==================== block 1
Block 1, the metal 2 layer:
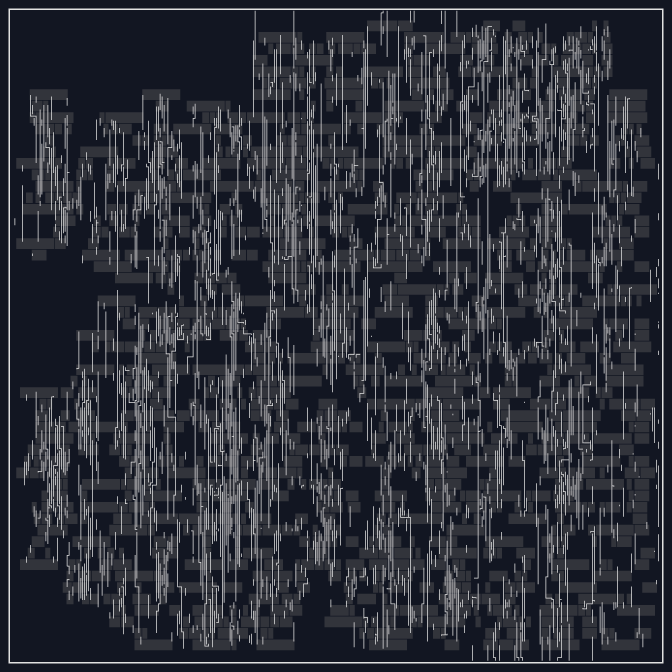

<file path="config.mk">
export PLATFORM = sky130hd
export DESIGN_NAME = gps_acq_corr
export DESIGN_NICKNAME = d
export VERILOG_FILES = /design/src/rtl/gps_acq_corr.sv
export SDC_FILE = /design/constraint.sdc
export NUM_CORES = 1
export LEC_CHECK = 0
export CAP_MARGIN = 20
export CORE_UTILIZATION = 47
export CTS_BUF_LIST = sky130_fd_sc_hd__clkbuf_4 sky130_fd_sc_hd__clkbuf_8
export CTS_CLUSTER_SIZE = 14
export DETAILED_ROUTE_END_ITERATION = 10
export PLACE_DENSITY_LB_ADDON = 0.08
export SETUP_SLACK_MARGIN = 0.05
export SLEW_MARGIN = 40
export SYNTH_ARGS = -nofsm -noshare
export SYNTH_HDL_FRONTEND = slang
export SYNTH_SLANG_ARGS = --single-unit
</file>
<file path="constraint.sdc">
create_clock -name clk_in -period 8.05 [get_ports clk_in]
set_input_delay 0.805 -clock clk_in [delete_from_list [all_inputs] [get_ports clk_in]]
set_output_delay 0.805 -clock clk_in [all_outputs]
set_load 0.03 [all_outputs]
</file>
<file path="src/rtl/gps_acq_corr.sv">
// GPS C/A code-phase acquisition correlator: carrier wipe-off with a local NCO,
// despreading with a local C/A replica, serial sweep over code-phase hypotheses.
module gps_acq_corr #(
   parameter int NUM_HYP   = 1023,
   parameter int DWELL_LEN = 16368,
   parameter int SPC       = 16
) (
   input  logic        clk_in,
   input  logic        rst_in_n,
   input  logic        sample_in,
   input  logic        sample_vld_in,
   input  logic [4:0]  n_sat_in,
   input  logic [7:0]  doppler_in,
   input  logic [15:0] threshold_in,
   input  logic        start_in,
   input  logic        abort_in,
   output logic        busy_out,
   output logic        done_out,
   output logic        found_out,
   output logic [9:0]  peak_phase_out,
   output logic [15:0] peak_mag_out
);

   localparam int CW = $clog2(DWELL_LEN + 1);

   typedef enum logic [2:0] {
      IDLE  = 3'd0,
      DWELL = 3'd1,
      EVAL  = 3'd2,
      SLIP  = 3'd3,
      DONE  = 3'd4
   } state_t;

   state_t             state_r;
   logic [4:0]         prn_r;
   logic [13:0]        word_r;
   logic [9:0]         hyp_r;
   logic [CW-1:0]      cnt_r;
   logic [15:0]        max_r;
   logic signed [14:0] acc_i_r;
   logic signed [14:0] acc_q_r;
   logic [3:0]         pre_r;
   logic [10:1]        g1_r;
   logic [10:1]        g2_r;
   logic [13:0]        phase_r;
   logic               busy_r;
   logic               done_r;
   logic               found_r;
   logic [9:0]         peak_phase_r;
   logic [15:0]        peak_mag_r;

   logic        clr_s;
   logic        nco_en_s;
   logic        adv_s;
   logic        gc_s;
   logic        step_i_s;
   logic        step_q_s;
   logic [14:0] abs_i_s;
   logic [14:0] abs_q_s;
   logic [15:0] mag_s;
   logic        upd_s;
   logic [15:0] new_max_s;

   // G2 phase-selector taps per PRN; code 0 selects PRN 32
   function automatic logic g2_tap(input logic [10:1] g2, input logic [4:0] prn);
      logic t;
      case (prn)
         5'd1:    t = g2[2] ^ g2[6];
         5'd2:    t = g2[3] ^ g2[7];
         5'd3:    t = g2[4] ^ g2[8];
         5'd4:    t = g2[5] ^ g2[9];
         5'd5:    t = g2[1] ^ g2[9];
         5'd6:    t = g2[2] ^ g2[10];
         5'd7:    t = g2[1] ^ g2[8];
         5'd8:    t = g2[2] ^ g2[9];
         5'd9:    t = g2[3] ^ g2[10];
         5'd10:   t = g2[2] ^ g2[3];
         5'd11:   t = g2[3] ^ g2[4];
         5'd12:   t = g2[5] ^ g2[6];
         5'd13:   t = g2[6] ^ g2[7];
         5'd14:   t = g2[7] ^ g2[8];
         5'd15:   t = g2[8] ^ g2[9];
         5'd16:   t = g2[9] ^ g2[10];
         5'd17:   t = g2[1] ^ g2[4];
         5'd18:   t = g2[2] ^ g2[5];
         5'd19:   t = g2[3] ^ g2[6];
         5'd20:   t = g2[4] ^ g2[7];
         5'd21:   t = g2[5] ^ g2[8];
         5'd22:   t = g2[6] ^ g2[9];
         5'd23:   t = g2[1] ^ g2[3];
         5'd24:   t = g2[4] ^ g2[6];
         5'd25:   t = g2[5] ^ g2[7];
         5'd26:   t = g2[6] ^ g2[8];
         5'd27:   t = g2[7] ^ g2[9];
         5'd28:   t = g2[8] ^ g2[10];
         5'd29:   t = g2[1] ^ g2[6];
         5'd30:   t = g2[2] ^ g2[7];
         5'd31:   t = g2[3] ^ g2[8];
         default: t = g2[4] ^ g2[9];
      endcase
      return t;
   endfunction

   // Replica control, correlation products and the magnitude/peak compare
   always_comb begin
      clr_s     = (state_r == IDLE) && start_in;
      nco_en_s  = sample_vld_in && ((state_r == DWELL) || (state_r == EVAL) || (state_r == SLIP));
      adv_s     = sample_vld_in && ((state_r == DWELL) || (state_r == EVAL));
      gc_s      = g1_r[10] ^ g2_tap(g2_r, prn_r);
      step_i_s  = sample_in ^ gc_s ^ phase_r[13];
      step_q_s  = sample_in ^ gc_s ^ phase_r[13] ^ phase_r[12];
      abs_i_s   = acc_i_r[14] ? 15'(-acc_i_r) : 15'(acc_i_r);
      abs_q_s   = acc_q_r[14] ? 15'(-acc_q_r) : 15'(acc_q_r);
      mag_s     = {1'b0, abs_i_s} + {1'b0, abs_q_s};
      upd_s     = mag_s > max_r;
      new_max_s = upd_s ? mag_s : max_r;
   end

   // Local carrier NCO and C/A replica; frozen outside DWELL/EVAL, which creates the slip
   always_ff @(posedge clk_in or negedge rst_in_n) begin
      if (!rst_in_n) begin
         phase_r <= 14'd0;
         pre_r   <= 4'd0;
         g1_r    <= 10'h3FF;
         g2_r    <= 10'h3FF;
      end else if (clr_s) begin
         phase_r <= 14'd0;
         pre_r   <= 4'd0;
         g1_r    <= 10'h3FF;
         g2_r    <= 10'h3FF;
      end else begin
         if (nco_en_s) begin
            phase_r <= phase_r + word_r;
         end
         if (adv_s) begin
            if (pre_r == 4'(SPC - 1)) begin
               pre_r <= 4'd0;
               g1_r  <= {g1_r[9:1], g1_r[3] ^ g1_r[10]};
               g2_r  <= {g2_r[9:1], g2_r[2] ^ g2_r[3] ^ g2_r[6] ^ g2_r[8] ^ g2_r[9] ^ g2_r[10]};
            end else begin
               pre_r <= pre_r + 4'd1;
            end
         end
      end
   end

   // Sweep sequencer with accumulators and registered result outputs
   always_ff @(posedge clk_in or negedge rst_in_n) begin
      if (!rst_in_n) begin
         state_r      <= IDLE;
         prn_r        <= 5'd0;
         word_r       <= 14'd0;
         hyp_r        <= 10'd0;
         cnt_r        <= '0;
         max_r        <= 16'd0;
         acc_i_r      <= 15'sd0;
         acc_q_r      <= 15'sd0;
         busy_r       <= 1'b0;
         done_r       <= 1'b0;
         found_r      <= 1'b0;
         peak_phase_r <= 10'd0;
         peak_mag_r   <= 16'd0;
      end else begin
         done_r <= 1'b0;
         if ((state_r != IDLE) && abort_in) begin
            state_r <= IDLE;
            busy_r  <= 1'b0;
         end else begin
            case (state_r)
               IDLE: begin
                  if (start_in) begin
                     prn_r        <= n_sat_in;
                     word_r       <= 14'd8000 + {6'd0, doppler_in};
                     hyp_r        <= 10'd0;
                     cnt_r        <= '0;
                     max_r        <= 16'd0;
                     acc_i_r      <= 15'sd0;
                     acc_q_r      <= 15'sd0;
                     found_r      <= 1'b0;
                     peak_phase_r <= 10'd0;
                     peak_mag_r   <= 16'd0;
                     busy_r       <= 1'b1;
                     state_r      <= DWELL;
                  end
               end
               DWELL: begin
                  if (sample_vld_in) begin
                     acc_i_r <= acc_i_r + (step_i_s ? -15'sd1 : 15'sd1);
                     acc_q_r <= acc_q_r + (step_q_s ? -15'sd1 : 15'sd1);
                     if (cnt_r == CW'(DWELL_LEN - 1)) begin
                        cnt_r   <= '0;
                        state_r <= EVAL;
                     end else begin
                        cnt_r <= cnt_r + 1'b1;
                     end
                  end
               end
               EVAL: begin
                  max_r <= new_max_s;
                  if (upd_s) begin
                     peak_phase_r <= hyp_r;
                  end
                  if (hyp_r == 10'(NUM_HYP - 1)) begin
                     done_r     <= 1'b1;
                     busy_r     <= 1'b0;
                     peak_mag_r <= new_max_s;
                     found_r    <= (new_max_s >= threshold_in);
                     state_r    <= DONE;
                  end else begin
                     acc_i_r <= 15'sd0;
                     acc_q_r <= 15'sd0;
                     state_r <= SLIP;
                  end
               end
               SLIP: begin
                  if (sample_vld_in) begin
                     if (cnt_r == CW'(SPC - 1)) begin
                        cnt_r   <= '0;
                        hyp_r   <= hyp_r + 10'd1;
                        state_r <= DWELL;
                     end else begin
                        cnt_r <= cnt_r + 1'b1;
                     end
                  end
               end
               DONE: begin
                  state_r <= IDLE;
               end
               default: begin
                  state_r <= IDLE;
                  busy_r  <= 1'b0;
               end
            endcase
         end
      end
   end

   assign busy_out       = busy_r;
   assign done_out       = done_r;
   assign found_out      = found_r;
   assign peak_phase_out = peak_phase_r;
   assign peak_mag_out   = peak_mag_r;

endmodule

</file>
==================== block 2
<file path="config.mk">
export PLATFORM = sky130hd
export DESIGN_NAME = spi_tx_fifo
export DESIGN_NICKNAME = d
export VERILOG_FILES = /design/src/rtl/spi_tx_fifo.sv
export SDC_FILE = /design/constraint.sdc
export NUM_CORES = 1
export LEC_CHECK = 0
export ABC_AREA = 1
export CORE_AREA = 2 2 51 101
export CTS_CLUSTER_DIAMETER = 40
export DETAILED_ROUTE_END_ITERATION = 10
export DIE_AREA = 0 0 53 103
export GPL_TIMING_DRIVEN = 0
export HOLD_SLACK_MARGIN = 0.08
export PLACE_DENSITY = 0.49
export SLEW_MARGIN = 20
export SYNTH_ARGS = -nofsm -noshare
export SYNTH_HDL_FRONTEND = slang
export SYNTH_SLANG_ARGS = --single-unit
</file>
<file path="constraint.sdc">
create_clock -name pclk -period 3.51 [get_ports pclk]
set_input_delay 0.5265 -clock pclk [delete_from_list [all_inputs] [get_ports pclk]]
set_output_delay 0.5265 -clock pclk [all_outputs]
set_load 0.02 [all_outputs]
</file>
<file path="src/rtl/spi_tx_fifo.sv">
// Transmit FIFO between the SPI control decode and the shift engine: show-ahead
// circular buffer of {last, frame} entries with fill level and sticky error flags.
module spi_tx_fifo #(
  parameter int CFG_FRAME_SIZE = 4,
  parameter int FIFO_DEPTH     = 4,
  localparam int ADDR_W        = $clog2(FIFO_DEPTH)
) (
  input  logic                      pclk,
  input  logic                      preset,
  input  logic                      tx_fifo_write,
  input  logic [CFG_FRAME_SIZE-1:0] tx_fifo_data,
  input  logic                      tx_fifo_last,
  input  logic                      tx_fifo_flush,
  input  logic                      rd_en,
  output logic [CFG_FRAME_SIZE-1:0] rd_data,
  output logic                      rd_last,
  output logic                      empty,
  output logic                      full,
  output logic [ADDR_W:0]           count,
  output logic                      overflow,
  output logic                      underflow,
  input  logic                      status_clear,
  output logic                      last_popped
);

  logic [CFG_FRAME_SIZE:0] mem [FIFO_DEPTH];
  logic [ADDR_W-1:0]       wr_ptr_reg;
  logic [ADDR_W-1:0]       rd_ptr_reg;
  logic [ADDR_W:0]         count_reg;
  logic [ADDR_W:0]         count_next;
  logic                    overflow_reg;
  logic                    underflow_reg;
  logic                    last_popped_reg;

  logic push_ok;
  logic pop_ok;
  logic overflow_event;
  logic underflow_event;

  assign empty = (count_reg == '0);
  assign full  = (count_reg == (ADDR_W+1)'(FIFO_DEPTH));

  // A full FIFO still accepts a push when the head leaves in the same cycle.
  assign push_ok         = tx_fifo_write && (!full || rd_en);
  assign pop_ok          = rd_en && !empty;
  assign overflow_event  = tx_fifo_write && full && !rd_en;
  assign underflow_event = rd_en && empty;

  always_comb begin
    count_next = count_reg;
    case ({push_ok, pop_ok})
      2'b10:   count_next = count_reg + (ADDR_W+1)'(1);
      2'b01:   count_next = count_reg - (ADDR_W+1)'(1);
      default: count_next = count_reg;
    endcase
  end

  always_ff @(posedge pclk) begin
    if (push_ok && !tx_fifo_flush) begin
      mem[wr_ptr_reg] <= {tx_fifo_last, tx_fifo_data};
    end
  end

  always_ff @(posedge pclk) begin
    if (preset) begin
      wr_ptr_reg      <= '0;
      rd_ptr_reg      <= '0;
      count_reg       <= '0;
      overflow_reg    <= 1'b0;
      underflow_reg   <= 1'b0;
      last_popped_reg <= 1'b0;
    end else if (tx_fifo_flush) begin
      // Strobes coinciding with a flush are ignored and raise no flags.
      wr_ptr_reg      <= '0;
      rd_ptr_reg      <= '0;
      count_reg       <= '0;
      last_popped_reg <= 1'b0;
      if (status_clear) begin
        overflow_reg  <= 1'b0;
        underflow_reg <= 1'b0;
      end
    end else begin
      if (push_ok) wr_ptr_reg <= wr_ptr_reg + ADDR_W'(1);
      if (pop_ok)  rd_ptr_reg <= rd_ptr_reg + ADDR_W'(1);
      count_reg       <= count_next;
      last_popped_reg <= pop_ok && rd_last;
      overflow_reg    <= overflow_event || (overflow_reg && !status_clear);
      underflow_reg   <= underflow_event || (underflow_reg && !status_clear);
    end
  end

  assign rd_data     = mem[rd_ptr_reg][CFG_FRAME_SIZE-1:0];
  assign rd_last     = mem[rd_ptr_reg][CFG_FRAME_SIZE];
  assign count       = count_reg;
  assign overflow    = overflow_reg;
  assign underflow   = underflow_reg;
  assign last_popped = last_popped_reg;

endmodule

</file>

==> screenshots <==
Clock distribution.
picture 1
Scale bar: 50 um.
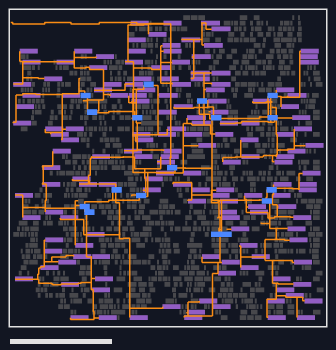
picture 2
Scale bar: 20 um.
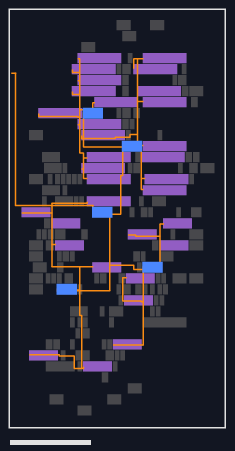
picture 1 -> block 1
picture 2 -> block 2

Block 2, the metal 2 layer:
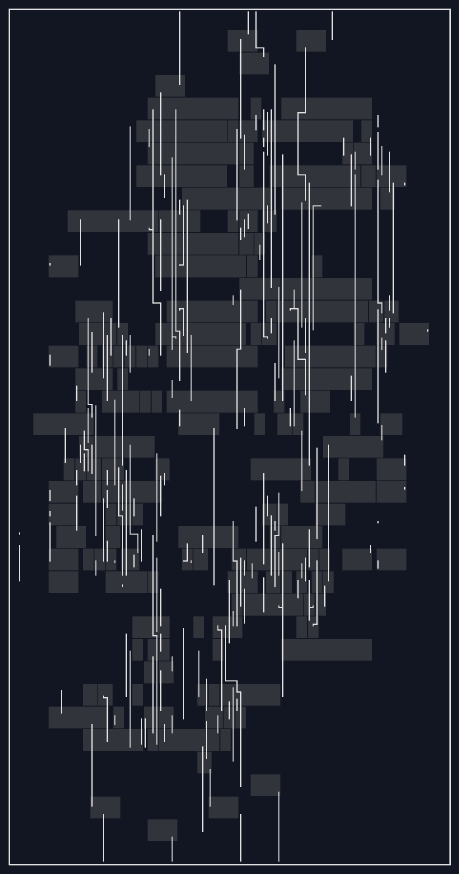
The layer carries 1220 um of wire. The layer holds 49% of the routed length. The wires run mostly vertical. 131 nets have wire on it.
Routed WL: 2.47 mm
routing usage on met2: 15.9%

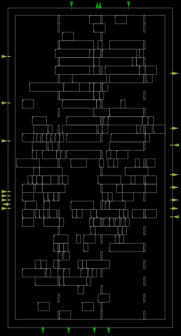
Block 2: placement view
core area: 4730 um^2
post-layout util: 37.5%
seq_cells: 32

==> out/metrics.csv, block 2 <==
stage,metric,value,unit
outcome,status,"complete, no violations",
logic_synthesis,floorplan.nets,155,
setup_path,crit_buf_inv,2,
power_and_ir_drop,top_power_group,sequential cells,
finish,stdcell_count,226,
finish,seq_share,47.4,%
floorplan,fp-row-count,36,
power_and_ir_drop,swShare,21.5,%
setup_path,cpMaxStageDelayCell,clkdlybuf4s50_1,
finish,n_antenna_cell,0,
finish,fin_nets,185,
cts,htreeDepth,2,
logic_synthesis,ys_types,18,
drt,drt_iter0_drc,5,
sta,fin_skew,0.00631,ns
drt,vias_per_cell,4.27,
drt,vias,965,
power_and_ir_drop,p_int,656,uW
setup_path,worst-setup-path-type,reg -> out,
setup_path,start_kind,flop,
logic_synthesis,syn_area,1360,um^2
finish,largest_reg_flops,20,
hold_path,hold_start,underflow$_SDFFE_PP0P_,
setup_path,crit_path_end_kind,primary output,
finish,clk_share,6.07,%
power_and_ir_drop,netSwitchingPower,179,uW
-- block 2: synth_stat cells, drive strengths merged --
cell and instances:
edfxtp 20, nor2 21, fa 1, nand3b 1, o22ai 5, nand2 23, dfxtp 12, buf 1
a21oi 5, nand3 8, nor3 2, o21ai 11, ha 5, inv 22, clkinv 1
-- block 2: final timing paths --
check	endpoint	slack, ns	cells after the start
setup / recovery	rd_data[2]	1.26	4
hold / removal	underflow$_SDFFE_PP0P_	0.48	2
setup reg to reg	count[2]$_SDFFE_PP0P_	1.68	13
hold reg to reg	underflow$_SDFFE_PP0P_	0.48	2
-- block 2: per-stage QoR --
stage | util, % | worst slack, ns
global route | 37.5 | 1.10
floorplan | - | 1.73
detailed placement | 35.2 | 1.07
CTS | 37.5 | 1.23
finish | 37.5 | 1.26
global placement | 35.2 | 1.11
-- block 2: layer usage --
metal  wire [um]  GRT usage (%)
met5           0              0
met1        1100           11.9
met4          32           7.10
met2        1220           15.9
met3         117           3.77
-- block 2: cell families after synthesis --
logic type      Yosys count
simple gates             55
flops                    32
buf+inv                  24
compound gates           21
fa+ha+maj                 6
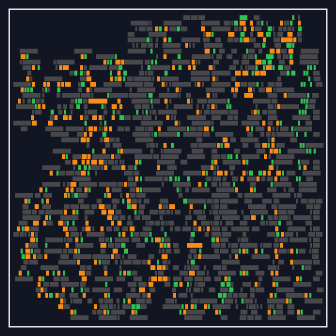
Block 1: selected gate families
Green is NAND gates, cells 242, most used nand2_1, where spread over the die. Orange is inverting AOI/OAI gates, cells 289, most used o21ai_0, where spread over the die.

## Picture notes: 'the metal 2 layer' of block 1
The wires run mostly vertical. The layer carries 10500 um of wire. The longest straight run is 42.5 um. 1083 nets have wire on it. The layer holds 42% of the routed length.
Routed WL: 24.9 mm
vias: 8810
routing usage on met2: 33.3%

==> out/metrics.csv, block 1 <==
stage,metric,value,unit
outcome,status,"complete, no violations",
logic_synthesis,ys_area,11000,um^2
cts,cts_tree,done,
drt,wl_met1,13.5,mm
sta,finalClockPeriodUsage,82.5,%
cts,cts_setup_buffers,0,
finish,fin_nets,1446,
place,dp.final_hpwl,17.8,mm
cts,ctsHoldBuffers,0,
power_and_ir_drop,seq_power_share,22.0,%
grt,grt_pass1_wl,42.6,mm
setup_path,r2r_slack,1.41,ns
logic_synthesis,ys_sh_simple,18.6,%
logic_synthesis,yosysWarnings,0,
grt,grtUsageTotal,21.9,%
sta,worstMarginPinSlew,0.785,ns
power_and_ir_drop,peakVddDrop,0.300,mV
grt,grt_use_met1,32.7,%
sta,setup-violations-final,0,
place,port_buffers,63,
finish,seq_share,31.9,%
grt,grt_pass1_vias,8452,
floorplan,dieArea,23900,um^2
logic_synthesis,netlist_logic_family_top,AND-OR/OR-AND gates,
floorplan,fp_util,48.1,%
sta,relSlewSlack,47.6,%
finish,n_antenna_cell,0,
grt,globalRouteOverflowTotal,0,
job,drv_cap,0,
drt,firstDrtPassIters,5,
setup_path,crit_path_start,acc_i_r[5]$_DFFE_PN0P_,
grt,antenna_found_initial,0,
cts,clock_sinks,155,
sta,hold_viol,0,
finish,area_growth,11.6,%
finish,clkbuf_count,18,
logic_synthesis,adder_share,11.3,%
setup_path,timing.rr.end,found_out$_DFFE_PN0P_,
drt,wl_met3,636,um
## block 1: registers in the layout, indices dropped and copies added (netlist names), 14 cells and up
signal	flops
acc_q_r	15
cnt_r	14
max_r	16
acc_i_r	15
phase_r	14
peak_mag_out	16
## block 1: per-stage QoR
stage | cell area, um^2 | utilization, % | setup slack, ns | cells
final | 12200 | 53.7 | 1.41 | 1640
after global routing | 12200 | 53.7 | 0.819 | 1640
after CTS | 12200 | 53.7 | 1.34 | 1640
after detailed placement | 11900 | 52.0 | 1.37 | 1608
after global placement | 11800 | 52.0 | 1.54 | 1608
after floorplan | 11000 | - | 1.92 | 1270
## block 1: cell usage in the layout, fill, tap and decap left out, types with 13 or more instances in the layout
master / count
clkbuf_8: 17
a21o_1: 17
nand4_1: 15
nor3_1: 24
dfstp_2: 20
nand2b_1: 19
nor2_1: 88
xnor2_1: 64
nand2_1: 172
dfrtp_1: 133
o21ai_0: 130
o31ai_1: 21
mux2i_1: 16
nor2b_1: 13
a21oi_1: 66
nand3_1: 30
inv_1: 83
clkdlybuf4s50_1: 62
xor2_1: 32
ha_1: 93

==================== block 3
Block 3, clock distribution:
Scale bar: 50 um.
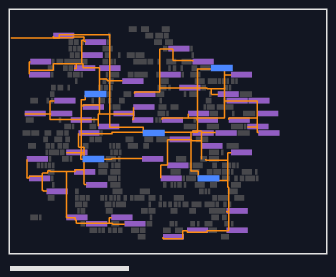

**src/rtl/pack_s3_pkg.sv**
```systemverilog
// Shared definitions for the S3 trit-to-byte packer.
// Trit encodings, powers of three, converter states.
package pack_s3_pkg;

  localparam logic [1:0] TRIT_0   = 2'b00;
  localparam logic [1:0] TRIT_1   = 2'b01;
  localparam logic [1:0] TRIT_2   = 2'b10;
  localparam logic [1:0] TRIT_ILL = 2'b11;

  localparam int unsigned POW3 [5] = '{1, 3, 9, 27, 81};

  typedef enum logic [1:0] {
    CV_IDLE,
    CV_LOAD,
    CV_ADD,
    CV_HOLD
  } cv_state_t;

  function automatic int nbytes(input int n);
    return (n + 4) / 5;
  endfunction

endpackage

```
**src/rtl/trit5_acc.sv**
```systemverilog
// Five-trit converter register with a shift/add accumulator.
// One load cycle (t4*81) followed by four add cycles.
module trit5_acc
  import pack_s3_pkg::*;
(
  input  logic       clk,
  input  logic       rst,
  input  logic       copy,
  input  logic [9:0] grp,
  input  logic       load,
  input  logic       add,
  output logic [7:0] acc,
  output logic       last_step
);

  logic [9:0] grp_q;
  logic [1:0] step;
  logic [7:0] t0, t1, t2, t3, t4;
  logic [7:0] term;

  assign t0 = {6'd0, grp_q[1:0]};
  assign t1 = {6'd0, grp_q[3:2]};
  assign t2 = {6'd0, grp_q[5:4]};
  assign t3 = {6'd0, grp_q[7:6]};
  assign t4 = {6'd0, grp_q[9:8]};

  // step 0..3 adds t3*27, t2*9, t1*3, t0
  always_comb begin
    term = 8'd0;
    case (step)
      2'd0: term = (t3 << 4) + (t3 << 3) + (t3 << 1) + t3;
      2'd1: term = (t2 << 3) + t2;
      2'd2: term = (t1 << 1) + t1;
      default: term = t0;
    endcase
  end

  always_ff @(posedge clk or posedge rst) begin
    if (rst) begin
      grp_q <= 10'd0;
      acc   <= 8'd0;
      step  <= 2'd0;
    end else begin
      if (copy) grp_q <= grp;
      if (load) begin
        acc  <= (t4 << 6) + (t4 << 4) + t4;
        step <= 2'd0;
      end else if (add) begin
        acc  <= acc + term;
        step <= step + 2'd1;
      end
    end
  end

  assign last_step = (step == 2'd3);

endmodule

```
**src/rtl/pack_s3_ctrl.sv**
```systemverilog
// Packs a stream of trits into bytes, five trits per byte.
// Owns the collector, counters, handshakes and converter FSM.
module pack_s3_ctrl
  import pack_s3_pkg::*;
#(
  parameter int N_COEFF = 700
) (
  input  logic       clk,
  input  logic       rst,
  input  logic       start,
  output logic       busy,
  output logic       done,
  input  logic       in_valid,
  input  logic [1:0] in_trit,
  output logic       in_ready,
  output logic       out_valid,
  output logic [7:0] out_byte,
  output logic       out_last,
  input  logic       out_ready,
  output logic       err_trit
);

  localparam int NB = nbytes(N_COEFF);
  localparam int CW = $clog2(N_COEFF + 1);
  localparam int BW = $clog2(NB + 1);
  localparam logic [CW-1:0] N_END  = CW'(N_COEFF);
  localparam logic [BW-1:0] B_LAST = BW'(NB - 1);

  cv_state_t     state, state_n;
  logic [CW-1:0] trit_cnt;
  logic [2:0]    slot;
  logic [BW-1:0] byte_cnt;
  logic [9:0]    col;
  logic [1:0]    tv;
  logic          take_start, take_trit, full;
  logic          last_byte, hs, copy;
  logic          acc_load, acc_add, last_step;
  logic [7:0]    acc;

  assign take_start = start & ~busy;
  assign full = (slot == 3'd5) |
                ((trit_cnt == N_END) & (slot != 3'd0));
  assign in_ready  = busy & ~full & (trit_cnt != N_END);
  assign take_trit = in_valid & in_ready;
  assign tv = (in_trit == TRIT_ILL) ? TRIT_0 : in_trit;
  assign last_byte = (byte_cnt == B_LAST);
  assign hs = (state == CV_HOLD) & out_ready;

  // Hand-off from collector to converter, also straight out of HOLD
  assign copy = full &
                ((state == CV_IDLE) | (hs & ~last_byte));

  always_ff @(posedge clk or posedge rst) begin
    if (rst) state <= CV_IDLE;
    else     state <= state_n;
  end

  always_comb begin
    state_n = state;
    unique case (state)
      CV_IDLE: if (copy) state_n = CV_LOAD;
      CV_LOAD: state_n = CV_ADD;
      CV_ADD:  if (last_step) state_n = CV_HOLD;
      CV_HOLD: if (out_ready) state_n = copy ? CV_LOAD : CV_IDLE;
      default: state_n = CV_IDLE;
    endcase
  end

  always_comb begin
    acc_load  = (state == CV_LOAD);
    acc_add   = (state == CV_ADD);
    out_valid = (state == CV_HOLD);
    out_last  = (state == CV_HOLD) & last_byte;
    out_byte  = acc;
  end

  always_ff @(posedge clk or posedge rst) begin
    if (rst) begin
      trit_cnt <= '0;
      slot     <= 3'd0;
      byte_cnt <= '0;
      col      <= 10'd0;
      busy     <= 1'b0;
      done     <= 1'b0;
      err_trit <= 1'b0;
    end else if (take_start) begin
      trit_cnt <= '0;
      slot     <= 3'd0;
      byte_cnt <= '0;
      col      <= 10'd0;
      busy     <= 1'b1;
      done     <= 1'b0;
      err_trit <= 1'b0;
    end else begin
      done <= 1'b0;
      if (copy) begin
        slot <= 3'd0;
        col  <= 10'd0;
      end else if (take_trit) begin
        for (int i = 0; i < 5; i++)
          if (slot == 3'(i)) col[2*i +: 2] <= tv;
        slot     <= slot + 3'd1;
        trit_cnt <= trit_cnt + CW'(1);
        if (in_trit == TRIT_ILL) err_trit <= 1'b1;
      end
      if (hs) begin
        byte_cnt <= byte_cnt + BW'(1);
        if (last_byte) begin
          busy <= 1'b0;
          done <= 1'b1;
        end
      end
    end
  end

  trit5_acc u_acc (
    .clk       (clk),
    .rst       (rst),
    .copy      (copy),
    .grp       (col),
    .load      (acc_load),
    .add       (acc_add),
    .acc       (acc),
    .last_step (last_step)
  );

endmodule

```
**config.mk**
```make
export PLATFORM = sky130hd
export DESIGN_NAME = pack_s3_ctrl
export DESIGN_NICKNAME = d
export VERILOG_FILES = /design/src/rtl/pack_s3_pkg.sv /design/src/rtl/trit5_acc.sv /design/src/rtl/pack_s3_ctrl.sv
export SDC_FILE = /design/constraint.sdc
export NUM_CORES = 1
export LEC_CHECK = 0
export CAP_MARGIN = 0
export CORE_ASPECT_RATIO = 0.75
export CORE_MARGIN = 5
export CORE_UTILIZATION = 30
export CTS_CLUSTER_SIZE = 8
export DETAILED_ROUTE_END_ITERATION = 16
export GPL_ROUTABILITY_DRIVEN = 0
export PLACE_DENSITY = 0.46
export SYNTH_ARGS = -nofsm -noshare
export SYNTH_HDL_FRONTEND = slang
export SYNTH_SLANG_ARGS = --single-unit
```
**constraint.sdc**
```tcl
create_clock -name clk -period 4.3 [get_ports clk]
set_clock_uncertainty 0.1 [all_clocks]
set_input_delay 0.86 -clock clk [delete_from_list [all_inputs] [get_ports clk]]
set_output_delay 0.86 -clock clk [all_outputs]
set_load 0.05 [all_outputs]
```
==================== block 4
**src/rtl/regfile_wb_arbiter.sv**
```systemverilog
// Round-robin writeback arbiter (ALU vs load unit) with register busy scoreboard.
// Grants are combinational; the chosen write is registered with 1-cycle latency, and the loser keeps its request held.
module regfile_wb_arbiter #(
  parameter logic PRIO_INIT = 1'b0
) (
  input  logic        clk,
  input  logic        reset,
  input  logic        alu_valid,
  output logic        alu_ready,
  input  logic [4:0]  alu_addr,
  input  logic [31:0] alu_data,
  input  logic        mem_valid,
  output logic        mem_ready,
  input  logic [4:0]  mem_addr,
  input  logic [31:0] mem_data,
  input  logic        rsv_EN,
  input  logic [4:0]  rsv_address,
  input  logic [4:0]  query_address1,
  input  logic [4:0]  query_address2,
  output logic        busy1,
  output logic        busy2,
  output logic        write_EN,
  output logic [4:0]  write_address,
  output logic [31:0] write_data
);

  // ptr_q = 0 favours ALU on contention, 1 favours MEM
  logic        ptr_q, ptr_d;
  logic        wen_q, wen_d;
  logic [4:0]  waddr_q, waddr_d;
  logic [31:0] wdata_q, wdata_d;
  logic [31:0] busy_q, busy_d;
  logic        grant_alu, grant_mem;
  logic [4:0]  sel_addr;
  logic [31:0] sel_data;

  always_comb begin
    grant_alu = 1'b0;
    grant_mem = 1'b0;
    if (!reset) begin
      if (alu_valid && mem_valid) begin
        grant_alu = ~ptr_q;
        grant_mem = ptr_q;
      end else begin
        grant_alu = alu_valid;
        grant_mem = mem_valid;
      end
    end
  end

  assign alu_ready = grant_alu;
  assign mem_ready = grant_mem;

  always_comb begin
    ptr_d = ptr_q;
    if (alu_valid && mem_valid) begin
      ptr_d = ~ptr_q;
    end
  end

  always_comb begin
    sel_addr = grant_mem ? mem_addr : alu_addr;
    sel_data = grant_mem ? mem_data : alu_data;
    // Writes to x0 are accepted but never reach the register file
    wen_d    = (grant_alu || grant_mem) && (sel_addr != 5'd0);
    waddr_d  = wen_d ? sel_addr : waddr_q;
    wdata_d  = wen_d ? sel_data : wdata_q;
  end

  // Clear first so a same-edge reserve of the written register wins
  always_comb begin
    busy_d = busy_q;
    if (wen_d) begin
      busy_d[sel_addr] = 1'b0;
    end
    if (rsv_EN) begin
      busy_d[rsv_address] = 1'b1;
    end
    busy_d[0] = 1'b0;
  end

  always_ff @(posedge clk or posedge reset) begin
    if (reset) begin
      ptr_q   <= PRIO_INIT;
      wen_q   <= 1'b0;
      waddr_q <= 5'd0;
      wdata_q <= 32'd0;
      busy_q  <= 32'd0;
    end else begin
      ptr_q   <= ptr_d;
      wen_q   <= wen_d;
      waddr_q <= waddr_d;
      wdata_q <= wdata_d;
      busy_q  <= busy_d;
    end
  end

  assign write_EN      = wen_q;
  assign write_address = waddr_q;
  assign write_data    = wdata_q;
  assign busy1         = busy_q[query_address1];
  assign busy2         = busy_q[query_address2];

endmodule

```
**config.mk**
```make
export PLATFORM = sky130hd
export DESIGN_NAME = regfile_wb_arbiter
export DESIGN_NICKNAME = d
export VERILOG_FILES = /design/src/rtl/regfile_wb_arbiter.sv
export SDC_FILE = /design/constraint.sdc
export NUM_CORES = 1
export LEC_CHECK = 0
export CAP_MARGIN = 5
export CORE_MARGIN = 5
export CORE_UTILIZATION = 25
export CTS_CLUSTER_SIZE = 10
export DETAILED_ROUTE_END_ITERATION = 8
export SLEW_MARGIN = 20
export SYNTH_ARGS = -nofsm -noshare
export SYNTH_HDL_FRONTEND = slang
export SYNTH_SLANG_ARGS = --single-unit
```
**constraint.sdc**
```tcl
create_clock -name clk -period 3.1 [get_ports clk]
set_clock_uncertainty 0.2 [all_clocks]
set_input_delay 0.62 -clock clk [delete_from_list [all_inputs] [get_ports clk]]
set_output_delay 0.62 -clock clk [all_outputs]
set_load 0.01 [all_outputs]
```
==================== block 5
File: config.mk
export PLATFORM = sky130hd
export DESIGN_NAME = mul_io_sequencer
export DESIGN_NICKNAME = d
export VERILOG_FILES = /design/src/rtl/mul_seq_pkg.sv /design/src/rtl/mul_seq_acc.sv /design/src/rtl/mul_io_sequencer.sv
export SDC_FILE = /design/constraint.sdc
export NUM_CORES = 1
export LEC_CHECK = 0
export CAP_MARGIN = 20
export CORE_ASPECT_RATIO = 1.2
export CORE_MARGIN = 2
export CORE_UTILIZATION = 42
export CTS_CLUSTER_DIAMETER = 80
export DETAILED_ROUTE_END_ITERATION = 10
export GPL_ROUTABILITY_DRIVEN = 1
export MAX_ROUTING_LAYER = met4
export PLACE_DENSITY = 0.79
export SKIP_CTS_REPAIR_TIMING = 1
export SLEW_MARGIN = 30
export SYNTH_ARGS = -nofsm -noshare
export SYNTH_HDL_FRONTEND = slang
export SYNTH_SLANG_ARGS = --single-unit
File: constraint.sdc
create_clock -name clk -period 1.7 [get_ports clk]
set_input_delay 0.17 -clock clk [delete_from_list [all_inputs] [get_ports clk]]
set_output_delay 0.17 -clock clk [all_outputs]
set_load 0.01 [all_outputs]
File: src/rtl/mul_seq_pkg.sv
// Shared types and the saturating-add helper for the multiplier sequencing stage.
package mul_seq_pkg;

    typedef enum logic [1:0] {
        IDLE = 2'b00,
        CALC = 2'b01,
        OUT  = 2'b10
    } state_t;

    localparam int unsigned MAX_W = 32;

    // All-ones at the widest supported accumulator; narrowed by shifting to the active width.
    localparam logic [MAX_W-1:0] ACC_MAX = '1;

    function automatic logic [MAX_W-1:0] sat_add(
        input  logic [MAX_W-1:0] acc,
        input  logic [MAX_W-1:0] addend,
        input  int unsigned      width,
        output logic             ovf
    );
        logic [MAX_W:0] sum;
        logic [MAX_W:0] limit;
        sum   = {1'b0, acc} + {1'b0, addend};
        limit = {1'b0, ACC_MAX >> (MAX_W - width)};
        if (sum > limit) begin
            ovf = 1'b1;
            return limit[MAX_W-1:0];
        end
        ovf = 1'b0;
        return sum[MAX_W-1:0];
    endfunction

endpackage

File: src/rtl/mul_seq_acc.sv
// Result register: overwrites with, or saturating-accumulates, the multiplier product on load.
module mul_seq_acc
    import mul_seq_pkg::*;
#(
    parameter int unsigned BITS  = 4,
    parameter int unsigned ACC_W = 12
) (
    input  logic              clk,
    input  logic              rst_n,
    input  logic              load,
    input  logic              mode,
    input  logic [2*BITS-1:0] product,
    output logic [ACC_W-1:0]  acc,
    output logic              ovf
);

    logic [ACC_W-1:0] acc_d;
    logic             ovf_d;

    always_comb begin
        acc_d = acc;
        ovf_d = ovf;
        if (mode) begin
            acc_d = ACC_W'(sat_add(MAX_W'(acc), MAX_W'(product), ACC_W, ovf_d));
        end else begin
            acc_d = ACC_W'(product);
            ovf_d = 1'b0;
        end
    end

    always_ff @(posedge clk) begin
        if (!rst_n) begin
            acc <= '0;
            ovf <= 1'b0;
        end else if (load) begin
            acc <= acc_d;
            ovf <= ovf_d;
        end
    end

endmodule

File: src/rtl/mul_io_sequencer.sv
// Handshaked sequencer that feeds registered operands to an external multiplier
// and returns the overwritten or saturating-accumulated product downstream.
module mul_io_sequencer
    import mul_seq_pkg::*;
#(
    parameter int unsigned BITS  = 4,
    parameter int unsigned ACC_W = 12
) (
    input  logic              clk,
    input  logic              rst_n,
    input  logic              ena,
    input  logic              in_valid,
    output logic              in_ready,
    input  logic [BITS-1:0]   in_a,
    input  logic [BITS-1:0]   in_b,
    input  logic              in_acc,
    output logic [BITS-1:0]   mul_a,
    output logic [BITS-1:0]   mul_b,
    input  logic [2*BITS-1:0] mul_product,
    output logic              out_valid,
    input  logic              out_ready,
    output logic [ACC_W-1:0]  out_result,
    output logic              out_ovf
);

    state_t state, state_d;
    logic   acc_mode;
    logic   accept;
    logic   load;
    logic   valid_d;

    assign in_ready = ena && (state == IDLE);

    always_comb begin
        state_d = state;
        valid_d = out_valid;
        accept  = 1'b0;
        load    = 1'b0;
        case (state)
            IDLE: begin
                if (in_valid) begin
                    accept  = 1'b1;
                    state_d = CALC;
                end
            end
            CALC: begin
                load    = 1'b1;
                valid_d = 1'b1;
                state_d = OUT;
            end
            OUT: begin
                if (out_valid && out_ready) begin
                    valid_d = 1'b0;
                    state_d = IDLE;
                end
            end
            default: begin
                valid_d = 1'b0;
                state_d = IDLE;
            end
        endcase
    end

    always_ff @(posedge clk) begin
        if (!rst_n) begin
            state     <= IDLE;
            mul_a     <= '0;
            mul_b     <= '0;
            acc_mode  <= 1'b0;
            out_valid <= 1'b0;
        end else if (ena) begin
            state     <= state_d;
            out_valid <= valid_d;
            if (accept) begin
                mul_a    <= in_a;
                mul_b    <= in_b;
                acc_mode <= in_acc;
            end
        end
    end

    mul_seq_acc #(
        .BITS  (BITS),
        .ACC_W (ACC_W)
    ) u_acc (
        .clk     (clk),
        .rst_n   (rst_n),
        .load    (ena && load),
        .mode    (acc_mode),
        .product (mul_product),
        .acc     (out_result),
        .ovf     (out_ovf)
    );

endmodule

Block 3, placed cells, one colour a class:
Scale bar: 50 um.
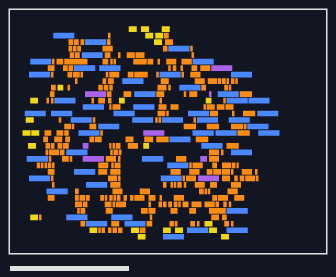
Orange is all other logic, cells 262, share of their area 52%. Purple is clock drivers and dummy loads, cells 8, share of their area 3.9%. Yellow is other buffers and delay cells, cells 24, share of their area 6.2%. Blue is flip-flops, cells 56, share of their area 38%.

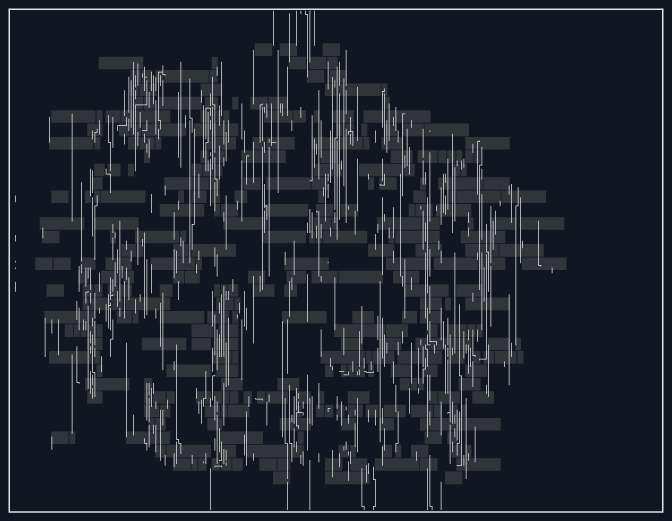
Block 3: the metal 2 layer
The layer carries 3030 um of wire. The layer holds 41% of the routed length. The longest straight run is 32.6 um. The wires run mostly vertical. 299 nets have wire on it.

## Picture notes: 'clock distribution' of block 3
Orange is clock wires, length 874 um. Blue is cells driving clock nets, count 5. Purple is flip-flops, count 56.
There are 6 routed clock nets.
clock group share of total power: 16.8%
clk pwr: 421 uW
Latency at later pin: 0.30 ns

==> out/metrics.csv, block 3 <==
stage,metric,value,unit
floorplan,die_h,102,um
floorplan,fp_util,30.7,%
finish,final_cell_mix,"dfrtp_1, nor2_1, ha_1",
cts,clock_sinks,56,
finish,design_area,3880,um^2
place,dp_cells,482,
logic_synthesis,adder_share,12.8,%
setup_path,worst-endpoint-arrival,2.34,ns
drt,wl_per_cell,14.9,um
drt,vias_per_cell,4.86,
cts,htreeDepth,2,
logic_synthesis,yosysWarnings,0,
sta,setup-violations-final,0,
grt,antenna_found_initial,0,
sta,max_freq,303,MHz
place,dp.final_hpwl,5.43,mm
logic_synthesis,syn_area_per_cell,10.3,um^2
job,drv_cap,0,
drt,drcViolationCount,0,
setup_path,slowest_delay,0.80,ns
logic_synthesis,top_cell,dfrtp_1,
job,warning_count,44,
floorplan,io_pins,21,
power_and_ir_drop,p_leak,1.80,nW
logic_synthesis,netlist_logic_family_top,simple AND/OR/NAND/NOR gates,
setup_path,critPathRequiredTime,3.34,ns
sta,fin_crit,3.30,ns
outcome,status,"complete, no violations",
block 3: path summary, 6_finish.rpt:
| check | depth (start not counted) | end |
|---|---|---|
| max | 4 | out_last |
| min | 1 | trit_cnt[9]$_DFFE_PP0P_ |
| max reg2reg | 11 | u_acc.acc[6]$_DFFE_PP0P_ |
| min reg2reg | 1 | trit_cnt[9]$_DFFE_PP0P_ |
| max in group asynchronous | 3 | u_acc.grp_q[7]$_DFFE_PP0P_ |
| min in group asynchronous | 2 | byte_cnt[2]$_DFFE_PP0P_ |
block 3: area by class of cell:
| class | count | share of cell area (%) |
|---|---|---|
| Timing Repair Buffer | 24 | 5.94 |
| Multi-Input combinational cell | 241 | 47.6 |
| Clock buffer | 6 | 3.32 |
| Tap cell | 140 | 4.52 |
| Sequential cell | 56 | 36.2 |
| Clock inverter | 2 | 0.420 |
| Inverter | 21 | 2.03 |
block 3: routing by layer:
metal  global-route usage, %  wire length [um]  vias up
met1                    16.8              4010     1162
li1                        -                 -     1194
met2                    16.5              3030       16
met5                       0                 0        -
met4                    4.15               104        0
met3                    2.41               160        9
block 3: where the power goes:
group          internal [mW]  total (mW)  switching (mW)
clock                  0.218       0.421           0.203
sequential             0.707       0.880           0.173
combinational          0.512        1.21           0.697
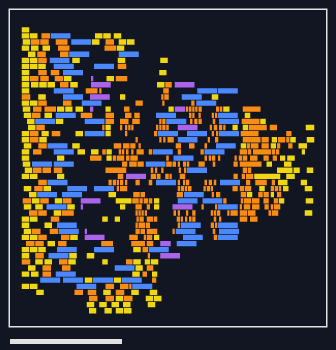
Block 4: placed cells, one colour a class
Scale bar: 50 um.
Yellow is other buffers and delay cells, cells 170, share of their area 27%. Purple is clock drivers and dummy loads, cells 15, share of their area 4.4%. Orange is all other logic, cells 317, share of their area 39%. Blue is flip-flops, cells 70, share of their area 29%.
# rows: 47
design area: 6350 um^2

==> out/metrics.csv, block 4 <==
stage,metric,value,unit
grt,antenna_found_initial,0,
logic_synthesis,yosysWarnings,0,
grt,grt_pass1_wl,22.0,mm
cts,clock_sinks,70,
logic_synthesis,ys_seq_share,41.0,%
place,port_buffers,135,
setup_path,start_kind,primary input,
power_and_ir_drop,peakVddDrop,0.232,mV
finish,drive_gt1_share,22.4,%
drt,drcViolationCount,0,
outcome,status,"complete, no violations",
finish,seq_share,27.6,%
floorplan,die_w,141,um
grt,grt_pass1_vias,4100,
setup_path,crit_end,busy2,
sta,max_freq,331,MHz
logic_synthesis,synthArstFlopShare,100,%
setup_path,slowest_delay,0.34,ns
finish,logic_area,2350,um^2
setup_path,cpMaxStageDelayCell,or3_1,
place,dp.final_hpwl,10.6,mm
cts,cts-buffers-inserted,9,
setup_path,r2r-start,ptr_q$_DFFE_PP0N_,
setup_path,r2r_slack,0.88,ns
setup_path,path_depth,6,
logic_synthesis,syn_area_per_cell,10.4,um^2
finish,area_growth,48.6,%
sta,worstMarginPinSlew,1.04,ns
==> block 4: power groups by stage <==
| stage | combinational, mW | clock [mW] | sequential [mW] |
|---|---|---|---|
| after floorplan | 0.532 | 0 | 1.29 |
| after global placement | 1.03 | 0 | 1.30 |
| after detailed placement | 1.05 | 0 | 1.31 |
| after CTS | 1.06 | 0.969 | 1.30 |
| after global routing | 1.15 | 1.01 | 1.33 |
| final | 1.05 | 0.944 | 1.30 |
==> block 4: what timing repair did <==
action / CTS / global route
resized: 20 / 5
endpoints found under the setup margin: 2 / 2
pin swaps: 2 / 0
gates cloned: 2 / 0
buffers inserted: 2 / 0
==> block 4: routing by layer <==
metal / part of all wire (%) / wire (um) / track usage (%)
met4: 0.97 / 130 / 3.57
met5: 0 / 0 / 0
met2: 47 / 6260 / 22.6
met3: 10 / 1400 / 5.38
met1: 42 / 5640 / 17.1
==> block 4: registers in the layout, summed over array words and instances (netlist names) <==
| name | count |
|---|---|
| busy_q | 31 |
| write_EN | 1 |
| ptr_q | 1 |
| write_data | 32 |
| write_address | 5 |
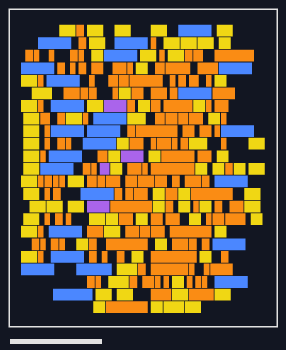
Block 5: placed cells, one colour a class
Scale bar: 20 um.
Purple is clock drivers and dummy loads, cells 4, share of their area 2.0%. Orange is all other logic, cells 149, share of their area 47%. Yellow is other buffers and delay cells, cells 79, share of their area 30%. Blue is flip-flops, cells 25, share of their area 21%.
# rows: 23
flop share of the area: 20.8%
core area: 3310 um^2
design area: 2430 um^2

==> out/metrics.csv, block 5 <==
stage,metric,value,unit
outcome,status,"complete, but fails checks",
cts,clock_latency,0.28,ns
sta,postLayoutSetupSlackWorst,-0.173,ns
drt,vias,1636,
logic_synthesis,ys_types,44,
grt,grt_use_met1,26.1,%
finish,logic_gate_count,140,
grt,grtUsageTotal,21.4,%
cts,cts-buffers-inserted,3,
place,port_buffers,44,
sta,setup-violations-final,13,
outcome,violations,negative setup slack,
finish,n_antenna_cell,0,
power_and_ir_drop,netSwitchingPower,374,uW
setup_path,worst-endpoint-arrival,2.08,ns
power_and_ir_drop,p_clk,378,uW
==> block 5: cell families after synthesis <==
kind of cell / Yosys count / share of synthesized area, %
buf+inv: 14 / 3.71
compound gates: 67 / 31.0
xor+xnor: 3 / 1.81
simple gates: 61 / 20.7
flops: 25 / 34.5
fa+ha+maj: 9 / 8.28
==> block 5: worst paths after layout <==
path	from	to	slack (ns)	cells after the start
setup reg to reg	u_acc.acc[0]$_SDFFE_PN0P_	u_acc.acc[10]$_SDFFE_PN0P_	-0.17	8
setup / recovery	u_acc.acc[0]$_SDFFE_PN0P_	u_acc.acc[10]$_SDFFE_PN0P_	-0.17	8
hold / removal	mul_product[3]	u_acc.acc[3]$_SDFFE_PN0P_	0.30	3
hold reg to reg	mul_a[2]$_SDFFE_PN0P_	mul_a[2]$_SDFFE_PN0P_	0.46	2
==> block 5: state kept, by name, summed over array words and instances, names as in the netlist <==
| register | cells |
|---|---|
| u_acc.acc | 12 |
| mul_a | 4 |
| mul_b | 4 |
| state | 2 |
| acc_mode | 1 |
| out_valid | 1 |
| u_acc.ovf | 1 |

==> screenshots <==
Selected gate families.
(a)
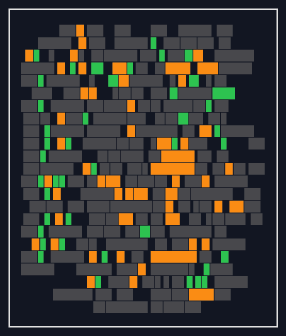
(b)
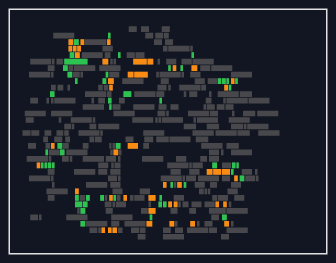
(c)
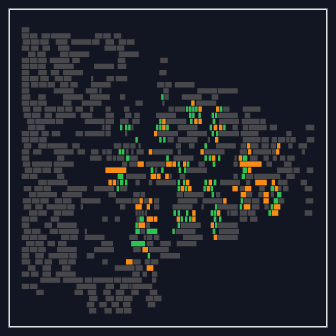
(b) is block 3.
(c) is block 4.
(a) is block 5.


==================== block 6
## src/rtl/pako32_pkg.sv

```systemverilog
// Shared fetch types: reset PC default, fetch-buffer entry and fetch FSM states.
package pako32_pkg;

    localparam int unsigned XLEN = 32;

    localparam logic [XLEN-1:0] RESET_PC_DEFAULT = 32'h0000_0000;

    // One fetch-buffer slot; fault marks a misaligned-target marker, not an instruction
    typedef struct packed {
        logic [XLEN-1:0] pc;
        logic [XLEN-1:0] instr;
        logic            fault;
    } fetch_entry_t;

    typedef enum logic {
        RUN  = 1'b0,
        HALT = 1'b1
    } fetch_state_t;

endpackage

```

## src/rtl/fetch_fifo.sv

```systemverilog
// Fetch buffer: circular FIFO of fetch entries with flush, push/pop and occupancy count.
module fetch_fifo
    import pako32_pkg::*;
#(
    parameter int unsigned DEPTH = 2
) (
    input  logic                       clk_i,
    input  logic                       rst_ni,
    input  logic                       push_i,
    input  logic                       pop_i,
    input  logic                       flush_i,
    input  fetch_entry_t               data_i,
    output fetch_entry_t               data_o,
    output logic                       full_o,
    output logic                       empty_o,
    output logic [$clog2(DEPTH+1)-1:0] count_o
);

    localparam int unsigned PW = (DEPTH > 1) ? $clog2(DEPTH) : 1;
    localparam int unsigned CW = $clog2(DEPTH + 1);

    fetch_entry_t  mem_q [DEPTH];
    logic [PW-1:0] rd_ptr;
    logic [PW-1:0] wr_ptr;
    logic [PW-1:0] wr_idx;
    logic [CW-1:0] count;

    function automatic logic [PW-1:0] ptr_next(input logic [PW-1:0] ptr);
        return (ptr == PW'(DEPTH - 1)) ? '0 : ptr + PW'(1);
    endfunction

    // A push that coincides with a flush lands in slot 0 of the emptied buffer
    assign wr_idx = flush_i ? '0 : wr_ptr;

    // Entry storage
    always_ff @(posedge clk_i or negedge rst_ni) begin
        if (!rst_ni) begin
            mem_q <= '{default: '0};
        end else if (push_i) begin
            mem_q[wr_idx] <= data_i;
        end
    end

    // Pointers and occupancy; flush wins over a concurrent pop
    always_ff @(posedge clk_i or negedge rst_ni) begin
        if (!rst_ni) begin
            rd_ptr <= '0;
            wr_ptr <= '0;
            count  <= '0;
        end else if (flush_i) begin
            rd_ptr <= '0;
            wr_ptr <= push_i ? ptr_next('0) : '0;
            count  <= push_i ? CW'(1) : '0;
        end else begin
            if (push_i) begin
                wr_ptr <= ptr_next(wr_ptr);
            end
            if (pop_i) begin
                rd_ptr <= ptr_next(rd_ptr);
            end
            case ({push_i, pop_i})
                2'b10:   count <= count + CW'(1);
                2'b01:   count <= count - CW'(1);
                default: ;
            endcase
        end
    end

    assign data_o  = mem_q[rd_ptr];
    assign empty_o = (count == '0);
    assign full_o  = (count == CW'(DEPTH));
    assign count_o = count;

endmodule

```

## src/rtl/instr_fetch.sv

```systemverilog
// Instruction fetch unit: one-cycle-latency memory, prefetch buffer, redirect handling.
// Optional feature: define INSTR_FETCH_MISALIGN_CHECK_EN to report misaligned redirect
// targets as a fault entry and halt fetch until the next aligned redirect.
module instr_fetch
    import pako32_pkg::*;
#(
    parameter logic [31:0] RESET_PC   = RESET_PC_DEFAULT,
    parameter int unsigned FIFO_DEPTH = 2
) (
    input  logic        clk_i,
    input  logic        rst_ni,
    output logic [31:0] imem_pc_o,
    input  logic [31:0] imem_data_i,
    output logic [31:0] instr_o,
    output logic [31:0] instr_pc_o,
    output logic        instr_valid_o,
    input  logic        instr_ready_i,
    output logic        fault_o,
    input  logic        redirect_i,
    input  logic [31:0] redirect_pc_i
);

    localparam int unsigned CW = $clog2(FIFO_DEPTH + 1);
    localparam int unsigned OW = CW + 1;

    fetch_state_t  state;
    fetch_state_t  next_state;
    logic [31:0]   fetch_pc;
    logic [31:0]   req_pc;
    logic [31:0]   target;
    logic          inflight;
    logic          misalign;
    logic          deq;
    logic          issue;
    logic          push;
    logic          pop;
    logic          flush;
    logic          fifo_full;
    logic          fifo_empty;
    logic [CW-1:0] fifo_count;
    logic [OW-1:0] occupancy;
    logic [OW-1:0] limit;
    fetch_entry_t  push_entry;
    fetch_entry_t  head;

    // Redirect target qualification
`ifdef INSTR_FETCH_MISALIGN_CHECK_EN
    assign target   = redirect_pc_i;
    assign misalign = |redirect_pc_i[1:0];
`else
    assign target   = redirect_pc_i & ~32'h3;
    assign misalign = 1'b0;
`endif

    // Issue only if the word can still find a slot after this cycle's dequeue
    assign deq       = instr_valid_o & instr_ready_i;
    assign occupancy = OW'(fifo_count) + OW'(inflight);
    assign limit     = OW'(FIFO_DEPTH) + OW'(deq);

    // State register
    always_ff @(posedge clk_i or negedge rst_ni) begin
        if (!rst_ni) begin
            state <= RUN;
        end else begin
            state <= next_state;
        end
    end

    // Next state and buffer control; redirect overrides issue, push and dequeue
    always_comb begin
        next_state = state;
        issue      = 1'b0;
        push       = 1'b0;
        pop        = 1'b0;
        flush      = 1'b0;
        push_entry = '{pc: req_pc, instr: imem_data_i, fault: 1'b0};
        if (redirect_i) begin
            flush = 1'b1;
            if (misalign) begin
                push       = 1'b1;
                push_entry = '{pc: target, instr: '0, fault: 1'b1};
                next_state = HALT;
            end else begin
                next_state = RUN;
            end
        end else begin
            pop   = deq;
            push  = inflight & (~fifo_full | deq);
            issue = (state == RUN) && (occupancy < limit);
        end
    end

    // Fetch address and in-flight request tracking; redirect squashes the pending word
    always_ff @(posedge clk_i or negedge rst_ni) begin
        if (!rst_ni) begin
            fetch_pc <= RESET_PC;
            req_pc   <= '0;
            inflight <= 1'b0;
        end else if (redirect_i) begin
            fetch_pc <= target;
            inflight <= 1'b0;
        end else begin
            inflight <= issue;
            if (issue) begin
                fetch_pc <= fetch_pc + 32'd4;
                req_pc   <= fetch_pc;
            end
        end
    end

    fetch_fifo #(
        .DEPTH (FIFO_DEPTH)
    ) u_fifo (
        .clk_i   (clk_i),
        .rst_ni  (rst_ni),
        .push_i  (push),
        .pop_i   (pop),
        .flush_i (flush),
        .data_i  (push_entry),
        .data_o  (head),
        .full_o  (fifo_full),
        .empty_o (fifo_empty),
        .count_o (fifo_count)
    );

    // Only the misalign path ever stores fault=1, so without it fault_o is constant 0
    assign imem_pc_o     = fetch_pc;
    assign instr_o       = head.instr;
    assign instr_pc_o    = head.pc;
    assign fault_o       = head.fault;
    assign instr_valid_o = ~fifo_empty;

endmodule

```

## config.mk

```make
export PLATFORM = sky130hd
export DESIGN_NAME = instr_fetch
export DESIGN_NICKNAME = d
export VERILOG_FILES = /design/src/rtl/pako32_pkg.sv /design/src/rtl/fetch_fifo.sv /design/src/rtl/instr_fetch.sv
export SDC_FILE = /design/constraint.sdc
export NUM_CORES = 1
export LEC_CHECK = 0
export CAP_MARGIN = 15
export CORE_MARGIN = 5
export CORE_UTILIZATION = 35
export DETAILED_ROUTE_END_ITERATION = 8
export SETUP_SLACK_MARGIN = 0.02
export SLEW_MARGIN = 20
export SYNTH_ARGS = -nofsm -noshare
export SYNTH_HDL_FRONTEND = slang
export SYNTH_SLANG_ARGS = --single-unit
export TNS_END_PERCENT = 30
```

## constraint.sdc

```tcl
create_clock -name clk_i -period 2.3 [get_ports clk_i]
set_clock_uncertainty 0.1 [all_clocks]
set_input_delay 0.345 -clock clk_i [delete_from_list [all_inputs] [get_ports clk_i]]
set_output_delay 0.345 -clock clk_i [all_outputs]
set_load 0.01 [all_outputs]
```

==================== block 7
--- src/rtl/verinject_pkg.sv ---
// Shared constants and index-arithmetic helpers for the memory fault injector.
package verinject_pkg;

   localparam int VERINJECT_STATE_W = 32;

   function automatic logic [31:0] word_len_f(input int l, input int r);
      return (l > r) ? 32'(l - r + 1) : 32'(r - l + 1);
   endfunction

   function automatic logic [31:0] range_start_f(input int a, input int b);
      return (a < b) ? 32'(a) : 32'(b);
   endfunction

   // Unsigned subtraction cannot wrap because the lower bound is checked first.
   function automatic logic in_word_f(input logic [31:0] idx,
                                      input logic [31:0] word_start,
                                      input logic [31:0] word_len);
      return (idx >= word_start) && ((idx - word_start) < word_len);
   endfunction

endpackage

--- src/rtl/verinject_mem_fault_mask.sv ---
// Builds the XOR flip mask for one read address from the stored faults plus the
// live injector state.
module verinject_mem_fault_mask
   import verinject_pkg::*;
#(
   parameter int  LEFT       = 0,
   parameter int  RIGHT      = 0,
   parameter int  ADDR_LEFT  = 0,
   parameter int  ADDR_RIGHT = 0,
   parameter int  MEM_LEFT   = 0,
   parameter int  MEM_RIGHT  = 0,
   parameter int  P_START    = 0,
   parameter int  FIFO_DEPTH = 4,
   localparam int WL         = int'(word_len_f(LEFT, RIGHT)),
   localparam int ADDR_W     = int'(word_len_f(ADDR_LEFT, ADDR_RIGHT))
) (
   input  logic [FIFO_DEPTH-1:0][VERINJECT_STATE_W-1:0] slots,
   input  logic [FIFO_DEPTH-1:0]                        valid,
   input  logic [VERINJECT_STATE_W-1:0]                 live_state,
   input  logic [ADDR_W-1:0]                            address,
   output logic [WL-1:0]                                mask
);

   localparam logic [31:0] WORD_LEN  = word_len_f(LEFT, RIGHT);
   localparam logic [31:0] MEM_START = range_start_f(MEM_LEFT, MEM_RIGHT);
   localparam logic [31:0] MEM_LEN   = word_len_f(MEM_LEFT, MEM_RIGHT);

   logic [31:0] addr32;
   logic [31:0] word_start;
   logic        addr_ok;

   always_comb begin
      addr32     = 32'(address);
      addr_ok    = in_word_f(addr32, MEM_START, MEM_LEN);
      word_start = 32'(P_START) + (addr32 - MEM_START) * WORD_LEN;
      mask       = '0;
      if (addr_ok) begin
         for (int i = 0; i < FIFO_DEPTH; i++) begin
            if (valid[i] && in_word_f(slots[i], word_start, WORD_LEN))
               mask ^= WL'(1) << (slots[i] - word_start);
         end
         if (in_word_f(live_state, word_start, WORD_LEN))
            mask ^= WL'(1) << (live_state - word_start);
      end
   end

endmodule

--- src/rtl/verinject_memn_injector.sv ---
// Fault store for one memory array: captures injected bit flips, retires them on
// rewrite of their word, and applies them to every read port.
module verinject_memn_injector
   import verinject_pkg::*;
#(
   parameter int  LEFT       = 0,
   parameter int  RIGHT      = 0,
   parameter int  ADDR_LEFT  = 0,
   parameter int  ADDR_RIGHT = 0,
   parameter int  MEM_LEFT   = 0,
   parameter int  MEM_RIGHT  = 0,
   parameter int  P_START    = 0,
   parameter int  FIFO_DEPTH = 4,
   parameter int  READ_PORTS = 1,
   localparam int WL         = int'(word_len_f(LEFT, RIGHT)),
   localparam int ADDR_W     = int'(word_len_f(ADDR_LEFT, ADDR_RIGHT)),
   localparam int CNT_W      = $clog2(FIFO_DEPTH) + 1
) (
   input  logic                           clock,
   input  logic                           reset,
   input  logic [VERINJECT_STATE_W-1:0]   verinject__injector_state,
   input  logic [READ_PORTS*WL-1:0]       unmodified,
   input  logic [READ_PORTS*ADDR_W-1:0]   read_address,
   output logic [READ_PORTS*WL-1:0]       modified,
   input  logic                           do_write,
   input  logic [ADDR_W-1:0]              write_address,
   output logic [CNT_W-1:0]               active_count,
   output logic                           overflow
);

   localparam int          PTR_W     = (FIFO_DEPTH > 1) ? $clog2(FIFO_DEPTH) : 1;
   localparam logic [31:0] WORD_LEN  = word_len_f(LEFT, RIGHT);
   localparam logic [31:0] MEM_START = range_start_f(MEM_LEFT, MEM_RIGHT);
   localparam logic [31:0] MEM_LEN   = word_len_f(MEM_LEFT, MEM_RIGHT);
   localparam logic [31:0] TOTAL     = MEM_LEN * WORD_LEN;

   logic [FIFO_DEPTH-1:0][VERINJECT_STATE_W-1:0] slots_q, slots_n;
   logic [FIFO_DEPTH-1:0]                        valid_q, valid_n;
   logic [PTR_W-1:0]                             ptr_q, ptr_n;
   logic                                         overflow_n;
   logic [CNT_W-1:0]                             count_n;
   logic                                         capture;
   logic                                         waddr_ok;
   logic [31:0]                                  waddr32;
   logic [31:0]                                  wword_start;
   logic                                         free_found;
   logic [PTR_W-1:0]                             free_idx;

   // Erase is evaluated on the old slots before the capture lands, so a fault
   // injected into the word being written survives and may reuse a freed slot.
   always_comb begin
      slots_n     = slots_q;
      valid_n     = valid_q;
      ptr_n       = ptr_q;
      overflow_n  = overflow;
      free_found  = 1'b0;
      free_idx    = '0;
      count_n     = '0;
      capture     = in_word_f(verinject__injector_state, 32'(P_START), TOTAL);
      waddr32     = 32'(write_address);
      waddr_ok    = in_word_f(waddr32, MEM_START, MEM_LEN);
      wword_start = 32'(P_START) + (waddr32 - MEM_START) * WORD_LEN;

      if (do_write && waddr_ok) begin
         for (int i = 0; i < FIFO_DEPTH; i++) begin
            if (valid_q[i] && in_word_f(slots_q[i], wword_start, WORD_LEN))
               valid_n[i] = 1'b0;
         end
      end

      for (int i = 0; i < FIFO_DEPTH; i++) begin
         if (!valid_n[i] && !free_found) begin
            free_found = 1'b1;
            free_idx   = PTR_W'(i);
         end
      end

      if (capture) begin
         if (free_found) begin
            slots_n[free_idx] = verinject__injector_state;
            valid_n[free_idx] = 1'b1;
         end else begin
            slots_n[ptr_q] = verinject__injector_state;
            ptr_n          = (ptr_q == PTR_W'(FIFO_DEPTH - 1)) ? '0 : ptr_q + PTR_W'(1);
            overflow_n     = 1'b1;
         end
      end

      for (int i = 0; i < FIFO_DEPTH; i++)
         count_n = count_n + CNT_W'(valid_n[i]);
   end

   always_ff @(posedge clock or posedge reset) begin
      if (reset) begin
         slots_q      <= '0;
         valid_q      <= '0;
         ptr_q        <= '0;
         overflow     <= 1'b0;
         active_count <= '0;
      end else begin
         slots_q      <= slots_n;
         valid_q      <= valid_n;
         ptr_q        <= ptr_n;
         overflow     <= overflow_n;
         active_count <= count_n;
      end
   end

   for (genvar p = 0; p < READ_PORTS; p++) begin : g_port
      logic [WL-1:0] mask;

      verinject_mem_fault_mask #(
         .LEFT       (LEFT),
         .RIGHT      (RIGHT),
         .ADDR_LEFT  (ADDR_LEFT),
         .ADDR_RIGHT (ADDR_RIGHT),
         .MEM_LEFT   (MEM_LEFT),
         .MEM_RIGHT  (MEM_RIGHT),
         .P_START    (P_START),
         .FIFO_DEPTH (FIFO_DEPTH)
      ) u_mask (
         .slots      (slots_q),
         .valid      (valid_q),
         .live_state (verinject__injector_state),
         .address    (read_address[p*ADDR_W +: ADDR_W]),
         .mask       (mask)
      );

      // Reset hides the live state too, so reads pass through untouched.
      assign modified[p*WL +: WL] = reset ? unmodified[p*WL +: WL]
                                          : unmodified[p*WL +: WL] ^ mask;
   end

endmodule

--- config.mk ---
export PLATFORM = sky130hd
export DESIGN_NAME = verinject_memn_injector
export DESIGN_NICKNAME = d
export VERILOG_FILES = /design/src/rtl/verinject_pkg.sv /design/src/rtl/verinject_mem_fault_mask.sv /design/src/rtl/verinject_memn_injector.sv
export SDC_FILE = /design/constraint.sdc
export NUM_CORES = 1
export LEC_CHECK = 0
export CORE_AREA = 2 2 128 130
export CTS_CLUSTER_DIAMETER = 100
export DETAILED_ROUTE_END_ITERATION = 6
export DIE_AREA = 0 0 130 132
export GPL_TIMING_DRIVEN = 1
export PLACE_DENSITY = 0.71
export SLEW_MARGIN = 30
export SYNTH_ARGS = -nofsm -noshare
export SYNTH_HDL_FRONTEND = slang
export SYNTH_SLANG_ARGS = --single-unit
--- constraint.sdc ---
create_clock -name clock -period 7.2 [get_ports clock]
set_input_delay 2.16 -clock clock [delete_from_list [all_inputs] [get_ports clock]]
set_output_delay 2.16 -clock clock [all_outputs]
set_load 0.005 [all_outputs]
==================== block 8
==> src/rtl/fc_binary_layer.sv <==
// ============================================================================
// Module  : fc_binary_layer
// Brief   : Binary (XNOR/popcount) fully-connected layer, 10 neurons, serial input.
// Revision: 1.0
// ============================================================================
`default_nettype none

module fc_binary_layer #(
    parameter int IN_LEN = 121,
    parameter int N_OUT  = 10
) (
    input  logic                    clk,
    input  logic                    rst,
    input  logic                    start,
    input  logic                    fc_din,
    input  logic                    fc_din_valid,
    input  logic [N_OUT-1:0]        w_din,
    input  logic                    w_valid,
    output logic signed [9:0]       fc_result_0,
    output logic signed [9:0]       fc_result_1,
    output logic signed [9:0]       fc_result_2,
    output logic signed [9:0]       fc_result_3,
    output logic signed [9:0]       fc_result_4,
    output logic signed [9:0]       fc_result_5,
    output logic signed [9:0]       fc_result_6,
    output logic signed [9:0]       fc_result_7,
    output logic signed [9:0]       fc_result_8,
    output logic signed [9:0]       fc_result_9,
    output logic                    fc_result_valid,
    output logic                    busy
);

    localparam int             c_AW   = (IN_LEN > 1) ? $clog2(IN_LEN) : 1;
    localparam logic [c_AW-1:0] c_LAST = c_AW'(IN_LEN - 1);

    typedef enum logic [1:0] {
        IDLE  = 2'd0,
        ACCUM = 2'd1,
        DONE  = 2'd2
    } state_t;

    state_t                 r_state;
    logic [c_AW-1:0]        r_in_idx;
    logic [c_AW-1:0]        r_w_addr;
    logic signed [9:0]      r_acc [N_OUT];
    logic                   r_result_valid;
    logic [N_OUT-1:0]       r_mem [2**c_AW];

    logic [N_OUT-1:0]       w_rd;
    logic [N_OUT-1:0]       w_match;

    assign w_rd    = r_mem[r_in_idx];
    assign w_match = ~(w_rd ^ {N_OUT{fc_din}});

    // Weight memory carries no reset; it is reloaded by the host after reset.
    always_ff @(posedge clk) begin
        if (!rst && w_valid && !start && (r_state != ACCUM))
            r_mem[r_w_addr] <= w_din;
    end

    always_ff @(posedge clk or posedge rst) begin
        if (rst) begin
            r_state        <= IDLE;
            r_in_idx       <= '0;
            r_w_addr       <= '0;
            r_result_valid <= 1'b0;
            for (int k = 0; k < N_OUT; k++) r_acc[k] <= '0;
        end else begin
            r_result_valid <= 1'b0;
            if (start) begin
                r_state  <= ACCUM;
                r_in_idx <= '0;
                r_w_addr <= '0;
                for (int k = 0; k < N_OUT; k++) r_acc[k] <= '0;
            end else begin
                case (r_state)
                    IDLE, DONE: begin
                        if (w_valid)
                            r_w_addr <= (r_w_addr == c_LAST) ? '0 : r_w_addr + 1'b1;
                    end
                    ACCUM: begin
                        if (fc_din_valid) begin
                            for (int k = 0; k < N_OUT; k++)
                                r_acc[k] <= w_match[k] ? r_acc[k] + 10'sd1 : r_acc[k] - 10'sd1;
                            if (r_in_idx == c_LAST) begin
                                r_state        <= DONE;
                                r_in_idx       <= '0;
                                r_result_valid <= 1'b1;
                            end else begin
                                r_in_idx <= r_in_idx + 1'b1;
                            end
                        end
                    end
                    default: r_state <= IDLE;
                endcase
            end
        end
    end

    assign busy            = (r_state == ACCUM);
    assign fc_result_valid = r_result_valid;
    assign fc_result_0     = r_acc[0];
    assign fc_result_1     = r_acc[1];
    assign fc_result_2     = r_acc[2];
    assign fc_result_3     = r_acc[3];
    assign fc_result_4     = r_acc[4];
    assign fc_result_5     = r_acc[5];
    assign fc_result_6     = r_acc[6];
    assign fc_result_7     = r_acc[7];
    assign fc_result_8     = r_acc[8];
    assign fc_result_9     = r_acc[9];

endmodule

`default_nettype wire

==> config.mk <==
export PLATFORM = sky130hd
export DESIGN_NAME = fc_binary_layer
export DESIGN_NICKNAME = d
export VERILOG_FILES = /design/src/rtl/fc_binary_layer.sv
export SDC_FILE = /design/constraint.sdc
export NUM_CORES = 2
export LEC_CHECK = 0
export CORE_MARGIN = 2
export CORE_UTILIZATION = 45
export CTS_CLUSTER_DIAMETER = 40
export DETAILED_ROUTE_END_ITERATION = 7
export GPL_ROUTABILITY_DRIVEN = 1
export SLEW_MARGIN = 20
export SYNTH_ARGS = -nofsm -noshare
export SYNTH_HDL_FRONTEND = slang
export SYNTH_SLANG_ARGS = --single-unit
==> constraint.sdc <==
create_clock -name clk -period 10.6 [get_ports clk]
set_clock_uncertainty 0.05 [all_clocks]
set_input_delay 1.59 -clock clk [delete_from_list [all_inputs] [get_ports clk]]
set_output_delay 1.59 -clock clk [all_outputs]
set_load 0.01 [all_outputs]
==================== block 9
==> config.mk <==
export PLATFORM = sky130hd
export DESIGN_NAME = prefixsub8_pipe
export DESIGN_NICKNAME = d
export VERILOG_FILES = /design/src/rtl/prefix_pkg.sv /design/src/rtl/prefix_gp_cell.sv /design/src/rtl/prefixsub8_pipe.sv
export SDC_FILE = /design/constraint.sdc
export NUM_CORES = 1
export LEC_CHECK = 0
export CORE_MARGIN = 3
export CORE_UTILIZATION = 54
export DETAILED_ROUTE_END_ITERATION = 12
export PLACE_DENSITY = 0.83
export REMOVE_ABC_BUFFERS = 1
export SLEW_MARGIN = 20
export SYNTH_ARGS = -nofsm -noshare
export SYNTH_HDL_FRONTEND = slang
export SYNTH_SLANG_ARGS = --single-unit
==> constraint.sdc <==
create_clock -name clk -period 1.85 [get_ports clk]
set_input_delay 0.185 -clock clk [delete_from_list [all_inputs] [get_ports clk]]
set_output_delay 0.185 -clock clk [all_outputs]
set_load 0.005 [all_outputs]
==> src/rtl/prefix_pkg.sv <==
// Shared types and helpers for the pipelined parallel-prefix subtractor.
// gp_t carries one (generate, propagate) pair; combine() is the prefix operator.
package prefix_pkg;

   typedef struct packed {
      logic g;
      logic p;
   } gp_t;

   // First-stage prefix depth for the default 8-bit operand width.
   localparam int PREFIX_S1_LEVELS = 2;

   function automatic int prefix_levels(input int width);
      return $clog2(width);
   endfunction

   // Stage 1 takes ceil(levels/2) prefix levels, stage 2 the remainder.
   function automatic int prefix_s1_levels(input int width);
      return ($clog2(width) + 1) / 2;
   endfunction

   // hi covers the more significant span, lo the adjacent lower span.
   function automatic gp_t combine(input gp_t hi, input gp_t lo);
      gp_t r;
      r.g = hi.g | (hi.p & lo.g);
      r.p = hi.p & lo.p;
      return r;
   endfunction

endpackage

==> src/rtl/prefix_gp_cell.sv <==
// Single (G,P) combine cell of the radix-2 prefix tree.
module prefix_gp_cell
   import prefix_pkg::*;
(
   input  gp_t i_hi,
   input  gp_t i_lo,
   output gp_t o_gp
);

   assign o_gp = combine(i_hi, i_lo);

endmodule

==> src/rtl/prefixsub8_pipe.sv <==
// Two-stage pipelined a - b using a Kogge-Stone (G,P) tree with carry-in 1.
// Optional signed-overflow output enabled by defining PREFIXSUB_OVF_EN.
module prefixsub8_pipe
   import prefix_pkg::*;
#(
   parameter int WIDTH = 8
) (
   input  logic             clk,
   input  logic             rst,
   input  logic             in_valid,
   output logic             in_ready,
   input  logic [WIDTH-1:0] a,
   input  logic [WIDTH-1:0] b,
   output logic             out_valid,
   input  logic             out_ready,
   output logic [WIDTH-1:0] diff,
   output logic             borrow
`ifdef PREFIXSUB_OVF_EN
   ,
   output logic             ovf
`endif
);

   localparam int LEVELS = prefix_levels(WIDTH);
   localparam int S1_LVL = prefix_s1_levels(WIDTH);

   logic             r_s1_valid;
   logic             r_s2_valid;
   logic             w_s1_adv;
   logic [WIDTH-1:0] w_g0;
   logic [WIDTH-1:0] w_p0;
   logic [WIDTH-1:0] w_g0_cin;
   logic [WIDTH-1:0] r_s1_g;
   logic [WIDTH-1:0] r_s1_pp;
   logic [WIDTH-1:0] r_s1_p;
   logic [WIDTH-1:0] w_c;
   logic [WIDTH-1:0] w_diff;
   logic [WIDTH-1:0] r_diff;
   logic             r_borrow;
   logic             w_unused_p;

   // Handshake: a stage advances when the one after it is empty or draining.
   // in_ready depends on out_ready and state only, never on in_valid.
   assign w_s1_adv = ~r_s2_valid | out_ready;
   assign in_ready = ~rst & (~r_s1_valid | w_s1_adv);

   // a + ~b + 1: the constant carry-in is folded into bit 0's generate.
   assign w_g0     = a & ~b;
   assign w_p0     = a ^ ~b;
   assign w_g0_cin = {w_g0[WIDTH-1:1], w_g0[0] | w_p0[0]};

   for (genvar k = 0; k < LEVELS; k++) begin : g_lvl
      localparam int D = 1 << k;
      logic [WIDTH-1:0] w_g_in;
      logic [WIDTH-1:0] w_p_in;
      logic [WIDTH-1:0] w_g_out;
      logic [WIDTH-1:0] w_p_out;

      if (k == 0) begin : g_src
         assign w_g_in = w_g0_cin;
         assign w_p_in = w_p0;
      end else if (k == S1_LVL) begin : g_src
         assign w_g_in = r_s1_g;
         assign w_p_in = r_s1_pp;
      end else begin : g_src
         assign w_g_in = g_lvl[k-1].w_g_out;
         assign w_p_in = g_lvl[k-1].w_p_out;
      end

      for (genvar i = 0; i < WIDTH; i++) begin : g_bit
         if (i >= D) begin : g_cell
            gp_t w_hi;
            gp_t w_lo;
            gp_t w_out;
            assign w_hi = '{g: w_g_in[i],   p: w_p_in[i]};
            assign w_lo = '{g: w_g_in[i-D], p: w_p_in[i-D]};
            prefix_gp_cell u_cell (
               .i_hi (w_hi),
               .i_lo (w_lo),
               .o_gp (w_out)
            );
            assign w_g_out[i] = w_out.g;
            assign w_p_out[i] = w_out.p;
         end else begin : g_pass
            assign w_g_out[i] = w_g_in[i];
            assign w_p_out[i] = w_p_in[i];
         end
      end
   end

   // Group propagate after the last level has no consumer; carries need G only.
   assign w_unused_p = ^g_lvl[LEVELS-1].w_p_out;

   assign w_c    = g_lvl[LEVELS-1].w_g_out;
   assign w_diff = r_s1_p ^ {w_c[WIDTH-2:0], 1'b1};

`ifdef PREFIXSUB_OVF_EN
   logic r_s1_amsb;
   logic r_ovf;
   logic w_ovf;
   // ~p[MSB] is a[MSB] ^ b[MSB] since p = a ^ ~b.
   assign w_ovf = ~r_s1_p[WIDTH-1] & (r_s1_amsb ^ w_diff[WIDTH-1]);
   assign ovf   = r_ovf;
`endif

   always_ff @(posedge clk) begin
      if (rst) begin
         r_s1_valid <= 1'b0;
         r_s2_valid <= 1'b0;
         r_s1_g     <= '0;
         r_s1_pp    <= '0;
         r_s1_p     <= '0;
         r_diff     <= '0;
         r_borrow   <= 1'b0;
`ifdef PREFIXSUB_OVF_EN
         r_s1_amsb  <= 1'b0;
         r_ovf      <= 1'b0;
`endif
      end else begin
         if (in_ready) begin
            r_s1_valid <= in_valid;
         end
         if (in_valid && in_ready) begin
            r_s1_g  <= g_lvl[S1_LVL-1].w_g_out;
            r_s1_pp <= g_lvl[S1_LVL-1].w_p_out;
            r_s1_p  <= w_p0;
`ifdef PREFIXSUB_OVF_EN
            r_s1_amsb <= a[WIDTH-1];
`endif
         end
         if (w_s1_adv) begin
            r_s2_valid <= r_s1_valid;
         end
         if (w_s1_adv && r_s1_valid) begin
            r_diff   <= w_diff;
            r_borrow <= ~w_c[WIDTH-1];
`ifdef PREFIXSUB_OVF_EN
            r_ovf    <= w_ovf;
`endif
         end
      end
   end

   assign out_valid = r_s2_valid;
   assign diff      = r_diff;
   assign borrow    = r_borrow;

endmodule
Block 6, the metal 2 layer:
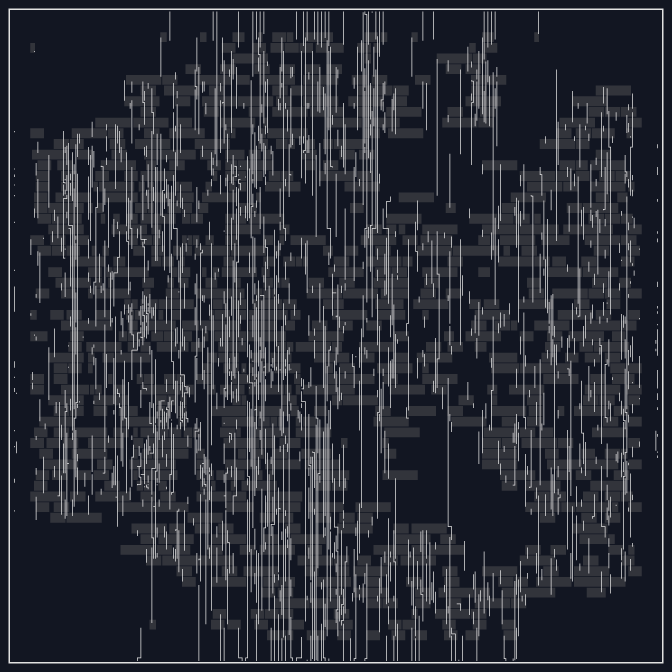
The longest straight run is 59.8 um. 811 nets have wire on it. The layer holds 47% of the routed length. The wires run mostly vertical. The layer carries 10100 um of wire.
Routed WL: 21.3 mm
routing usage on met2: 25.0%
vias: 5704

==> out/metrics.csv, block 6 <==
stage,metric,value,unit
outcome,status,"complete, no violations",
logic_synthesis,ys_sh_xor,2.47,%
finish,design_area,11500,um^2
finish,fin_nets,912,
power_and_ir_drop,comb_power,3.23,mW
sta,hold_viol,0,
cts,htreeDepth,4,
hold_path,hold_end,u_fifo.rd_ptr$_DFFE_PN0P_,
logic_synthesis,ys_top_cells_by_count,"mux2_2, dfrtp_1, nand2_1",
sta,rsz0062_at_grt,true,
sta,finalClockPeriodUsage,99.6,%
power_and_ir_drop,p_leak,4.86,nW
grt,grt_use_met1,21.7,%
setup_path,critPathMaxFanout,9,
setup_path,timing.rr.end,req_pc[22]$_DFFE_PN0P_,
power_and_ir_drop,seq_power_share,45.2,%
setup_path,r2r-start,u_fifo.count_o[0]$_DFFE_PN0P_,
setup_path,path_delay_family,buffers and inverters,
finish,largest_reg_flops,124,
logic_synthesis,ys.flops,189,
power_and_ir_drop,p_int,7.84,mW
place,dp.final_hpwl,14.7,mm
grt,grt_max_degree,52,
setup_path,path_depth,3,
setup_path,r2r_slack,0.12,ns
place,pre_cts_slack,-0.131,ns
finish,drive_gt1_share,40.8,%
sta,fin_crit,2.29,ns
grt,antenna_found_initial,0,
sta,setup_tns,0,ns
cts,cts_setup_buffers,6,
grt,globalRouteOverflowTotal,0,
drt,top_layer,met4,
logic_synthesis,synth-main-ff-cell,dfrtp_1,
cts,clock_sinks,189,
setup_path,crit_path_end_kind,primary output,
grt,grt_pass1_vias,6064,
cts,cts_max_path_buffers,2,
drt,drt.antenna.violating_nets,0,
power_and_ir_drop,comb_power_share,29.5,%
[block 6: cell type report]
cell class | instances | area [um^2]
Fill cell | 2201 | 12700
Tap cell | 324 | 405
Sequential cell | 189 | 4730
Inverter | 3 | 11.3
Timing Repair Buffer | 221 | 2180
Clock buffer | 21 | 480
Multi-Input combinational cell | 409 | 3620
Clock inverter | 9 | 63.8
[block 6: cell usage in the layout (no fill, tap or decap), types with 2 or more instances in the layout]
cell type        count
a31oi_1              6
and2_1               2
and3_1               6
and4_1               5
buf_12              12
buf_16               3
buf_2               15
buf_4               42
buf_6                3
clkbuf_16           18
clkbuf_2            12
clkbuf_8             5
clkdlybuf4s15_1     21
clkdlybuf4s50_1     93
clkinv_2             3
clkinv_4             2
clkinvlp_4           3
conb_1               5
dfrtp_1            188
dlygate4sd2_1       14
ha_1                 2
inv_1                2
mux2_2             215
nand2_1             34
nand2b_1             3
nand3_1              9
nand4_1              8
nor2_1              11
nor3_1               9
nor3_2               2
nor3b_1              2
nor4_1              13
o21ai_0             28
o31a_1               3
o31ai_1              2
or3_1                4
xnor2_1             22
xor2_1               2
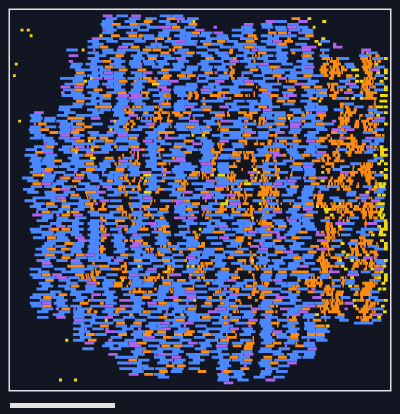
Block 8: placed cells, one colour a class
Scale bar: 100 um.
Blue is flip-flops, cells 1397, share of their area 64%. Orange is all other logic, cells 1696, share of their area 24%. Yellow is other buffers and delay cells, cells 166, share of their area 2.4%. Purple is clock drivers and dummy loads, cells 339, share of their area 9.3%.

==> out/metrics.csv, block 8 <==
stage,metric,value,unit
grt,grt.met3_usage,4.66,%
hold_path,hold_depth,2,
drt,met2_length,71.1,mm
setup_path,worst-setup-path-type,reg -> reg,
cts,cts_tree,done,
logic_synthesis,synthArstFlopShare,8.38,%
hold_path,hp-class,reg -> reg,
logic_synthesis,synthCells,3267,
power_and_ir_drop,power_density,202,nW/um^2
finish,logic_area,15800,um^2
drt,vias_per_cell,5.96,
cts,clock_sinks,1397,
setup_path,r2r_slack,3.49,ns
finish,logic_gate_count,1663,
power_and_ir_drop,top_power_group,sequential cells,
power_and_ir_drop,netSwitchingPower,3.22,mW
finish,mostFrequentLayoutCell,edfxtp_1,
outcome,status,"complete, no violations",
setup_path,path_depth,18,
drt,vias,31344,
floorplan,fp-row-count,131,
finish,sh_comb_area,23.5,%
setup_path,crit_path_end_kind,flop,
power_and_ir_drop,comb_power,1.29,mW
setup_path,timing.rr.end,fc_result_4[9]$_DFFE_PP0P_,
finish,buf_share,2.37,%
grt,grt_pass1_vias,32029,
power_and_ir_drop,clockPowerShare,44.8,%
logic_synthesis,ys_seq_share,71.2,%
place,dp.final_hpwl,89.7,mm
power_and_ir_drop,peakVddDrop,0.148,mV
## block 8: cell usage after synthesis (9+ instances only)
library cell / instances / share of area (%)
buf_4: 12 / 0.16
a22oi_1: 23 / 0.30
dfrtp_1: 117 / 5.0
a21oi_1: 193 / 1.7
xnor2_1: 80 / 1.2
buf_1: 16 / 0.10
a221oi_1: 35 / 0.53
a21o_1: 32 / 0.41
edfxtp_1: 1280 / 66
buf_6: 24 / 0.47
mux2_2: 10 / 0.19
nand2b_1: 9 / 0.097
o221ai_1: 19 / 0.29
inv_1: 30 / 0.19
ha_1: 93 / 2.0
clkbuf_1: 86 / 0.56
fa_1: 10 / 0.34
o21bai_1: 22 / 0.28
nor2b_1: 18 / 0.19
mux2i_1: 128 / 2.2
nand2_1: 241 / 1.6
o211ai_1: 12 / 0.16
a211oi_1: 17 / 0.22
nand3_1: 30 / 0.26
and2_1: 12 / 0.13
mux4_2: 291 / 11
nor2_1: 203 / 1.3
o21ai_0: 48 / 0.41
buf_2: 31 / 0.27
xor2_1: 22 / 0.33
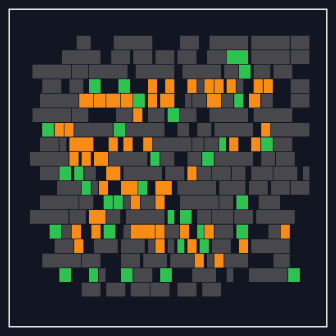
Block 9: selected gate families
Orange is inverting AOI/OAI gates, cells 50, most used a21oi_1. Green is NAND gates, cells 33, most used nand2b_1.
most instantiated logic cell after routing: dfxtp_1
non-filler cells in the finished layout: 235
combinational share of cell area: 41.9%

==> out/metrics.csv, block 9 <==
stage,metric,value,unit
outcome,status,"complete, no violations",
setup_path,r2r-start,r_s1_valid$_SDFFE_PP0P_,
logic_synthesis,synth-main-ff-cell,dfxtp_1,
power_and_ir_drop,p_clk,398,uW
cts,ctsHoldBuffers,0,
power_and_ir_drop,comb_power,296,uW
setup_path,worst-endpoint-arrival,1.55,ns
power_and_ir_drop,clockPowerShare,27.6,%
job,warning_count,25,
floorplan,core_area,2590,um^2
finish,fin_nets,233,
logic_synthesis,top_cell,dfxtp_1,
cts,cts_max_path_buffers,2,
drt,firstDrtPassIters,4,
power_and_ir_drop,power_density,751,nW/um^2
[block 9: cells by family after synthesis]
kind of cell | count (synthesis) | synth area share [%]
compound gates | 52 | 20.4
mux | 7 | 4.84
flops | 31 | 40.7
xor+xnor | 7 | 4.02
fa+ha+maj | 8 | 6.57
simple gates | 44 | 16.8
buf+inv | 21 | 6.65
[block 9: through the flow]
stage	cells	total power, mW
6_report	235	1.44
4_1_cts	235	1.46
3_5_place_dp	228	1.06
2_1_floorplan	160	0.916
5_1_grt	235	1.52
3_3_place_gp	228	1.05
[block 9: sequential cells by signal, summed over array words and instances (netlist names)]
register	flops
borrow	1
r_s1_valid	1
diff	8
out_valid	1
g_lvl.w_p_in	5
g_lvl.w_g_in	8
r_s1_p	7
[block 9: critical path: cells and delay by family (launching register included)]
kind	cells	cell delay [ns]
buf+inv	1	0.52
flops	1	0.34
compound gates	1	0.17
simple gates	1	0.18
[block 9: layer usage]
| layer | track usage [%] | vias up | share of wire (%) |
|---|---|---|---|
| met5 | 0 | - | 0 |
| met4 | 13.3 | 0 | 3.7 |
| met3 | 6.75 | 15 | 4.8 |
| met2 | 37.1 | 47 | 49 |
| met1 | 27.5 | 628 | 42 |
| li1 | - | 672 | - |
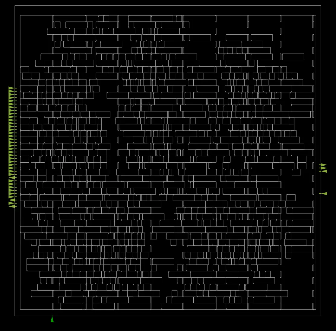
Block 7: placement view
tap cells: 216
core area: 15700 um^2
# rows: 46

==> out/metrics.csv, block 7 <==
stage,metric,value,unit
sta,rsz0062_at_grt,true,
outcome,status,"complete, no violations",
place,dp_cells,1084,
grt,grt_max_degree,80,
setup_path,r2r_slack,2.97,ns
setup_path,critPathRequiredTime,5.04,ns
floorplan,die_w,130,um
finish,logic_area,4330,um^2
sta,relSlewSlack,49.0,%
drt,drt_iter0_drc,581,
logic_synthesis,ys_seq_share,44.9,%
power_and_ir_drop,power_density,184,nW/um^2
sta,slew_viol_final,0,
drt,top_layer,met4,
logic_synthesis,netlist_logic_family_top,simple AND/OR/NAND/NOR gates,
hold_path,hold_depth,1,
logic_synthesis,ys.flops,138,
logic_synthesis,ys_sh_aoi,8.21,%
finish,n_sequential_cell,138,
## block 7: where the power goes
part           internal [mW]  leakage, nW   switching, mW
combinational         0.0489         2.33          0.0499
sequential             0.776         1.89  0.000000000479
clock                  0.567        0.293           0.349
## block 7: what timing repair did
action                     CTS  global route
gates cloned                 0             0
resized                     31            43
setup endpoints to repair    1             1
buffers inserted             1             2
pin swaps                    7            20
## block 7: cells in the mapped netlist, drive strengths merged, types with 11 or more instances
cell	instances
a21oi	12
a31oi	11
and2	66
buf	12
clkbuf	11
dfrtp	138
ha	20
inv	30
nand2	35
nand3	25
nand4	28
nor2	55
nor2b	65
nor3	34
nor4	51
o21ai	12
or4	21
xnor2	22
xor2	14
## block 7: flip-flops by register name, summed over array words and instances (netlist names)
| signal | flops |
|---|---|
| valid_q | 4 |
| overflow | 1 |
| active_count | 3 |
| ptr_q | 2 |
| slots_q | 128 |
## block 7: how the worst max path moves through the flow
stage,end,depth (start not counted),start
floorplan,modified,11,read_address
CTS,modified,15,read_address
global route,modified,15,read_address
global placement,modified,15,read_address
detailed placement,modified,15,read_address
finish,modified,16,read_address

==================== block 10
Block 10, clock distribution:
Scale bar: 20 um.
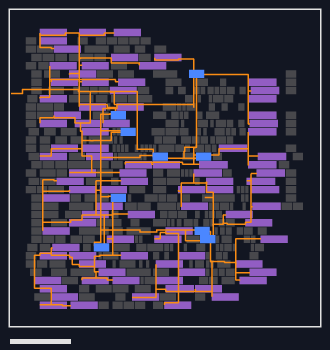

File: config.mk
export PLATFORM = sky130hd
export DESIGN_NAME = mfp_seg_scan_driver
export DESIGN_NICKNAME = d
export VERILOG_FILES = /design/src/rtl/mfp_seg_pkg.sv /design/src/rtl/mfp_seg_glyph_decode.sv /design/src/rtl/mfp_seg_scan_driver.sv
export SDC_FILE = /design/constraint.sdc
export NUM_CORES = 1
export LEC_CHECK = 0
export CAP_MARGIN = 10
export CORE_AREA = 5 5 97 99
export CTS_BUF_LIST = sky130_fd_sc_hd__clkbuf_8
export DETAILED_ROUTE_END_ITERATION = 10
export DIE_AREA = 0 0 102 104
export PLACE_DENSITY = 0.86
export SETUP_SLACK_MARGIN = 0.05
export SYNTH_ARGS = -nofsm -noshare
export SYNTH_HDL_FRONTEND = slang
export SYNTH_HIERARCHICAL = 1
export SYNTH_SLANG_ARGS = --single-unit
File: constraint.sdc
create_clock -name HCLK -period 4.15 [get_ports HCLK]
set_input_delay 0.83 -clock HCLK [delete_from_list [all_inputs] [get_ports HCLK]]
set_output_delay 0.83 -clock HCLK [all_outputs]
set_load 0.01 [all_outputs]
File: src/rtl/mfp_seg_pkg.sv
`timescale 1ns/1ps
`default_nettype none
// ============================================================================
// Module   : mfp_seg_pkg
// Purpose  : Shared constants for the 7-segment scan driver: digit count,
//            digit index width, special glyph codes and active-low segment
//            patterns ordered {a,b,c,d,e,f,g}.
// Ports    : none (package)
// Revision : 1.0 - initial release
// ============================================================================
package mfp_seg_pkg;

  localparam int DIGIT_CNT = 8;
  localparam int IDX_W     = 3;

  // Glyph codes above the hex range
  localparam logic [4:0] GLYPH_BLANK = 5'h10;
  localparam logic [4:0] GLYPH_DASH  = 5'h11;
  localparam logic [4:0] GLYPH_H     = 5'h12;
  localparam logic [4:0] GLYPH_L     = 5'h13;
  localparam logic [4:0] GLYPH_P     = 5'h14;
  localparam logic [4:0] GLYPH_U     = 5'h15;
  localparam logic [4:0] GLYPH_R     = 5'h16;
  localparam logic [4:0] GLYPH_N     = 5'h17;

  // Active-low segment patterns, {a,b,c,d,e,f,g}
  localparam logic [6:0] SEG_0     = 7'b0000001;
  localparam logic [6:0] SEG_1     = 7'b1001111;
  localparam logic [6:0] SEG_2     = 7'b0010010;
  localparam logic [6:0] SEG_3     = 7'b0000110;
  localparam logic [6:0] SEG_4     = 7'b1001100;
  localparam logic [6:0] SEG_5     = 7'b0100100;
  localparam logic [6:0] SEG_6     = 7'b0100000;
  localparam logic [6:0] SEG_7     = 7'b0001111;
  localparam logic [6:0] SEG_8     = 7'b0000000;
  localparam logic [6:0] SEG_9     = 7'b0000100;
  localparam logic [6:0] SEG_A     = 7'b0001000;
  localparam logic [6:0] SEG_B     = 7'b1100000;
  localparam logic [6:0] SEG_C     = 7'b0110001;
  localparam logic [6:0] SEG_D     = 7'b1000010;
  localparam logic [6:0] SEG_E     = 7'b0110000;
  localparam logic [6:0] SEG_F     = 7'b0111000;
  localparam logic [6:0] SEG_BLANK = 7'b1111111;
  localparam logic [6:0] SEG_DASH  = 7'b1111110;
  localparam logic [6:0] SEG_H     = 7'b1001000;
  localparam logic [6:0] SEG_L     = 7'b1110001;
  localparam logic [6:0] SEG_P     = 7'b0011000;
  localparam logic [6:0] SEG_U     = 7'b1000001;
  localparam logic [6:0] SEG_R     = 7'b1111010;
  localparam logic [6:0] SEG_N     = 7'b1101010;

endpackage
`default_nettype wire

File: src/rtl/mfp_seg_glyph_decode.sv
`timescale 1ns/1ps
`default_nettype none
// ============================================================================
// Module   : mfp_seg_glyph_decode
// Purpose  : Combinational glyph decoder, 5-bit glyph code to active-low
//            segment pattern {a,b,c,d,e,f,g}. Unassigned codes are blank.
// Ports    : i_code  [4:0] glyph code
//            o_seg_n [6:0] active-low segments
// Revision : 1.0 - initial release
// ============================================================================
module mfp_seg_glyph_decode
  import mfp_seg_pkg::*;
(
  input  logic [4:0] i_code,
  output logic [6:0] o_seg_n
);

  always_comb begin
    o_seg_n = SEG_BLANK;
    case (i_code)
      5'h00:      o_seg_n = SEG_0;
      5'h01:      o_seg_n = SEG_1;
      5'h02:      o_seg_n = SEG_2;
      5'h03:      o_seg_n = SEG_3;
      5'h04:      o_seg_n = SEG_4;
      5'h05:      o_seg_n = SEG_5;
      5'h06:      o_seg_n = SEG_6;
      5'h07:      o_seg_n = SEG_7;
      5'h08:      o_seg_n = SEG_8;
      5'h09:      o_seg_n = SEG_9;
      5'h0A:      o_seg_n = SEG_A;
      5'h0B:      o_seg_n = SEG_B;
      5'h0C:      o_seg_n = SEG_C;
      5'h0D:      o_seg_n = SEG_D;
      5'h0E:      o_seg_n = SEG_E;
      5'h0F:      o_seg_n = SEG_F;
      GLYPH_DASH: o_seg_n = SEG_DASH;
      GLYPH_H:    o_seg_n = SEG_H;
      GLYPH_L:    o_seg_n = SEG_L;
      GLYPH_P:    o_seg_n = SEG_P;
      GLYPH_U:    o_seg_n = SEG_U;
      GLYPH_R:    o_seg_n = SEG_R;
      GLYPH_N:    o_seg_n = SEG_N;
      default:    o_seg_n = SEG_BLANK;
    endcase
  end

endmodule
`default_nettype wire

File: src/rtl/mfp_seg_scan_driver.sv
`timescale 1ns/1ps
`default_nettype none
// ============================================================================
// Module   : mfp_seg_scan_driver
// Purpose  : Time-multiplexed 8-digit 7-segment scan driver with per-frame
//            input snapshot, anti-ghosting blank interval at the start of
//            each digit slot, and glyph decode.
//            Build option: MFP_SEG_BRIGHT_EN adds a 4-bit PWM brightness
//            control (BRIGHT port) within the non-blank part of each slot.
// Ports    : HCLK       in   system clock
//            HRESETn    in   asynchronous active-low reset
//            EN[7:0]    in   digit enables
//            DIGITS[63:0] in glyph codes, byte i for digit i
//            DP[7:0]    in   decimal points
//            BRIGHT[3:0] in  brightness (MFP_SEG_BRIGHT_EN only)
//            DISPENOUT[7:0] out anodes, active-low
//            DISPOUT[7:0]   out cathodes, active-low, {dp,a,b,c,d,e,f,g}
// Revision : 1.0 - initial release
// ============================================================================
module mfp_seg_scan_driver
  import mfp_seg_pkg::*;
#(
  parameter int SCAN_DIV  = 50000,
  parameter int BLANK_CYC = 16
)
(
  input  logic        HCLK,
  input  logic        HRESETn,
  input  logic [7:0]  EN,
  input  logic [63:0] DIGITS,
  input  logic [7:0]  DP,
`ifdef MFP_SEG_BRIGHT_EN
  input  logic [3:0]  BRIGHT,
`endif
  output logic [7:0]  DISPENOUT,
  output logic [7:0]  DISPOUT
);

  localparam int CNT_W = $clog2(SCAN_DIV);

  logic [CNT_W-1:0]     r_slot_cnt;
  logic [IDX_W-1:0]     r_idx;
  logic [7:0]           r_en_snap;
  logic [63:0]          r_digits_snap;
  logic [7:0]           r_dp_snap;

  logic                 w_slot_last;
  logic                 w_frame_start;
  logic                 w_past_blank;
  logic                 w_pwm_on;
  logic                 w_active;
  logic [4:0]           w_code;
  logic [6:0]           w_seg_n;
  logic [DIGIT_CNT-1:0] w_onehot;

  assign w_slot_last   = (r_slot_cnt == CNT_W'(SCAN_DIV - 1));
  assign w_frame_start = (r_idx == '0) && (r_slot_cnt == '0);
  assign w_past_blank  = (r_slot_cnt >= CNT_W'(BLANK_CYC));

  // Slot counter and digit index
  always_ff @(posedge HCLK or negedge HRESETn) begin
    if (!HRESETn) begin
      r_slot_cnt <= '0;
      r_idx      <= '0;
    end else if (w_slot_last) begin
      r_slot_cnt <= '0;
      r_idx      <= r_idx + IDX_W'(1);
    end else begin
      r_slot_cnt <= r_slot_cnt + CNT_W'(1);
    end
  end

  // Frame snapshot: inputs are frozen for a full 8-slot frame so a register
  // update in the middle of a scan never produces a mixed display.
  always_ff @(posedge HCLK or negedge HRESETn) begin
    if (!HRESETn) begin
      r_en_snap     <= '0;
      r_digits_snap <= '0;
      r_dp_snap     <= '0;
    end else if (w_frame_start) begin
      r_en_snap     <= EN;
      r_digits_snap <= DIGITS;
      r_dp_snap     <= DP;
    end
  end

`ifdef MFP_SEG_BRIGHT_EN
  logic [3:0] r_pwm_cnt;
  logic [3:0] r_bright_snap;

  // PWM phase holds at 0 through the blank window, then free-runs mod 16.
  always_ff @(posedge HCLK or negedge HRESETn) begin
    if (!HRESETn) begin
      r_pwm_cnt     <= '0;
      r_bright_snap <= '0;
    end else begin
      if (w_slot_last) begin
        r_pwm_cnt <= '0;
      end else if (w_past_blank) begin
        r_pwm_cnt <= r_pwm_cnt + 4'd1;
      end
      if (w_frame_start) begin
        r_bright_snap <= BRIGHT;
      end
    end
  end

  assign w_pwm_on = (r_pwm_cnt <= r_bright_snap);
`else
  assign w_pwm_on = 1'b1;
`endif

  assign w_code   = r_digits_snap[{r_idx, 3'b000} +: 5];
  assign w_active = r_en_snap[r_idx] & w_past_blank & w_pwm_on;
  assign w_onehot = {{(DIGIT_CNT-1){1'b0}}, 1'b1} << r_idx;

  mfp_seg_glyph_decode u_glyph_decode (
    .i_code  (w_code),
    .o_seg_n (w_seg_n)
  );

  // Registered pin drivers; reset blanks the display immediately.
  always_ff @(posedge HCLK or negedge HRESETn) begin
    if (!HRESETn) begin
      DISPENOUT <= 8'hFF;
      DISPOUT   <= 8'hFF;
    end else begin
      DISPENOUT <= ~(w_onehot & {DIGIT_CNT{w_active}});
      DISPOUT   <= w_active ? {~r_dp_snap[r_idx], w_seg_n} : 8'hFF;
    end
  end

endmodule
`default_nettype wire

==================== block 11
**config.mk**
```make
export PLATFORM = sky130hd
export DESIGN_NAME = seg_scan_ctrl
export DESIGN_NICKNAME = d
export VERILOG_FILES = /design/src/rtl/seg_scan_pkg.sv /design/src/rtl/seg7_decode.sv /design/src/rtl/seg_scan_ctrl.sv
export SDC_FILE = /design/constraint.sdc
export NUM_CORES = 1
export LEC_CHECK = 0
export CORE_MARGIN = 5
export CORE_UTILIZATION = 50
export CTS_BUF_LIST = sky130_fd_sc_hd__clkbuf_4
export DETAILED_ROUTE_END_ITERATION = 7
export PLACE_DENSITY_LB_ADDON = 0.08
export SKIP_CTS_REPAIR_TIMING = 1
export SYNTH_ARGS = -nofsm -noshare
export SYNTH_HDL_FRONTEND = slang
export SYNTH_SLANG_ARGS = --single-unit
```
**constraint.sdc**
```tcl
create_clock -name clk -period 2.9 [get_ports clk]
set_clock_uncertainty 0.05 [all_clocks]
set_input_delay 0.725 -clock clk [delete_from_list [all_inputs] [get_ports clk]]
set_output_delay 0.725 -clock clk [all_outputs]
set_load 0.005 [all_outputs]
```
**src/rtl/seg_scan_pkg.sv**
```systemverilog
// Shared types and constants for the seven-segment scan controller and
// other display blocks that reuse the active-low hex decode table.
package seg_scan_pkg;

    typedef enum logic [1:0] {
        IDLE,
        BLANK,
        SHOW
    } state_t;

    localparam logic [6:0] SEG_OFF = 7'h7F;

    // Active-low {g,f,e,d,c,b,a} patterns for hex digits 0..F
    localparam logic [6:0] SEG_TABLE [16] = '{
        7'h40, 7'h79, 7'h24, 7'h30, 7'h19, 7'h12, 7'h02, 7'h78,
        7'h00, 7'h10, 7'h08, 7'h03, 7'h46, 7'h21, 7'h06, 7'h0E
    };

endpackage

```
**src/rtl/seg7_decode.sv**
```systemverilog
// Combinational hex nibble to active-low seven-segment pattern.
module seg7_decode
    import seg_scan_pkg::*;
(
    input  logic [3:0] nibble,
    output logic [6:0] seg
);

    assign seg = SEG_TABLE[nibble];

endmodule

```
**src/rtl/seg_scan_ctrl.sv**
```systemverilog
// Multiplexed 8-digit seven-segment scan controller: one digit per clk_1k rise,
// anti-ghosting blank gap, leading-zero suppression, per-digit dp and blink.
module seg_scan_ctrl
    import seg_scan_pkg::*;
#(
    parameter int NUM_DIGITS   = 8,
    parameter int BLANK_CYCLES = 16,
    parameter int BLINK_TICKS  = 500,
    localparam int IDX_W = (NUM_DIGITS > 1) ? $clog2(NUM_DIGITS) : 1
) (
    input  logic                    clk,
    input  logic                    rst,
    input  logic                    clk_1k,
    input  logic [4*NUM_DIGITS-1:0] digits,
    input  logic [NUM_DIGITS-1:0]   dp_mask,
    input  logic [NUM_DIGITS-1:0]   blink_mask,
    input  logic                    lz_en,
    output logic [NUM_DIGITS-1:0]   an,
    output logic [6:0]              seg,
    output logic                    dp,
    output logic [IDX_W-1:0]        digit_idx,
    output logic                    frame_start
);

    localparam int BCW = $clog2(BLANK_CYCLES + 1);
    localparam int BKW = $clog2(BLINK_TICKS + 1);

    state_t                  state;
    logic                    s1, s2, s3;
    logic                    tick;
    logic [BCW-1:0]          blank_cnt;
    logic [BKW-1:0]          blink_cnt;
    logic                    blink_phase;
    logic [4*NUM_DIGITS-1:0] snap_digits;
    logic [NUM_DIGITS-1:0]   snap_dp;
    logic [NUM_DIGITS-1:0]   snap_blink;
    logic                    snap_lz;

    logic [IDX_W-1:0]        next_idx;
    logic [3:0]              cur_nib;
    logic [6:0]              dec_seg;
    logic                    nz_above;
    logic                    lead_zero;
    logic                    suppress;
    logic [NUM_DIGITS-1:0]   an_sel;

    assign tick     = s2 & ~s3;
    assign next_idx = (digit_idx == IDX_W'(NUM_DIGITS - 1)) ? '0 : digit_idx + IDX_W'(1);
    assign cur_nib  = snap_digits[{digit_idx, 2'b00} +: 4];
    assign an_sel   = ~(NUM_DIGITS'(1) << digit_idx);

    seg7_decode u_decode (
        .nibble (cur_nib),
        .seg    (dec_seg)
    );

    // A digit is a leading zero only if it and every more significant nibble is zero
    always_comb begin
        nz_above = 1'b0;
        for (int i = 0; i < NUM_DIGITS; i++) begin
            if (i >= int'(digit_idx) && snap_digits[4*i +: 4] != 4'h0)
                nz_above = 1'b1;
        end
    end

    assign lead_zero = snap_lz && (digit_idx != '0) && !nz_above;
    assign suppress  = (snap_blink[digit_idx] && blink_phase) || lead_zero;

    always_ff @(posedge clk or negedge rst) begin
        if (!rst) begin
            state       <= IDLE;
            s1          <= 1'b0;
            s2          <= 1'b0;
            s3          <= 1'b0;
            an          <= '1;
            seg         <= SEG_OFF;
            dp          <= 1'b1;
            frame_start <= 1'b0;
            digit_idx   <= IDX_W'(NUM_DIGITS - 1);
            blank_cnt   <= '0;
            blink_cnt   <= '0;
            blink_phase <= 1'b0;
            snap_digits <= '0;
            snap_dp     <= '0;
            snap_blink  <= '0;
            snap_lz     <= 1'b0;
        end else begin
            s1          <= clk_1k;
            s2          <= s1;
            s3          <= s2;
            frame_start <= 1'b0;
            if (tick) begin
                digit_idx <= next_idx;
                an        <= '1;
                seg       <= SEG_OFF;
                dp        <= 1'b1;
                blank_cnt <= BCW'(BLANK_CYCLES - 1);
                state     <= BLANK;
                // Inputs are frozen per frame so mid-frame edits never tear the display
                if (next_idx == '0) begin
                    snap_digits <= digits;
                    snap_dp     <= dp_mask;
                    snap_blink  <= blink_mask;
                    snap_lz     <= lz_en;
                    frame_start <= 1'b1;
                end
                if (blink_cnt == BKW'(BLINK_TICKS - 1)) begin
                    blink_cnt   <= '0;
                    blink_phase <= ~blink_phase;
                end else begin
                    blink_cnt <= blink_cnt + BKW'(1);
                end
            end else begin
                case (state)
                    BLANK: begin
                        if (blank_cnt == '0) begin
                            state <= SHOW;
                            an    <= suppress ? '1 : an_sel;
                            seg   <= dec_seg;
                            dp    <= ~snap_dp[digit_idx];
                        end else begin
                            blank_cnt <= blank_cnt - BCW'(1);
                        end
                    end
                    IDLE:    state <= IDLE;
                    SHOW:    state <= SHOW;
                    default: state <= IDLE;
                endcase
            end
        end
    end

endmodule

```
==================== block 12
[src/rtl/uart_receiver.sv]
// 16x-oversampled 8N1 UART receiver with glitch rejection, framing/overrun flags and valid/ready output.
// Define UART_RX_PARITY_EN for 8E1 framing with a parity_err output.
module uart_receiver #(
  parameter int CLOCK_RATE = 50_000_000,
  parameter int BAUD_RATE  = 115_200,
  parameter int OVERSAMPLE = 16
) (
  input  logic       clk,
  input  logic       rst_n,
  input  logic       enabled,
  input  logic       rx,
  output logic [7:0] data,
  output logic       valid,
  input  logic       ready,
  output logic       busy,
  output logic       frame_err,
`ifdef UART_RX_PARITY_EN
  output logic       parity_err,
`endif
  output logic       overrun
);

  localparam int DIV = CLOCK_RATE / (BAUD_RATE * OVERSAMPLE);
  localparam int TW  = (DIV > 1) ? $clog2(DIV) : 1;
  localparam int SW  = $clog2(OVERSAMPLE);
  localparam logic [TW-1:0] TICK_LAST = TW'(DIV - 1);
  localparam logic [SW-1:0] MID_BIT   = SW'(OVERSAMPLE / 2 - 1);
  localparam logic [SW-1:0] FULL_BIT  = SW'(OVERSAMPLE - 1);

`ifdef UART_RX_PARITY_EN
  typedef enum logic [2:0] {IDLE, START, DATA, PARITY, STOP, WAIT_IDLE} state_t;
`else
  typedef enum logic [2:0] {IDLE, START, DATA, STOP, WAIT_IDLE} state_t;
`endif

  state_t          state;
  logic            rxMeta, rx_s;
  logic [TW-1:0]   tickCnt;
  logic [SW-1:0]   sampleCnt;
  logic [2:0]      bitIdx;
  logic [7:0]      shiftReg;
`ifdef UART_RX_PARITY_EN
  logic            parityBit;
`endif
  logic            tick;
  logic            startDetect;

  assign tick        = (tickCnt == TICK_LAST);
  assign startDetect = (state == IDLE) && enabled && !rx_s;

  always_ff @(posedge clk or negedge rst_n) begin
    if (!rst_n) begin
      rxMeta <= 1'b1;
      rx_s   <= 1'b1;
    end else begin
      rxMeta <= rx;
      rx_s   <= rxMeta;
    end
  end

  // Restarting on the falling edge keeps every sample point a fixed offset into the bit.
  always_ff @(posedge clk or negedge rst_n) begin
    if (!rst_n)
      tickCnt <= '0;
    else if (startDetect || tick)
      tickCnt <= '0;
    else
      tickCnt <= tickCnt + TW'(1);
  end

  always_ff @(posedge clk or negedge rst_n) begin
    if (!rst_n) begin
      state      <= IDLE;
      sampleCnt  <= '0;
      bitIdx     <= '0;
      shiftReg   <= '0;
      data       <= '0;
      valid      <= 1'b0;
      busy       <= 1'b0;
      frame_err  <= 1'b0;
      overrun    <= 1'b0;
`ifdef UART_RX_PARITY_EN
      parityBit  <= 1'b0;
      parity_err <= 1'b0;
`endif
    end else begin
      frame_err <= 1'b0;
      overrun   <= 1'b0;
`ifdef UART_RX_PARITY_EN
      parity_err <= 1'b0;
`endif
      if (valid && ready)
        valid <= 1'b0;

      if (!enabled) begin
        state <= IDLE;
        busy  <= 1'b0;
      end else begin
        case (state)
          IDLE: if (!rx_s) begin
            state     <= START;
            busy      <= 1'b1;
            sampleCnt <= '0;
          end
          START: if (tick) begin
            if (sampleCnt == MID_BIT) begin
              sampleCnt <= '0;
              bitIdx    <= '0;
              if (rx_s) begin
                state <= IDLE;
                busy  <= 1'b0;
              end else
                state <= DATA;
            end else
              sampleCnt <= sampleCnt + SW'(1);
          end
          DATA: if (tick) begin
            if (sampleCnt == FULL_BIT) begin
              sampleCnt <= '0;
              shiftReg  <= {rx_s, shiftReg[7:1]};
              bitIdx    <= bitIdx + 3'd1;
              if (bitIdx == 3'd7)
`ifdef UART_RX_PARITY_EN
                state <= PARITY;
`else
                state <= STOP;
`endif
            end else
              sampleCnt <= sampleCnt + SW'(1);
          end
`ifdef UART_RX_PARITY_EN
          PARITY: if (tick) begin
            if (sampleCnt == FULL_BIT) begin
              sampleCnt <= '0;
              parityBit <= rx_s;
              state     <= STOP;
            end else
              sampleCnt <= sampleCnt + SW'(1);
          end
`endif
          STOP: if (tick) begin
            if (sampleCnt == FULL_BIT) begin
              sampleCnt <= '0;
              if (!rx_s) begin
                frame_err <= 1'b1;
                state     <= WAIT_IDLE;
              end else begin
                state <= IDLE;
                busy  <= 1'b0;
`ifdef UART_RX_PARITY_EN
                if (^{shiftReg, parityBit})
                  parity_err <= 1'b1;
                else
`endif
                begin
                  data    <= shiftReg;
                  valid   <= 1'b1;
                  overrun <= valid && !ready;
                end
              end
            end else
              sampleCnt <= sampleCnt + SW'(1);
          end
          WAIT_IDLE: if (rx_s) begin
            state <= IDLE;
            busy  <= 1'b0;
          end
          default: begin
            state <= IDLE;
            busy  <= 1'b0;
          end
        endcase
      end
    end
  end

endmodule

[config.mk]
export PLATFORM = sky130hd
export DESIGN_NAME = uart_receiver
export DESIGN_NICKNAME = d
export VERILOG_FILES = /design/src/rtl/uart_receiver.sv
export SDC_FILE = /design/constraint.sdc
export NUM_CORES = 1
export LEC_CHECK = 0
export ABC_AREA = 1
export CAP_MARGIN = 30
export CORE_MARGIN = 8
export CORE_UTILIZATION = 50
export DETAILED_ROUTE_END_ITERATION = 10
export PLACE_DENSITY = 0.71
export SETUP_SLACK_MARGIN = 0.4
export SYNTH_ARGS = -nofsm -noshare
export SYNTH_HDL_FRONTEND = slang
export SYNTH_SLANG_ARGS = --single-unit
[constraint.sdc]
create_clock -name clk -period 1.94 [get_ports clk]
set_input_delay 0.194 -clock clk [delete_from_list [all_inputs] [get_ports clk]]
set_output_delay 0.194 -clock clk [all_outputs]
set_load 0.05 [all_outputs]

## Gallery

The metal 2 layer.
image #1
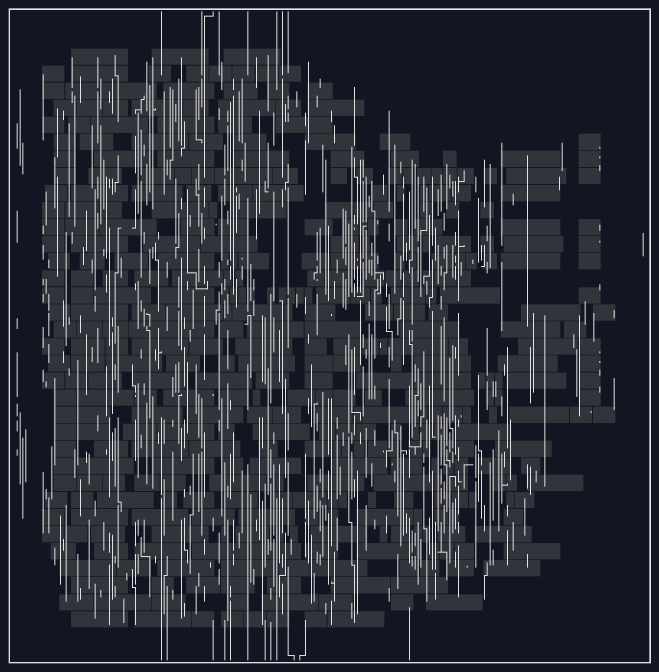
image #2
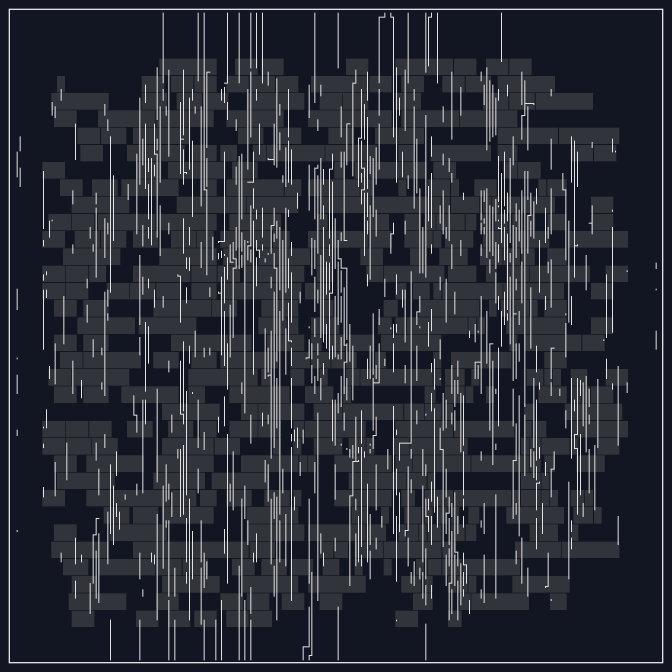
image #3
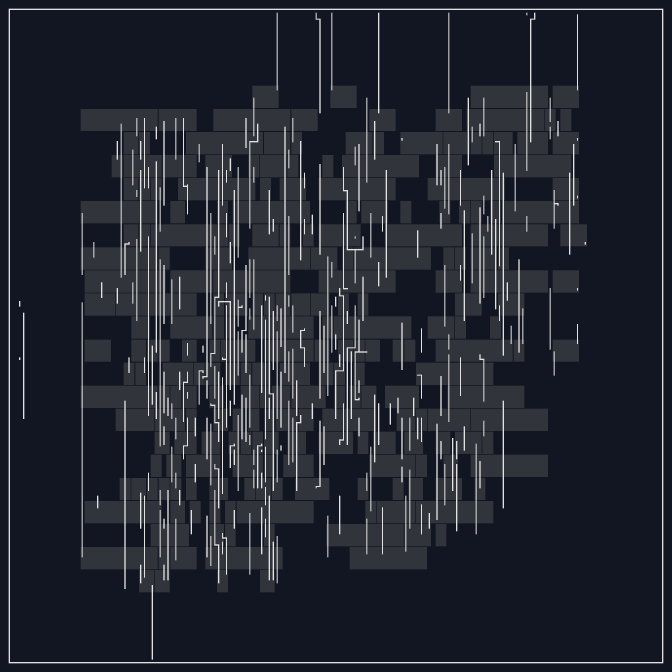
Block 12 is image #3.
Block 11 is image #2.
Block 10 is image #1.

Key to image #2:
The layer holds 45% of the routed length. The wires run mostly vertical.

Block 11, selected gate families:
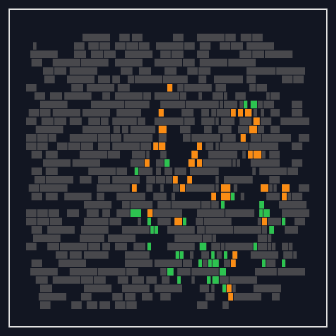
Orange is inverting AOI/OAI gates, cells 35. Green is NAND gates, cells 34, most used nand2_1.

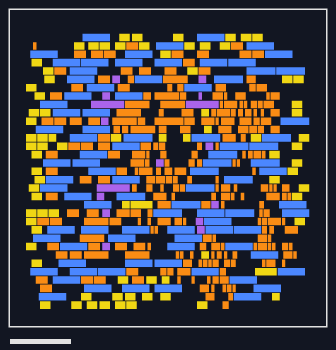
Block 11: placed cells, one colour a class
Scale bar: 20 um.
Blue is flip-flops, cells 89, share of their area 43%. Orange is all other logic, cells 240, share of their area 38%. Purple is clock drivers and dummy loads, cells 16, share of their area 3.5%. Yellow is other buffers and delay cells, cells 81, share of their area 15%.

==> out/metrics.csv, block 11 <==
stage,metric,value,unit
finish,drive_gt1_share,26.1,%
finish,clk_share,3.43,%
sta,finalClockPeriodUsage,90.9,%
logic_synthesis,synthCells,345,
logic_synthesis,ys.flops,89,
finish,filler_cell_count,668,
finish,n_antenna_cell,0,
floorplan,fp_util,51.9,%
floorplan,die_w,103,um
place,dp.final_hpwl,6.70,mm
cts,htreeDepth,3,
logic_synthesis,adder_share,4.94,%
drt,drt.antenna.violating_nets,0,
grt,grt_pass1_vias,3058,
place,gp_congestion,0.870,
sta,fin_crit,2.64,ns
cts,cts_tree,done,
power_and_ir_drop,total_power,4.90,mW
drt,drt_wl_total,8.90,mm
logic_synthesis,syn_area,4310,um^2
grt,grtUsageTotal,18.4,%
cts,clock_sinks,89,
logic_synthesis,syn_area_per_cell,12.5,um^2
sta,slew_viol_final,0,
grt,grt_max_degree,51,
outcome,status,"complete, no violations",
cts,clkTransAtPathRegs,0.14,ns
drt,vias_per_cell,5.59,
finish,area_growth,24.5,%
grt,antenna_found_initial,0,
finish,logic_gate_count,227,
floorplan,fp-row-count,33,
finish,top_register,snap_digits,
logic_synthesis,synth_top_area_share,40.7,%
floorplan,dieArea,10600,um^2
finish,top_regs,"snap_digits (32), blink_cnt (9)",
finish,largest_reg_flops,32,
sta,rsz0062_at_grt,false,
sta,max_freq,379,MHz
drt,firstDrtPassIters,4,
sta,hold_slack,0.231,ns
setup_path,r2r_cells,7,
block 11: placed cells by master, fill, tap and decap left out, types with 2 or more instances in the layout:
master,netlist,final
nand4_1,4,4
inv_1,12,12
o21ai_0,11,11
xor2_1,6,6
nor2b_1,2,2
or3_1,3,3
ha_1,17,17
clkbuf_4,0,12
mux4_2,11,11
a211oi_1,3,3
clkdlybuf4s50_1,0,70
dfstp_2,19,19
mux2i_1,8,8
nor4_1,8,8
nor3_1,6,6
o22a_1,3,3
o22ai_1,2,2
a31oi_1,3,3
dfrtp_1,70,70
nor2_1,24,24
o32a_1,2,2
a21oi_1,11,11
a41oi_1,2,2
xnor2_1,5,5
nand2_1,23,23
or4_1,3,3
bufinv_16,0,3
nand2b_1,3,3
o211ai_1,2,2
mux2_2,52,52
buf_4,2,9
nand3_1,4,3
buf_12,0,2
block 11: routing by layer:
layer  GRT usage (%)  vias to the layer above  routed length, um
met5               0                        -                  0
li1                -                     1406                  -
met3            3.25                        9                520
met2            27.5                       95               4010
met1            27.2                     1460               4280
met4            6.08                        0                100
block 11: report_power, final:
part,switching (mW),total (mW),internal [mW]
registers,0.403,2.09,1.69
clock network,0.395,0.860,0.465
logic,0.871,1.96,1.08
total,1.67,4.90,3.23
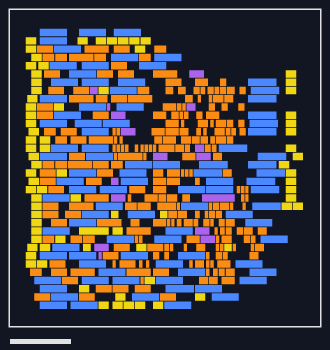
Block 10: placed cells, one colour a class
Scale bar: 20 um.
Orange is all other logic, cells 235, share of their area 40%. Yellow is other buffers and delay cells, cells 77, share of their area 14%. Blue is flip-flops, cells 91, share of their area 42%. Purple is clock drivers and dummy loads, cells 16, share of their area 3.5%.
design area: 5610 um^2
# rows: 34
post-layout util: 66.3%
core area: 8470 um^2
flop share of the area: 40.9%

Notes on 'clock distribution' of block 10 above:
Purple is flip-flops, count 91. Orange is clock wires, length 1090 um. Blue is cells driving clock nets, count 9.
Position of the flops: spread over the die. There are 10 routed clock nets.
clk pwr: 598 uW
clock group share of total power: 34.6%

==> out/metrics.csv, block 10 <==
stage,metric,value,unit
outcome,status,"complete, no violations",
cts,cts_resized,0,
floorplan,die_w,102,um
floorplan,dieArea,10600,um^2
cts,cts_tree,done,
power_and_ir_drop,power_density,308,nW/um^2
power_and_ir_drop,peakVddDrop,0.203,mV
setup_path,start_kind,flop,
grt,grt_pass1_wl,15.1,mm
logic_synthesis,ys_sh_mux,25.5,%
setup_path,crit_end,DISPOUT[4]$_DFF_PN1_,
setup_path,critPathRequiredTime,4.42,ns
finish,largest_reg_flops,40,
sta,setup_tns,0,ns
logic_synthesis,yosysWarnings,6,
sta,hold_slack,0.324,ns
finish,n_sequential_cell,91,
logic_synthesis,ys_seq_share,49.7,%
finish,regArea,2300,um^2
logic_synthesis,netlist_logic_family_top,multiplexers,
finish,filler_cell_count,610,
sta,rsz0062_at_grt,false,
setup_path,worst-endpoint-arrival,3.45,ns
cts,clock_latency,0.36,ns
setup_path,r2r_cells,8,
drt,wl_per_cell,16.9,um
place,placed_cell_area,5390,um^2
setup_path,crit_path_start,r_idx[0]$_DFFE_PN0N_,
finish,inverters,12,
drt,vias,2863,
finish,clkbuf_count,9,
sta,hold_viol,0,
-- block 10: placed cells by master, fill, tap and decap left out, types with 3 or more instances in the layout --
cell / n
nand4_1: 4
nand2_1: 32
o21ai_0: 5
clkbuf_8: 9
mux4_2: 14
xnor2_1: 9
inv_1: 13
mux2_2: 17
nor2_1: 14
ha_1: 17
clkdlybuf4s50_1: 72
buf_4: 4
a31oi_1: 3
xor2_1: 6
nor4_1: 4
dfrtp_1: 75
dfstp_2: 16
a211oi_1: 3
mux2_4: 42
nand2b_1: 3
a21oi_1: 3
nor3_1: 7
or3_1: 7
nand3_1: 5
mux2i_1: 4
-- block 10: power breakdown --
| part | leakage (nW) | internal (mW) | total [mW] | switching [mW] |
|---|---|---|---|---|
| clock | 0.0984 | 0.278 | 0.598 | 0.320 |
| combinational | 1.33 | 0.120 | 0.190 | 0.0702 |
| sequential | 1.07 | 0.924 | 0.942 | 0.0177 |
-- block 10: layer usage --
| layer | track usage, % | vias to the layer above | share of wire [%] |
|---|---|---|---|
| met5 | 0 | - | 0 |
| met4 | 3.66 | 0 | 0.68 |
| met3 | 3.82 | 8 | 5.5 |
| met2 | 27.2 | 83 | 47 |
| met1 | 26.4 | 1409 | 46 |
| li1 | - | 1363 | - |
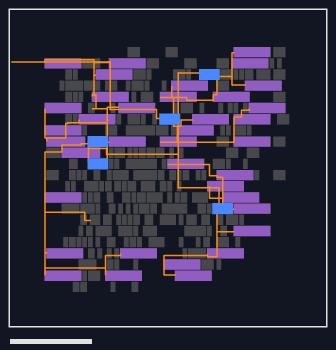
Block 12: clock distribution
Scale bar: 20 um.
Orange is clock wires, length 449 um. Purple is flip-flops, count 37. Blue is cells driving clock nets, count 5.
There are 6 routed clock nets.

==> out/metrics.csv, block 12 <==
stage,metric,value,unit
floorplan,dieArea,5910,um^2
job,drv_cap,0,
setup_path,start_kind,flop,
floorplan,die_w,76.9,um
place,dp.final_hpwl,2.50,mm
floorplan,core_area,3610,um^2
outcome,violations,negative hold slack,
setup_path,crit_buf_inv,3,
finish,final_util,62.0,%
sta,hold_viol,34,
finish,final_cell_mix,"nand2_1, dfrtp_1, inv_1",
sta,hold_slack,-0.0225,ns
cts,clock_sinks,37,
drt,vias,1393,
power_and_ir_drop,seq_power_share,42.8,%
outcome,status,"complete, but fails checks",
power_and_ir_drop,comb_power_share,35.7,%
==> block 12: sequential cells by signal (all words and copies together), names as in the netlist, 3 cells and up <==
| signal | count |
|---|---|
| data | 8 |
| shiftReg | 8 |
| tickCnt | 5 |
| sampleCnt | 4 |
| bitIdx | 3 |
| state | 3 |
==> block 12: routing by layer <==
metal  vias up  GRT usage (%)  wire length [um]
met5         -              0                 0
met1       651           14.9              1660
li1        715              -                 -
met4         0           4.04                39
met2        21           19.6              1630
met3         6           4.43               144
==> block 12: cells by family after synthesis <==
logic type               count (synthesis)  share of synthesized area, %
adder cells (fa/ha/maj)                  5                          3.37
flip-flops                              37                          50.1
XOR/XNOR                                 4                          1.89
AND/OR/NAND/NOR                        100                          25.4
buffers and inverters                   31                          7.08
AND-OR/OR-AND                           33                          12.1
==> block 12: what timing repair did <==
action,4_1_cts,5_1_grt
pin swaps,1,4
setup endpoints to repair,40,29
resized,16,21
setup buffers,1,1
hold endpoints to repair,0,0
==> block 12: final cells by class <==
class                      count  area [um^2]
inverter                      29          111
multi-input combinational    142          873
clock buffer                   5         68.8
clock inverter                 3         17.5
timing repair buffer          19          178
fill                         322         1370
sequential                    37          928
tap                           48         60.1


==> notes/layouts.md <==
Pictures saved along the way, in no particular order.

Clock distribution.
Plate I
Scale bar: 50 um.
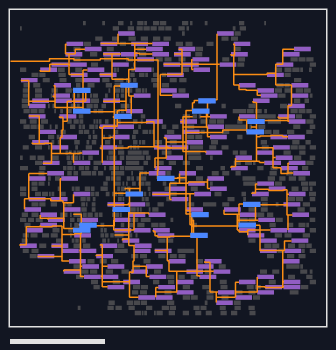
Plate II
Scale bar: 50 um.
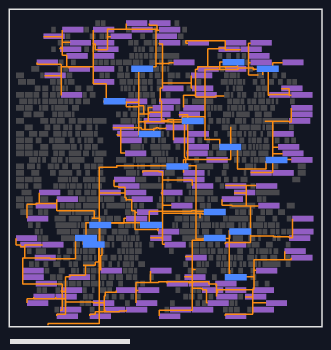
Plate III
Scale bar: 50 um.
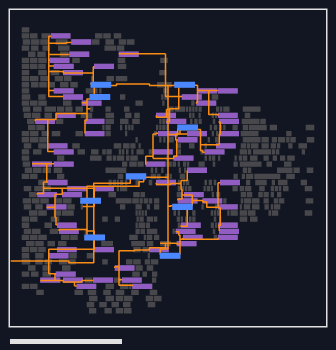
Plate IV
Scale bar: 20 um.
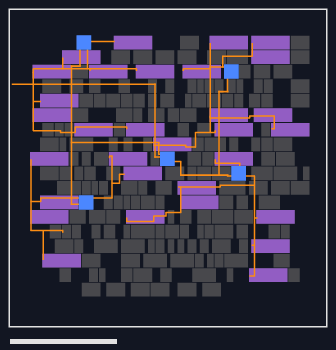
Plate V
Scale bar: 20 um.
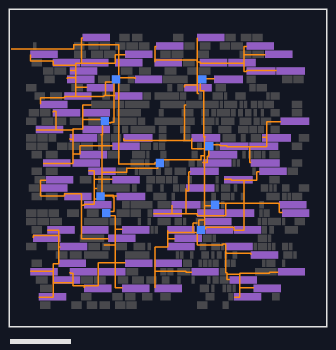
Plate VI
Scale bar: 100 um.
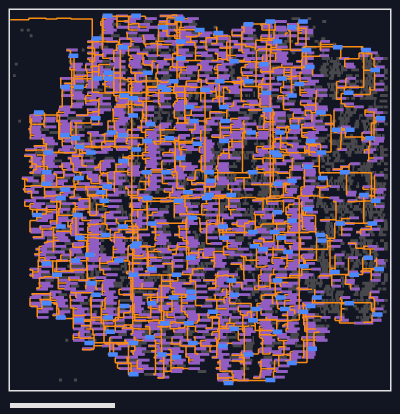
Plate I comes from block 6.
Plate III comes from block 4.
Plate V comes from block 11.
Plate VI comes from block 8.
Plate IV comes from block 9.
Plate II comes from block 7.

Key to Plate V:
Purple is flip-flops, count 89. Orange is clock wires, length 1030 um. Blue is cells driving clock nets, count 9.
Position of the flops: spread over the die. There are 10 routed clock nets.


==> layout pictures side by side <==
Placed cells, one colour a class.
panel A
Scale bar: 20 um.
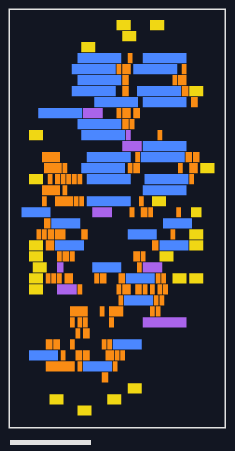
panel B
Scale bar: 50 um.
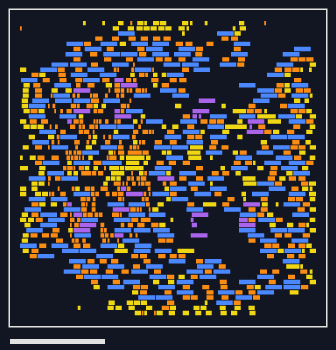
panel C
Scale bar: 50 um.
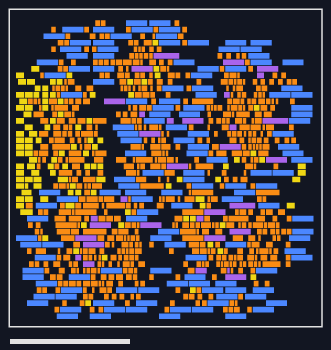
panel D
Scale bar: 20 um.
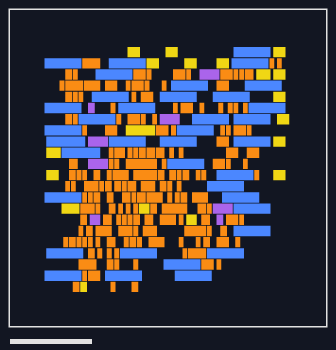
panel E
Scale bar: 50 um.
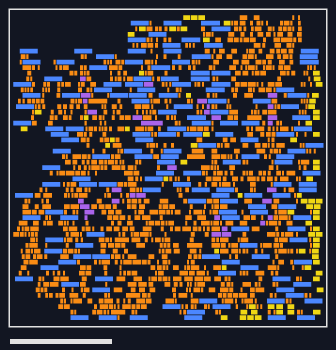
panel F
Scale bar: 20 um.
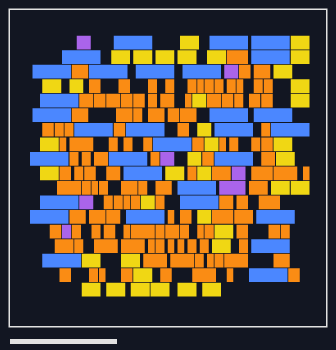
The one with the smallest die is panel F.
The one with the highest utilization is panel F.
block 2: panel A
block 7: panel C
block 12: panel D
block 6: panel B
block 1: panel E
block 9: panel F

No activity file was given, so power comes from the tool's default toggle rates.
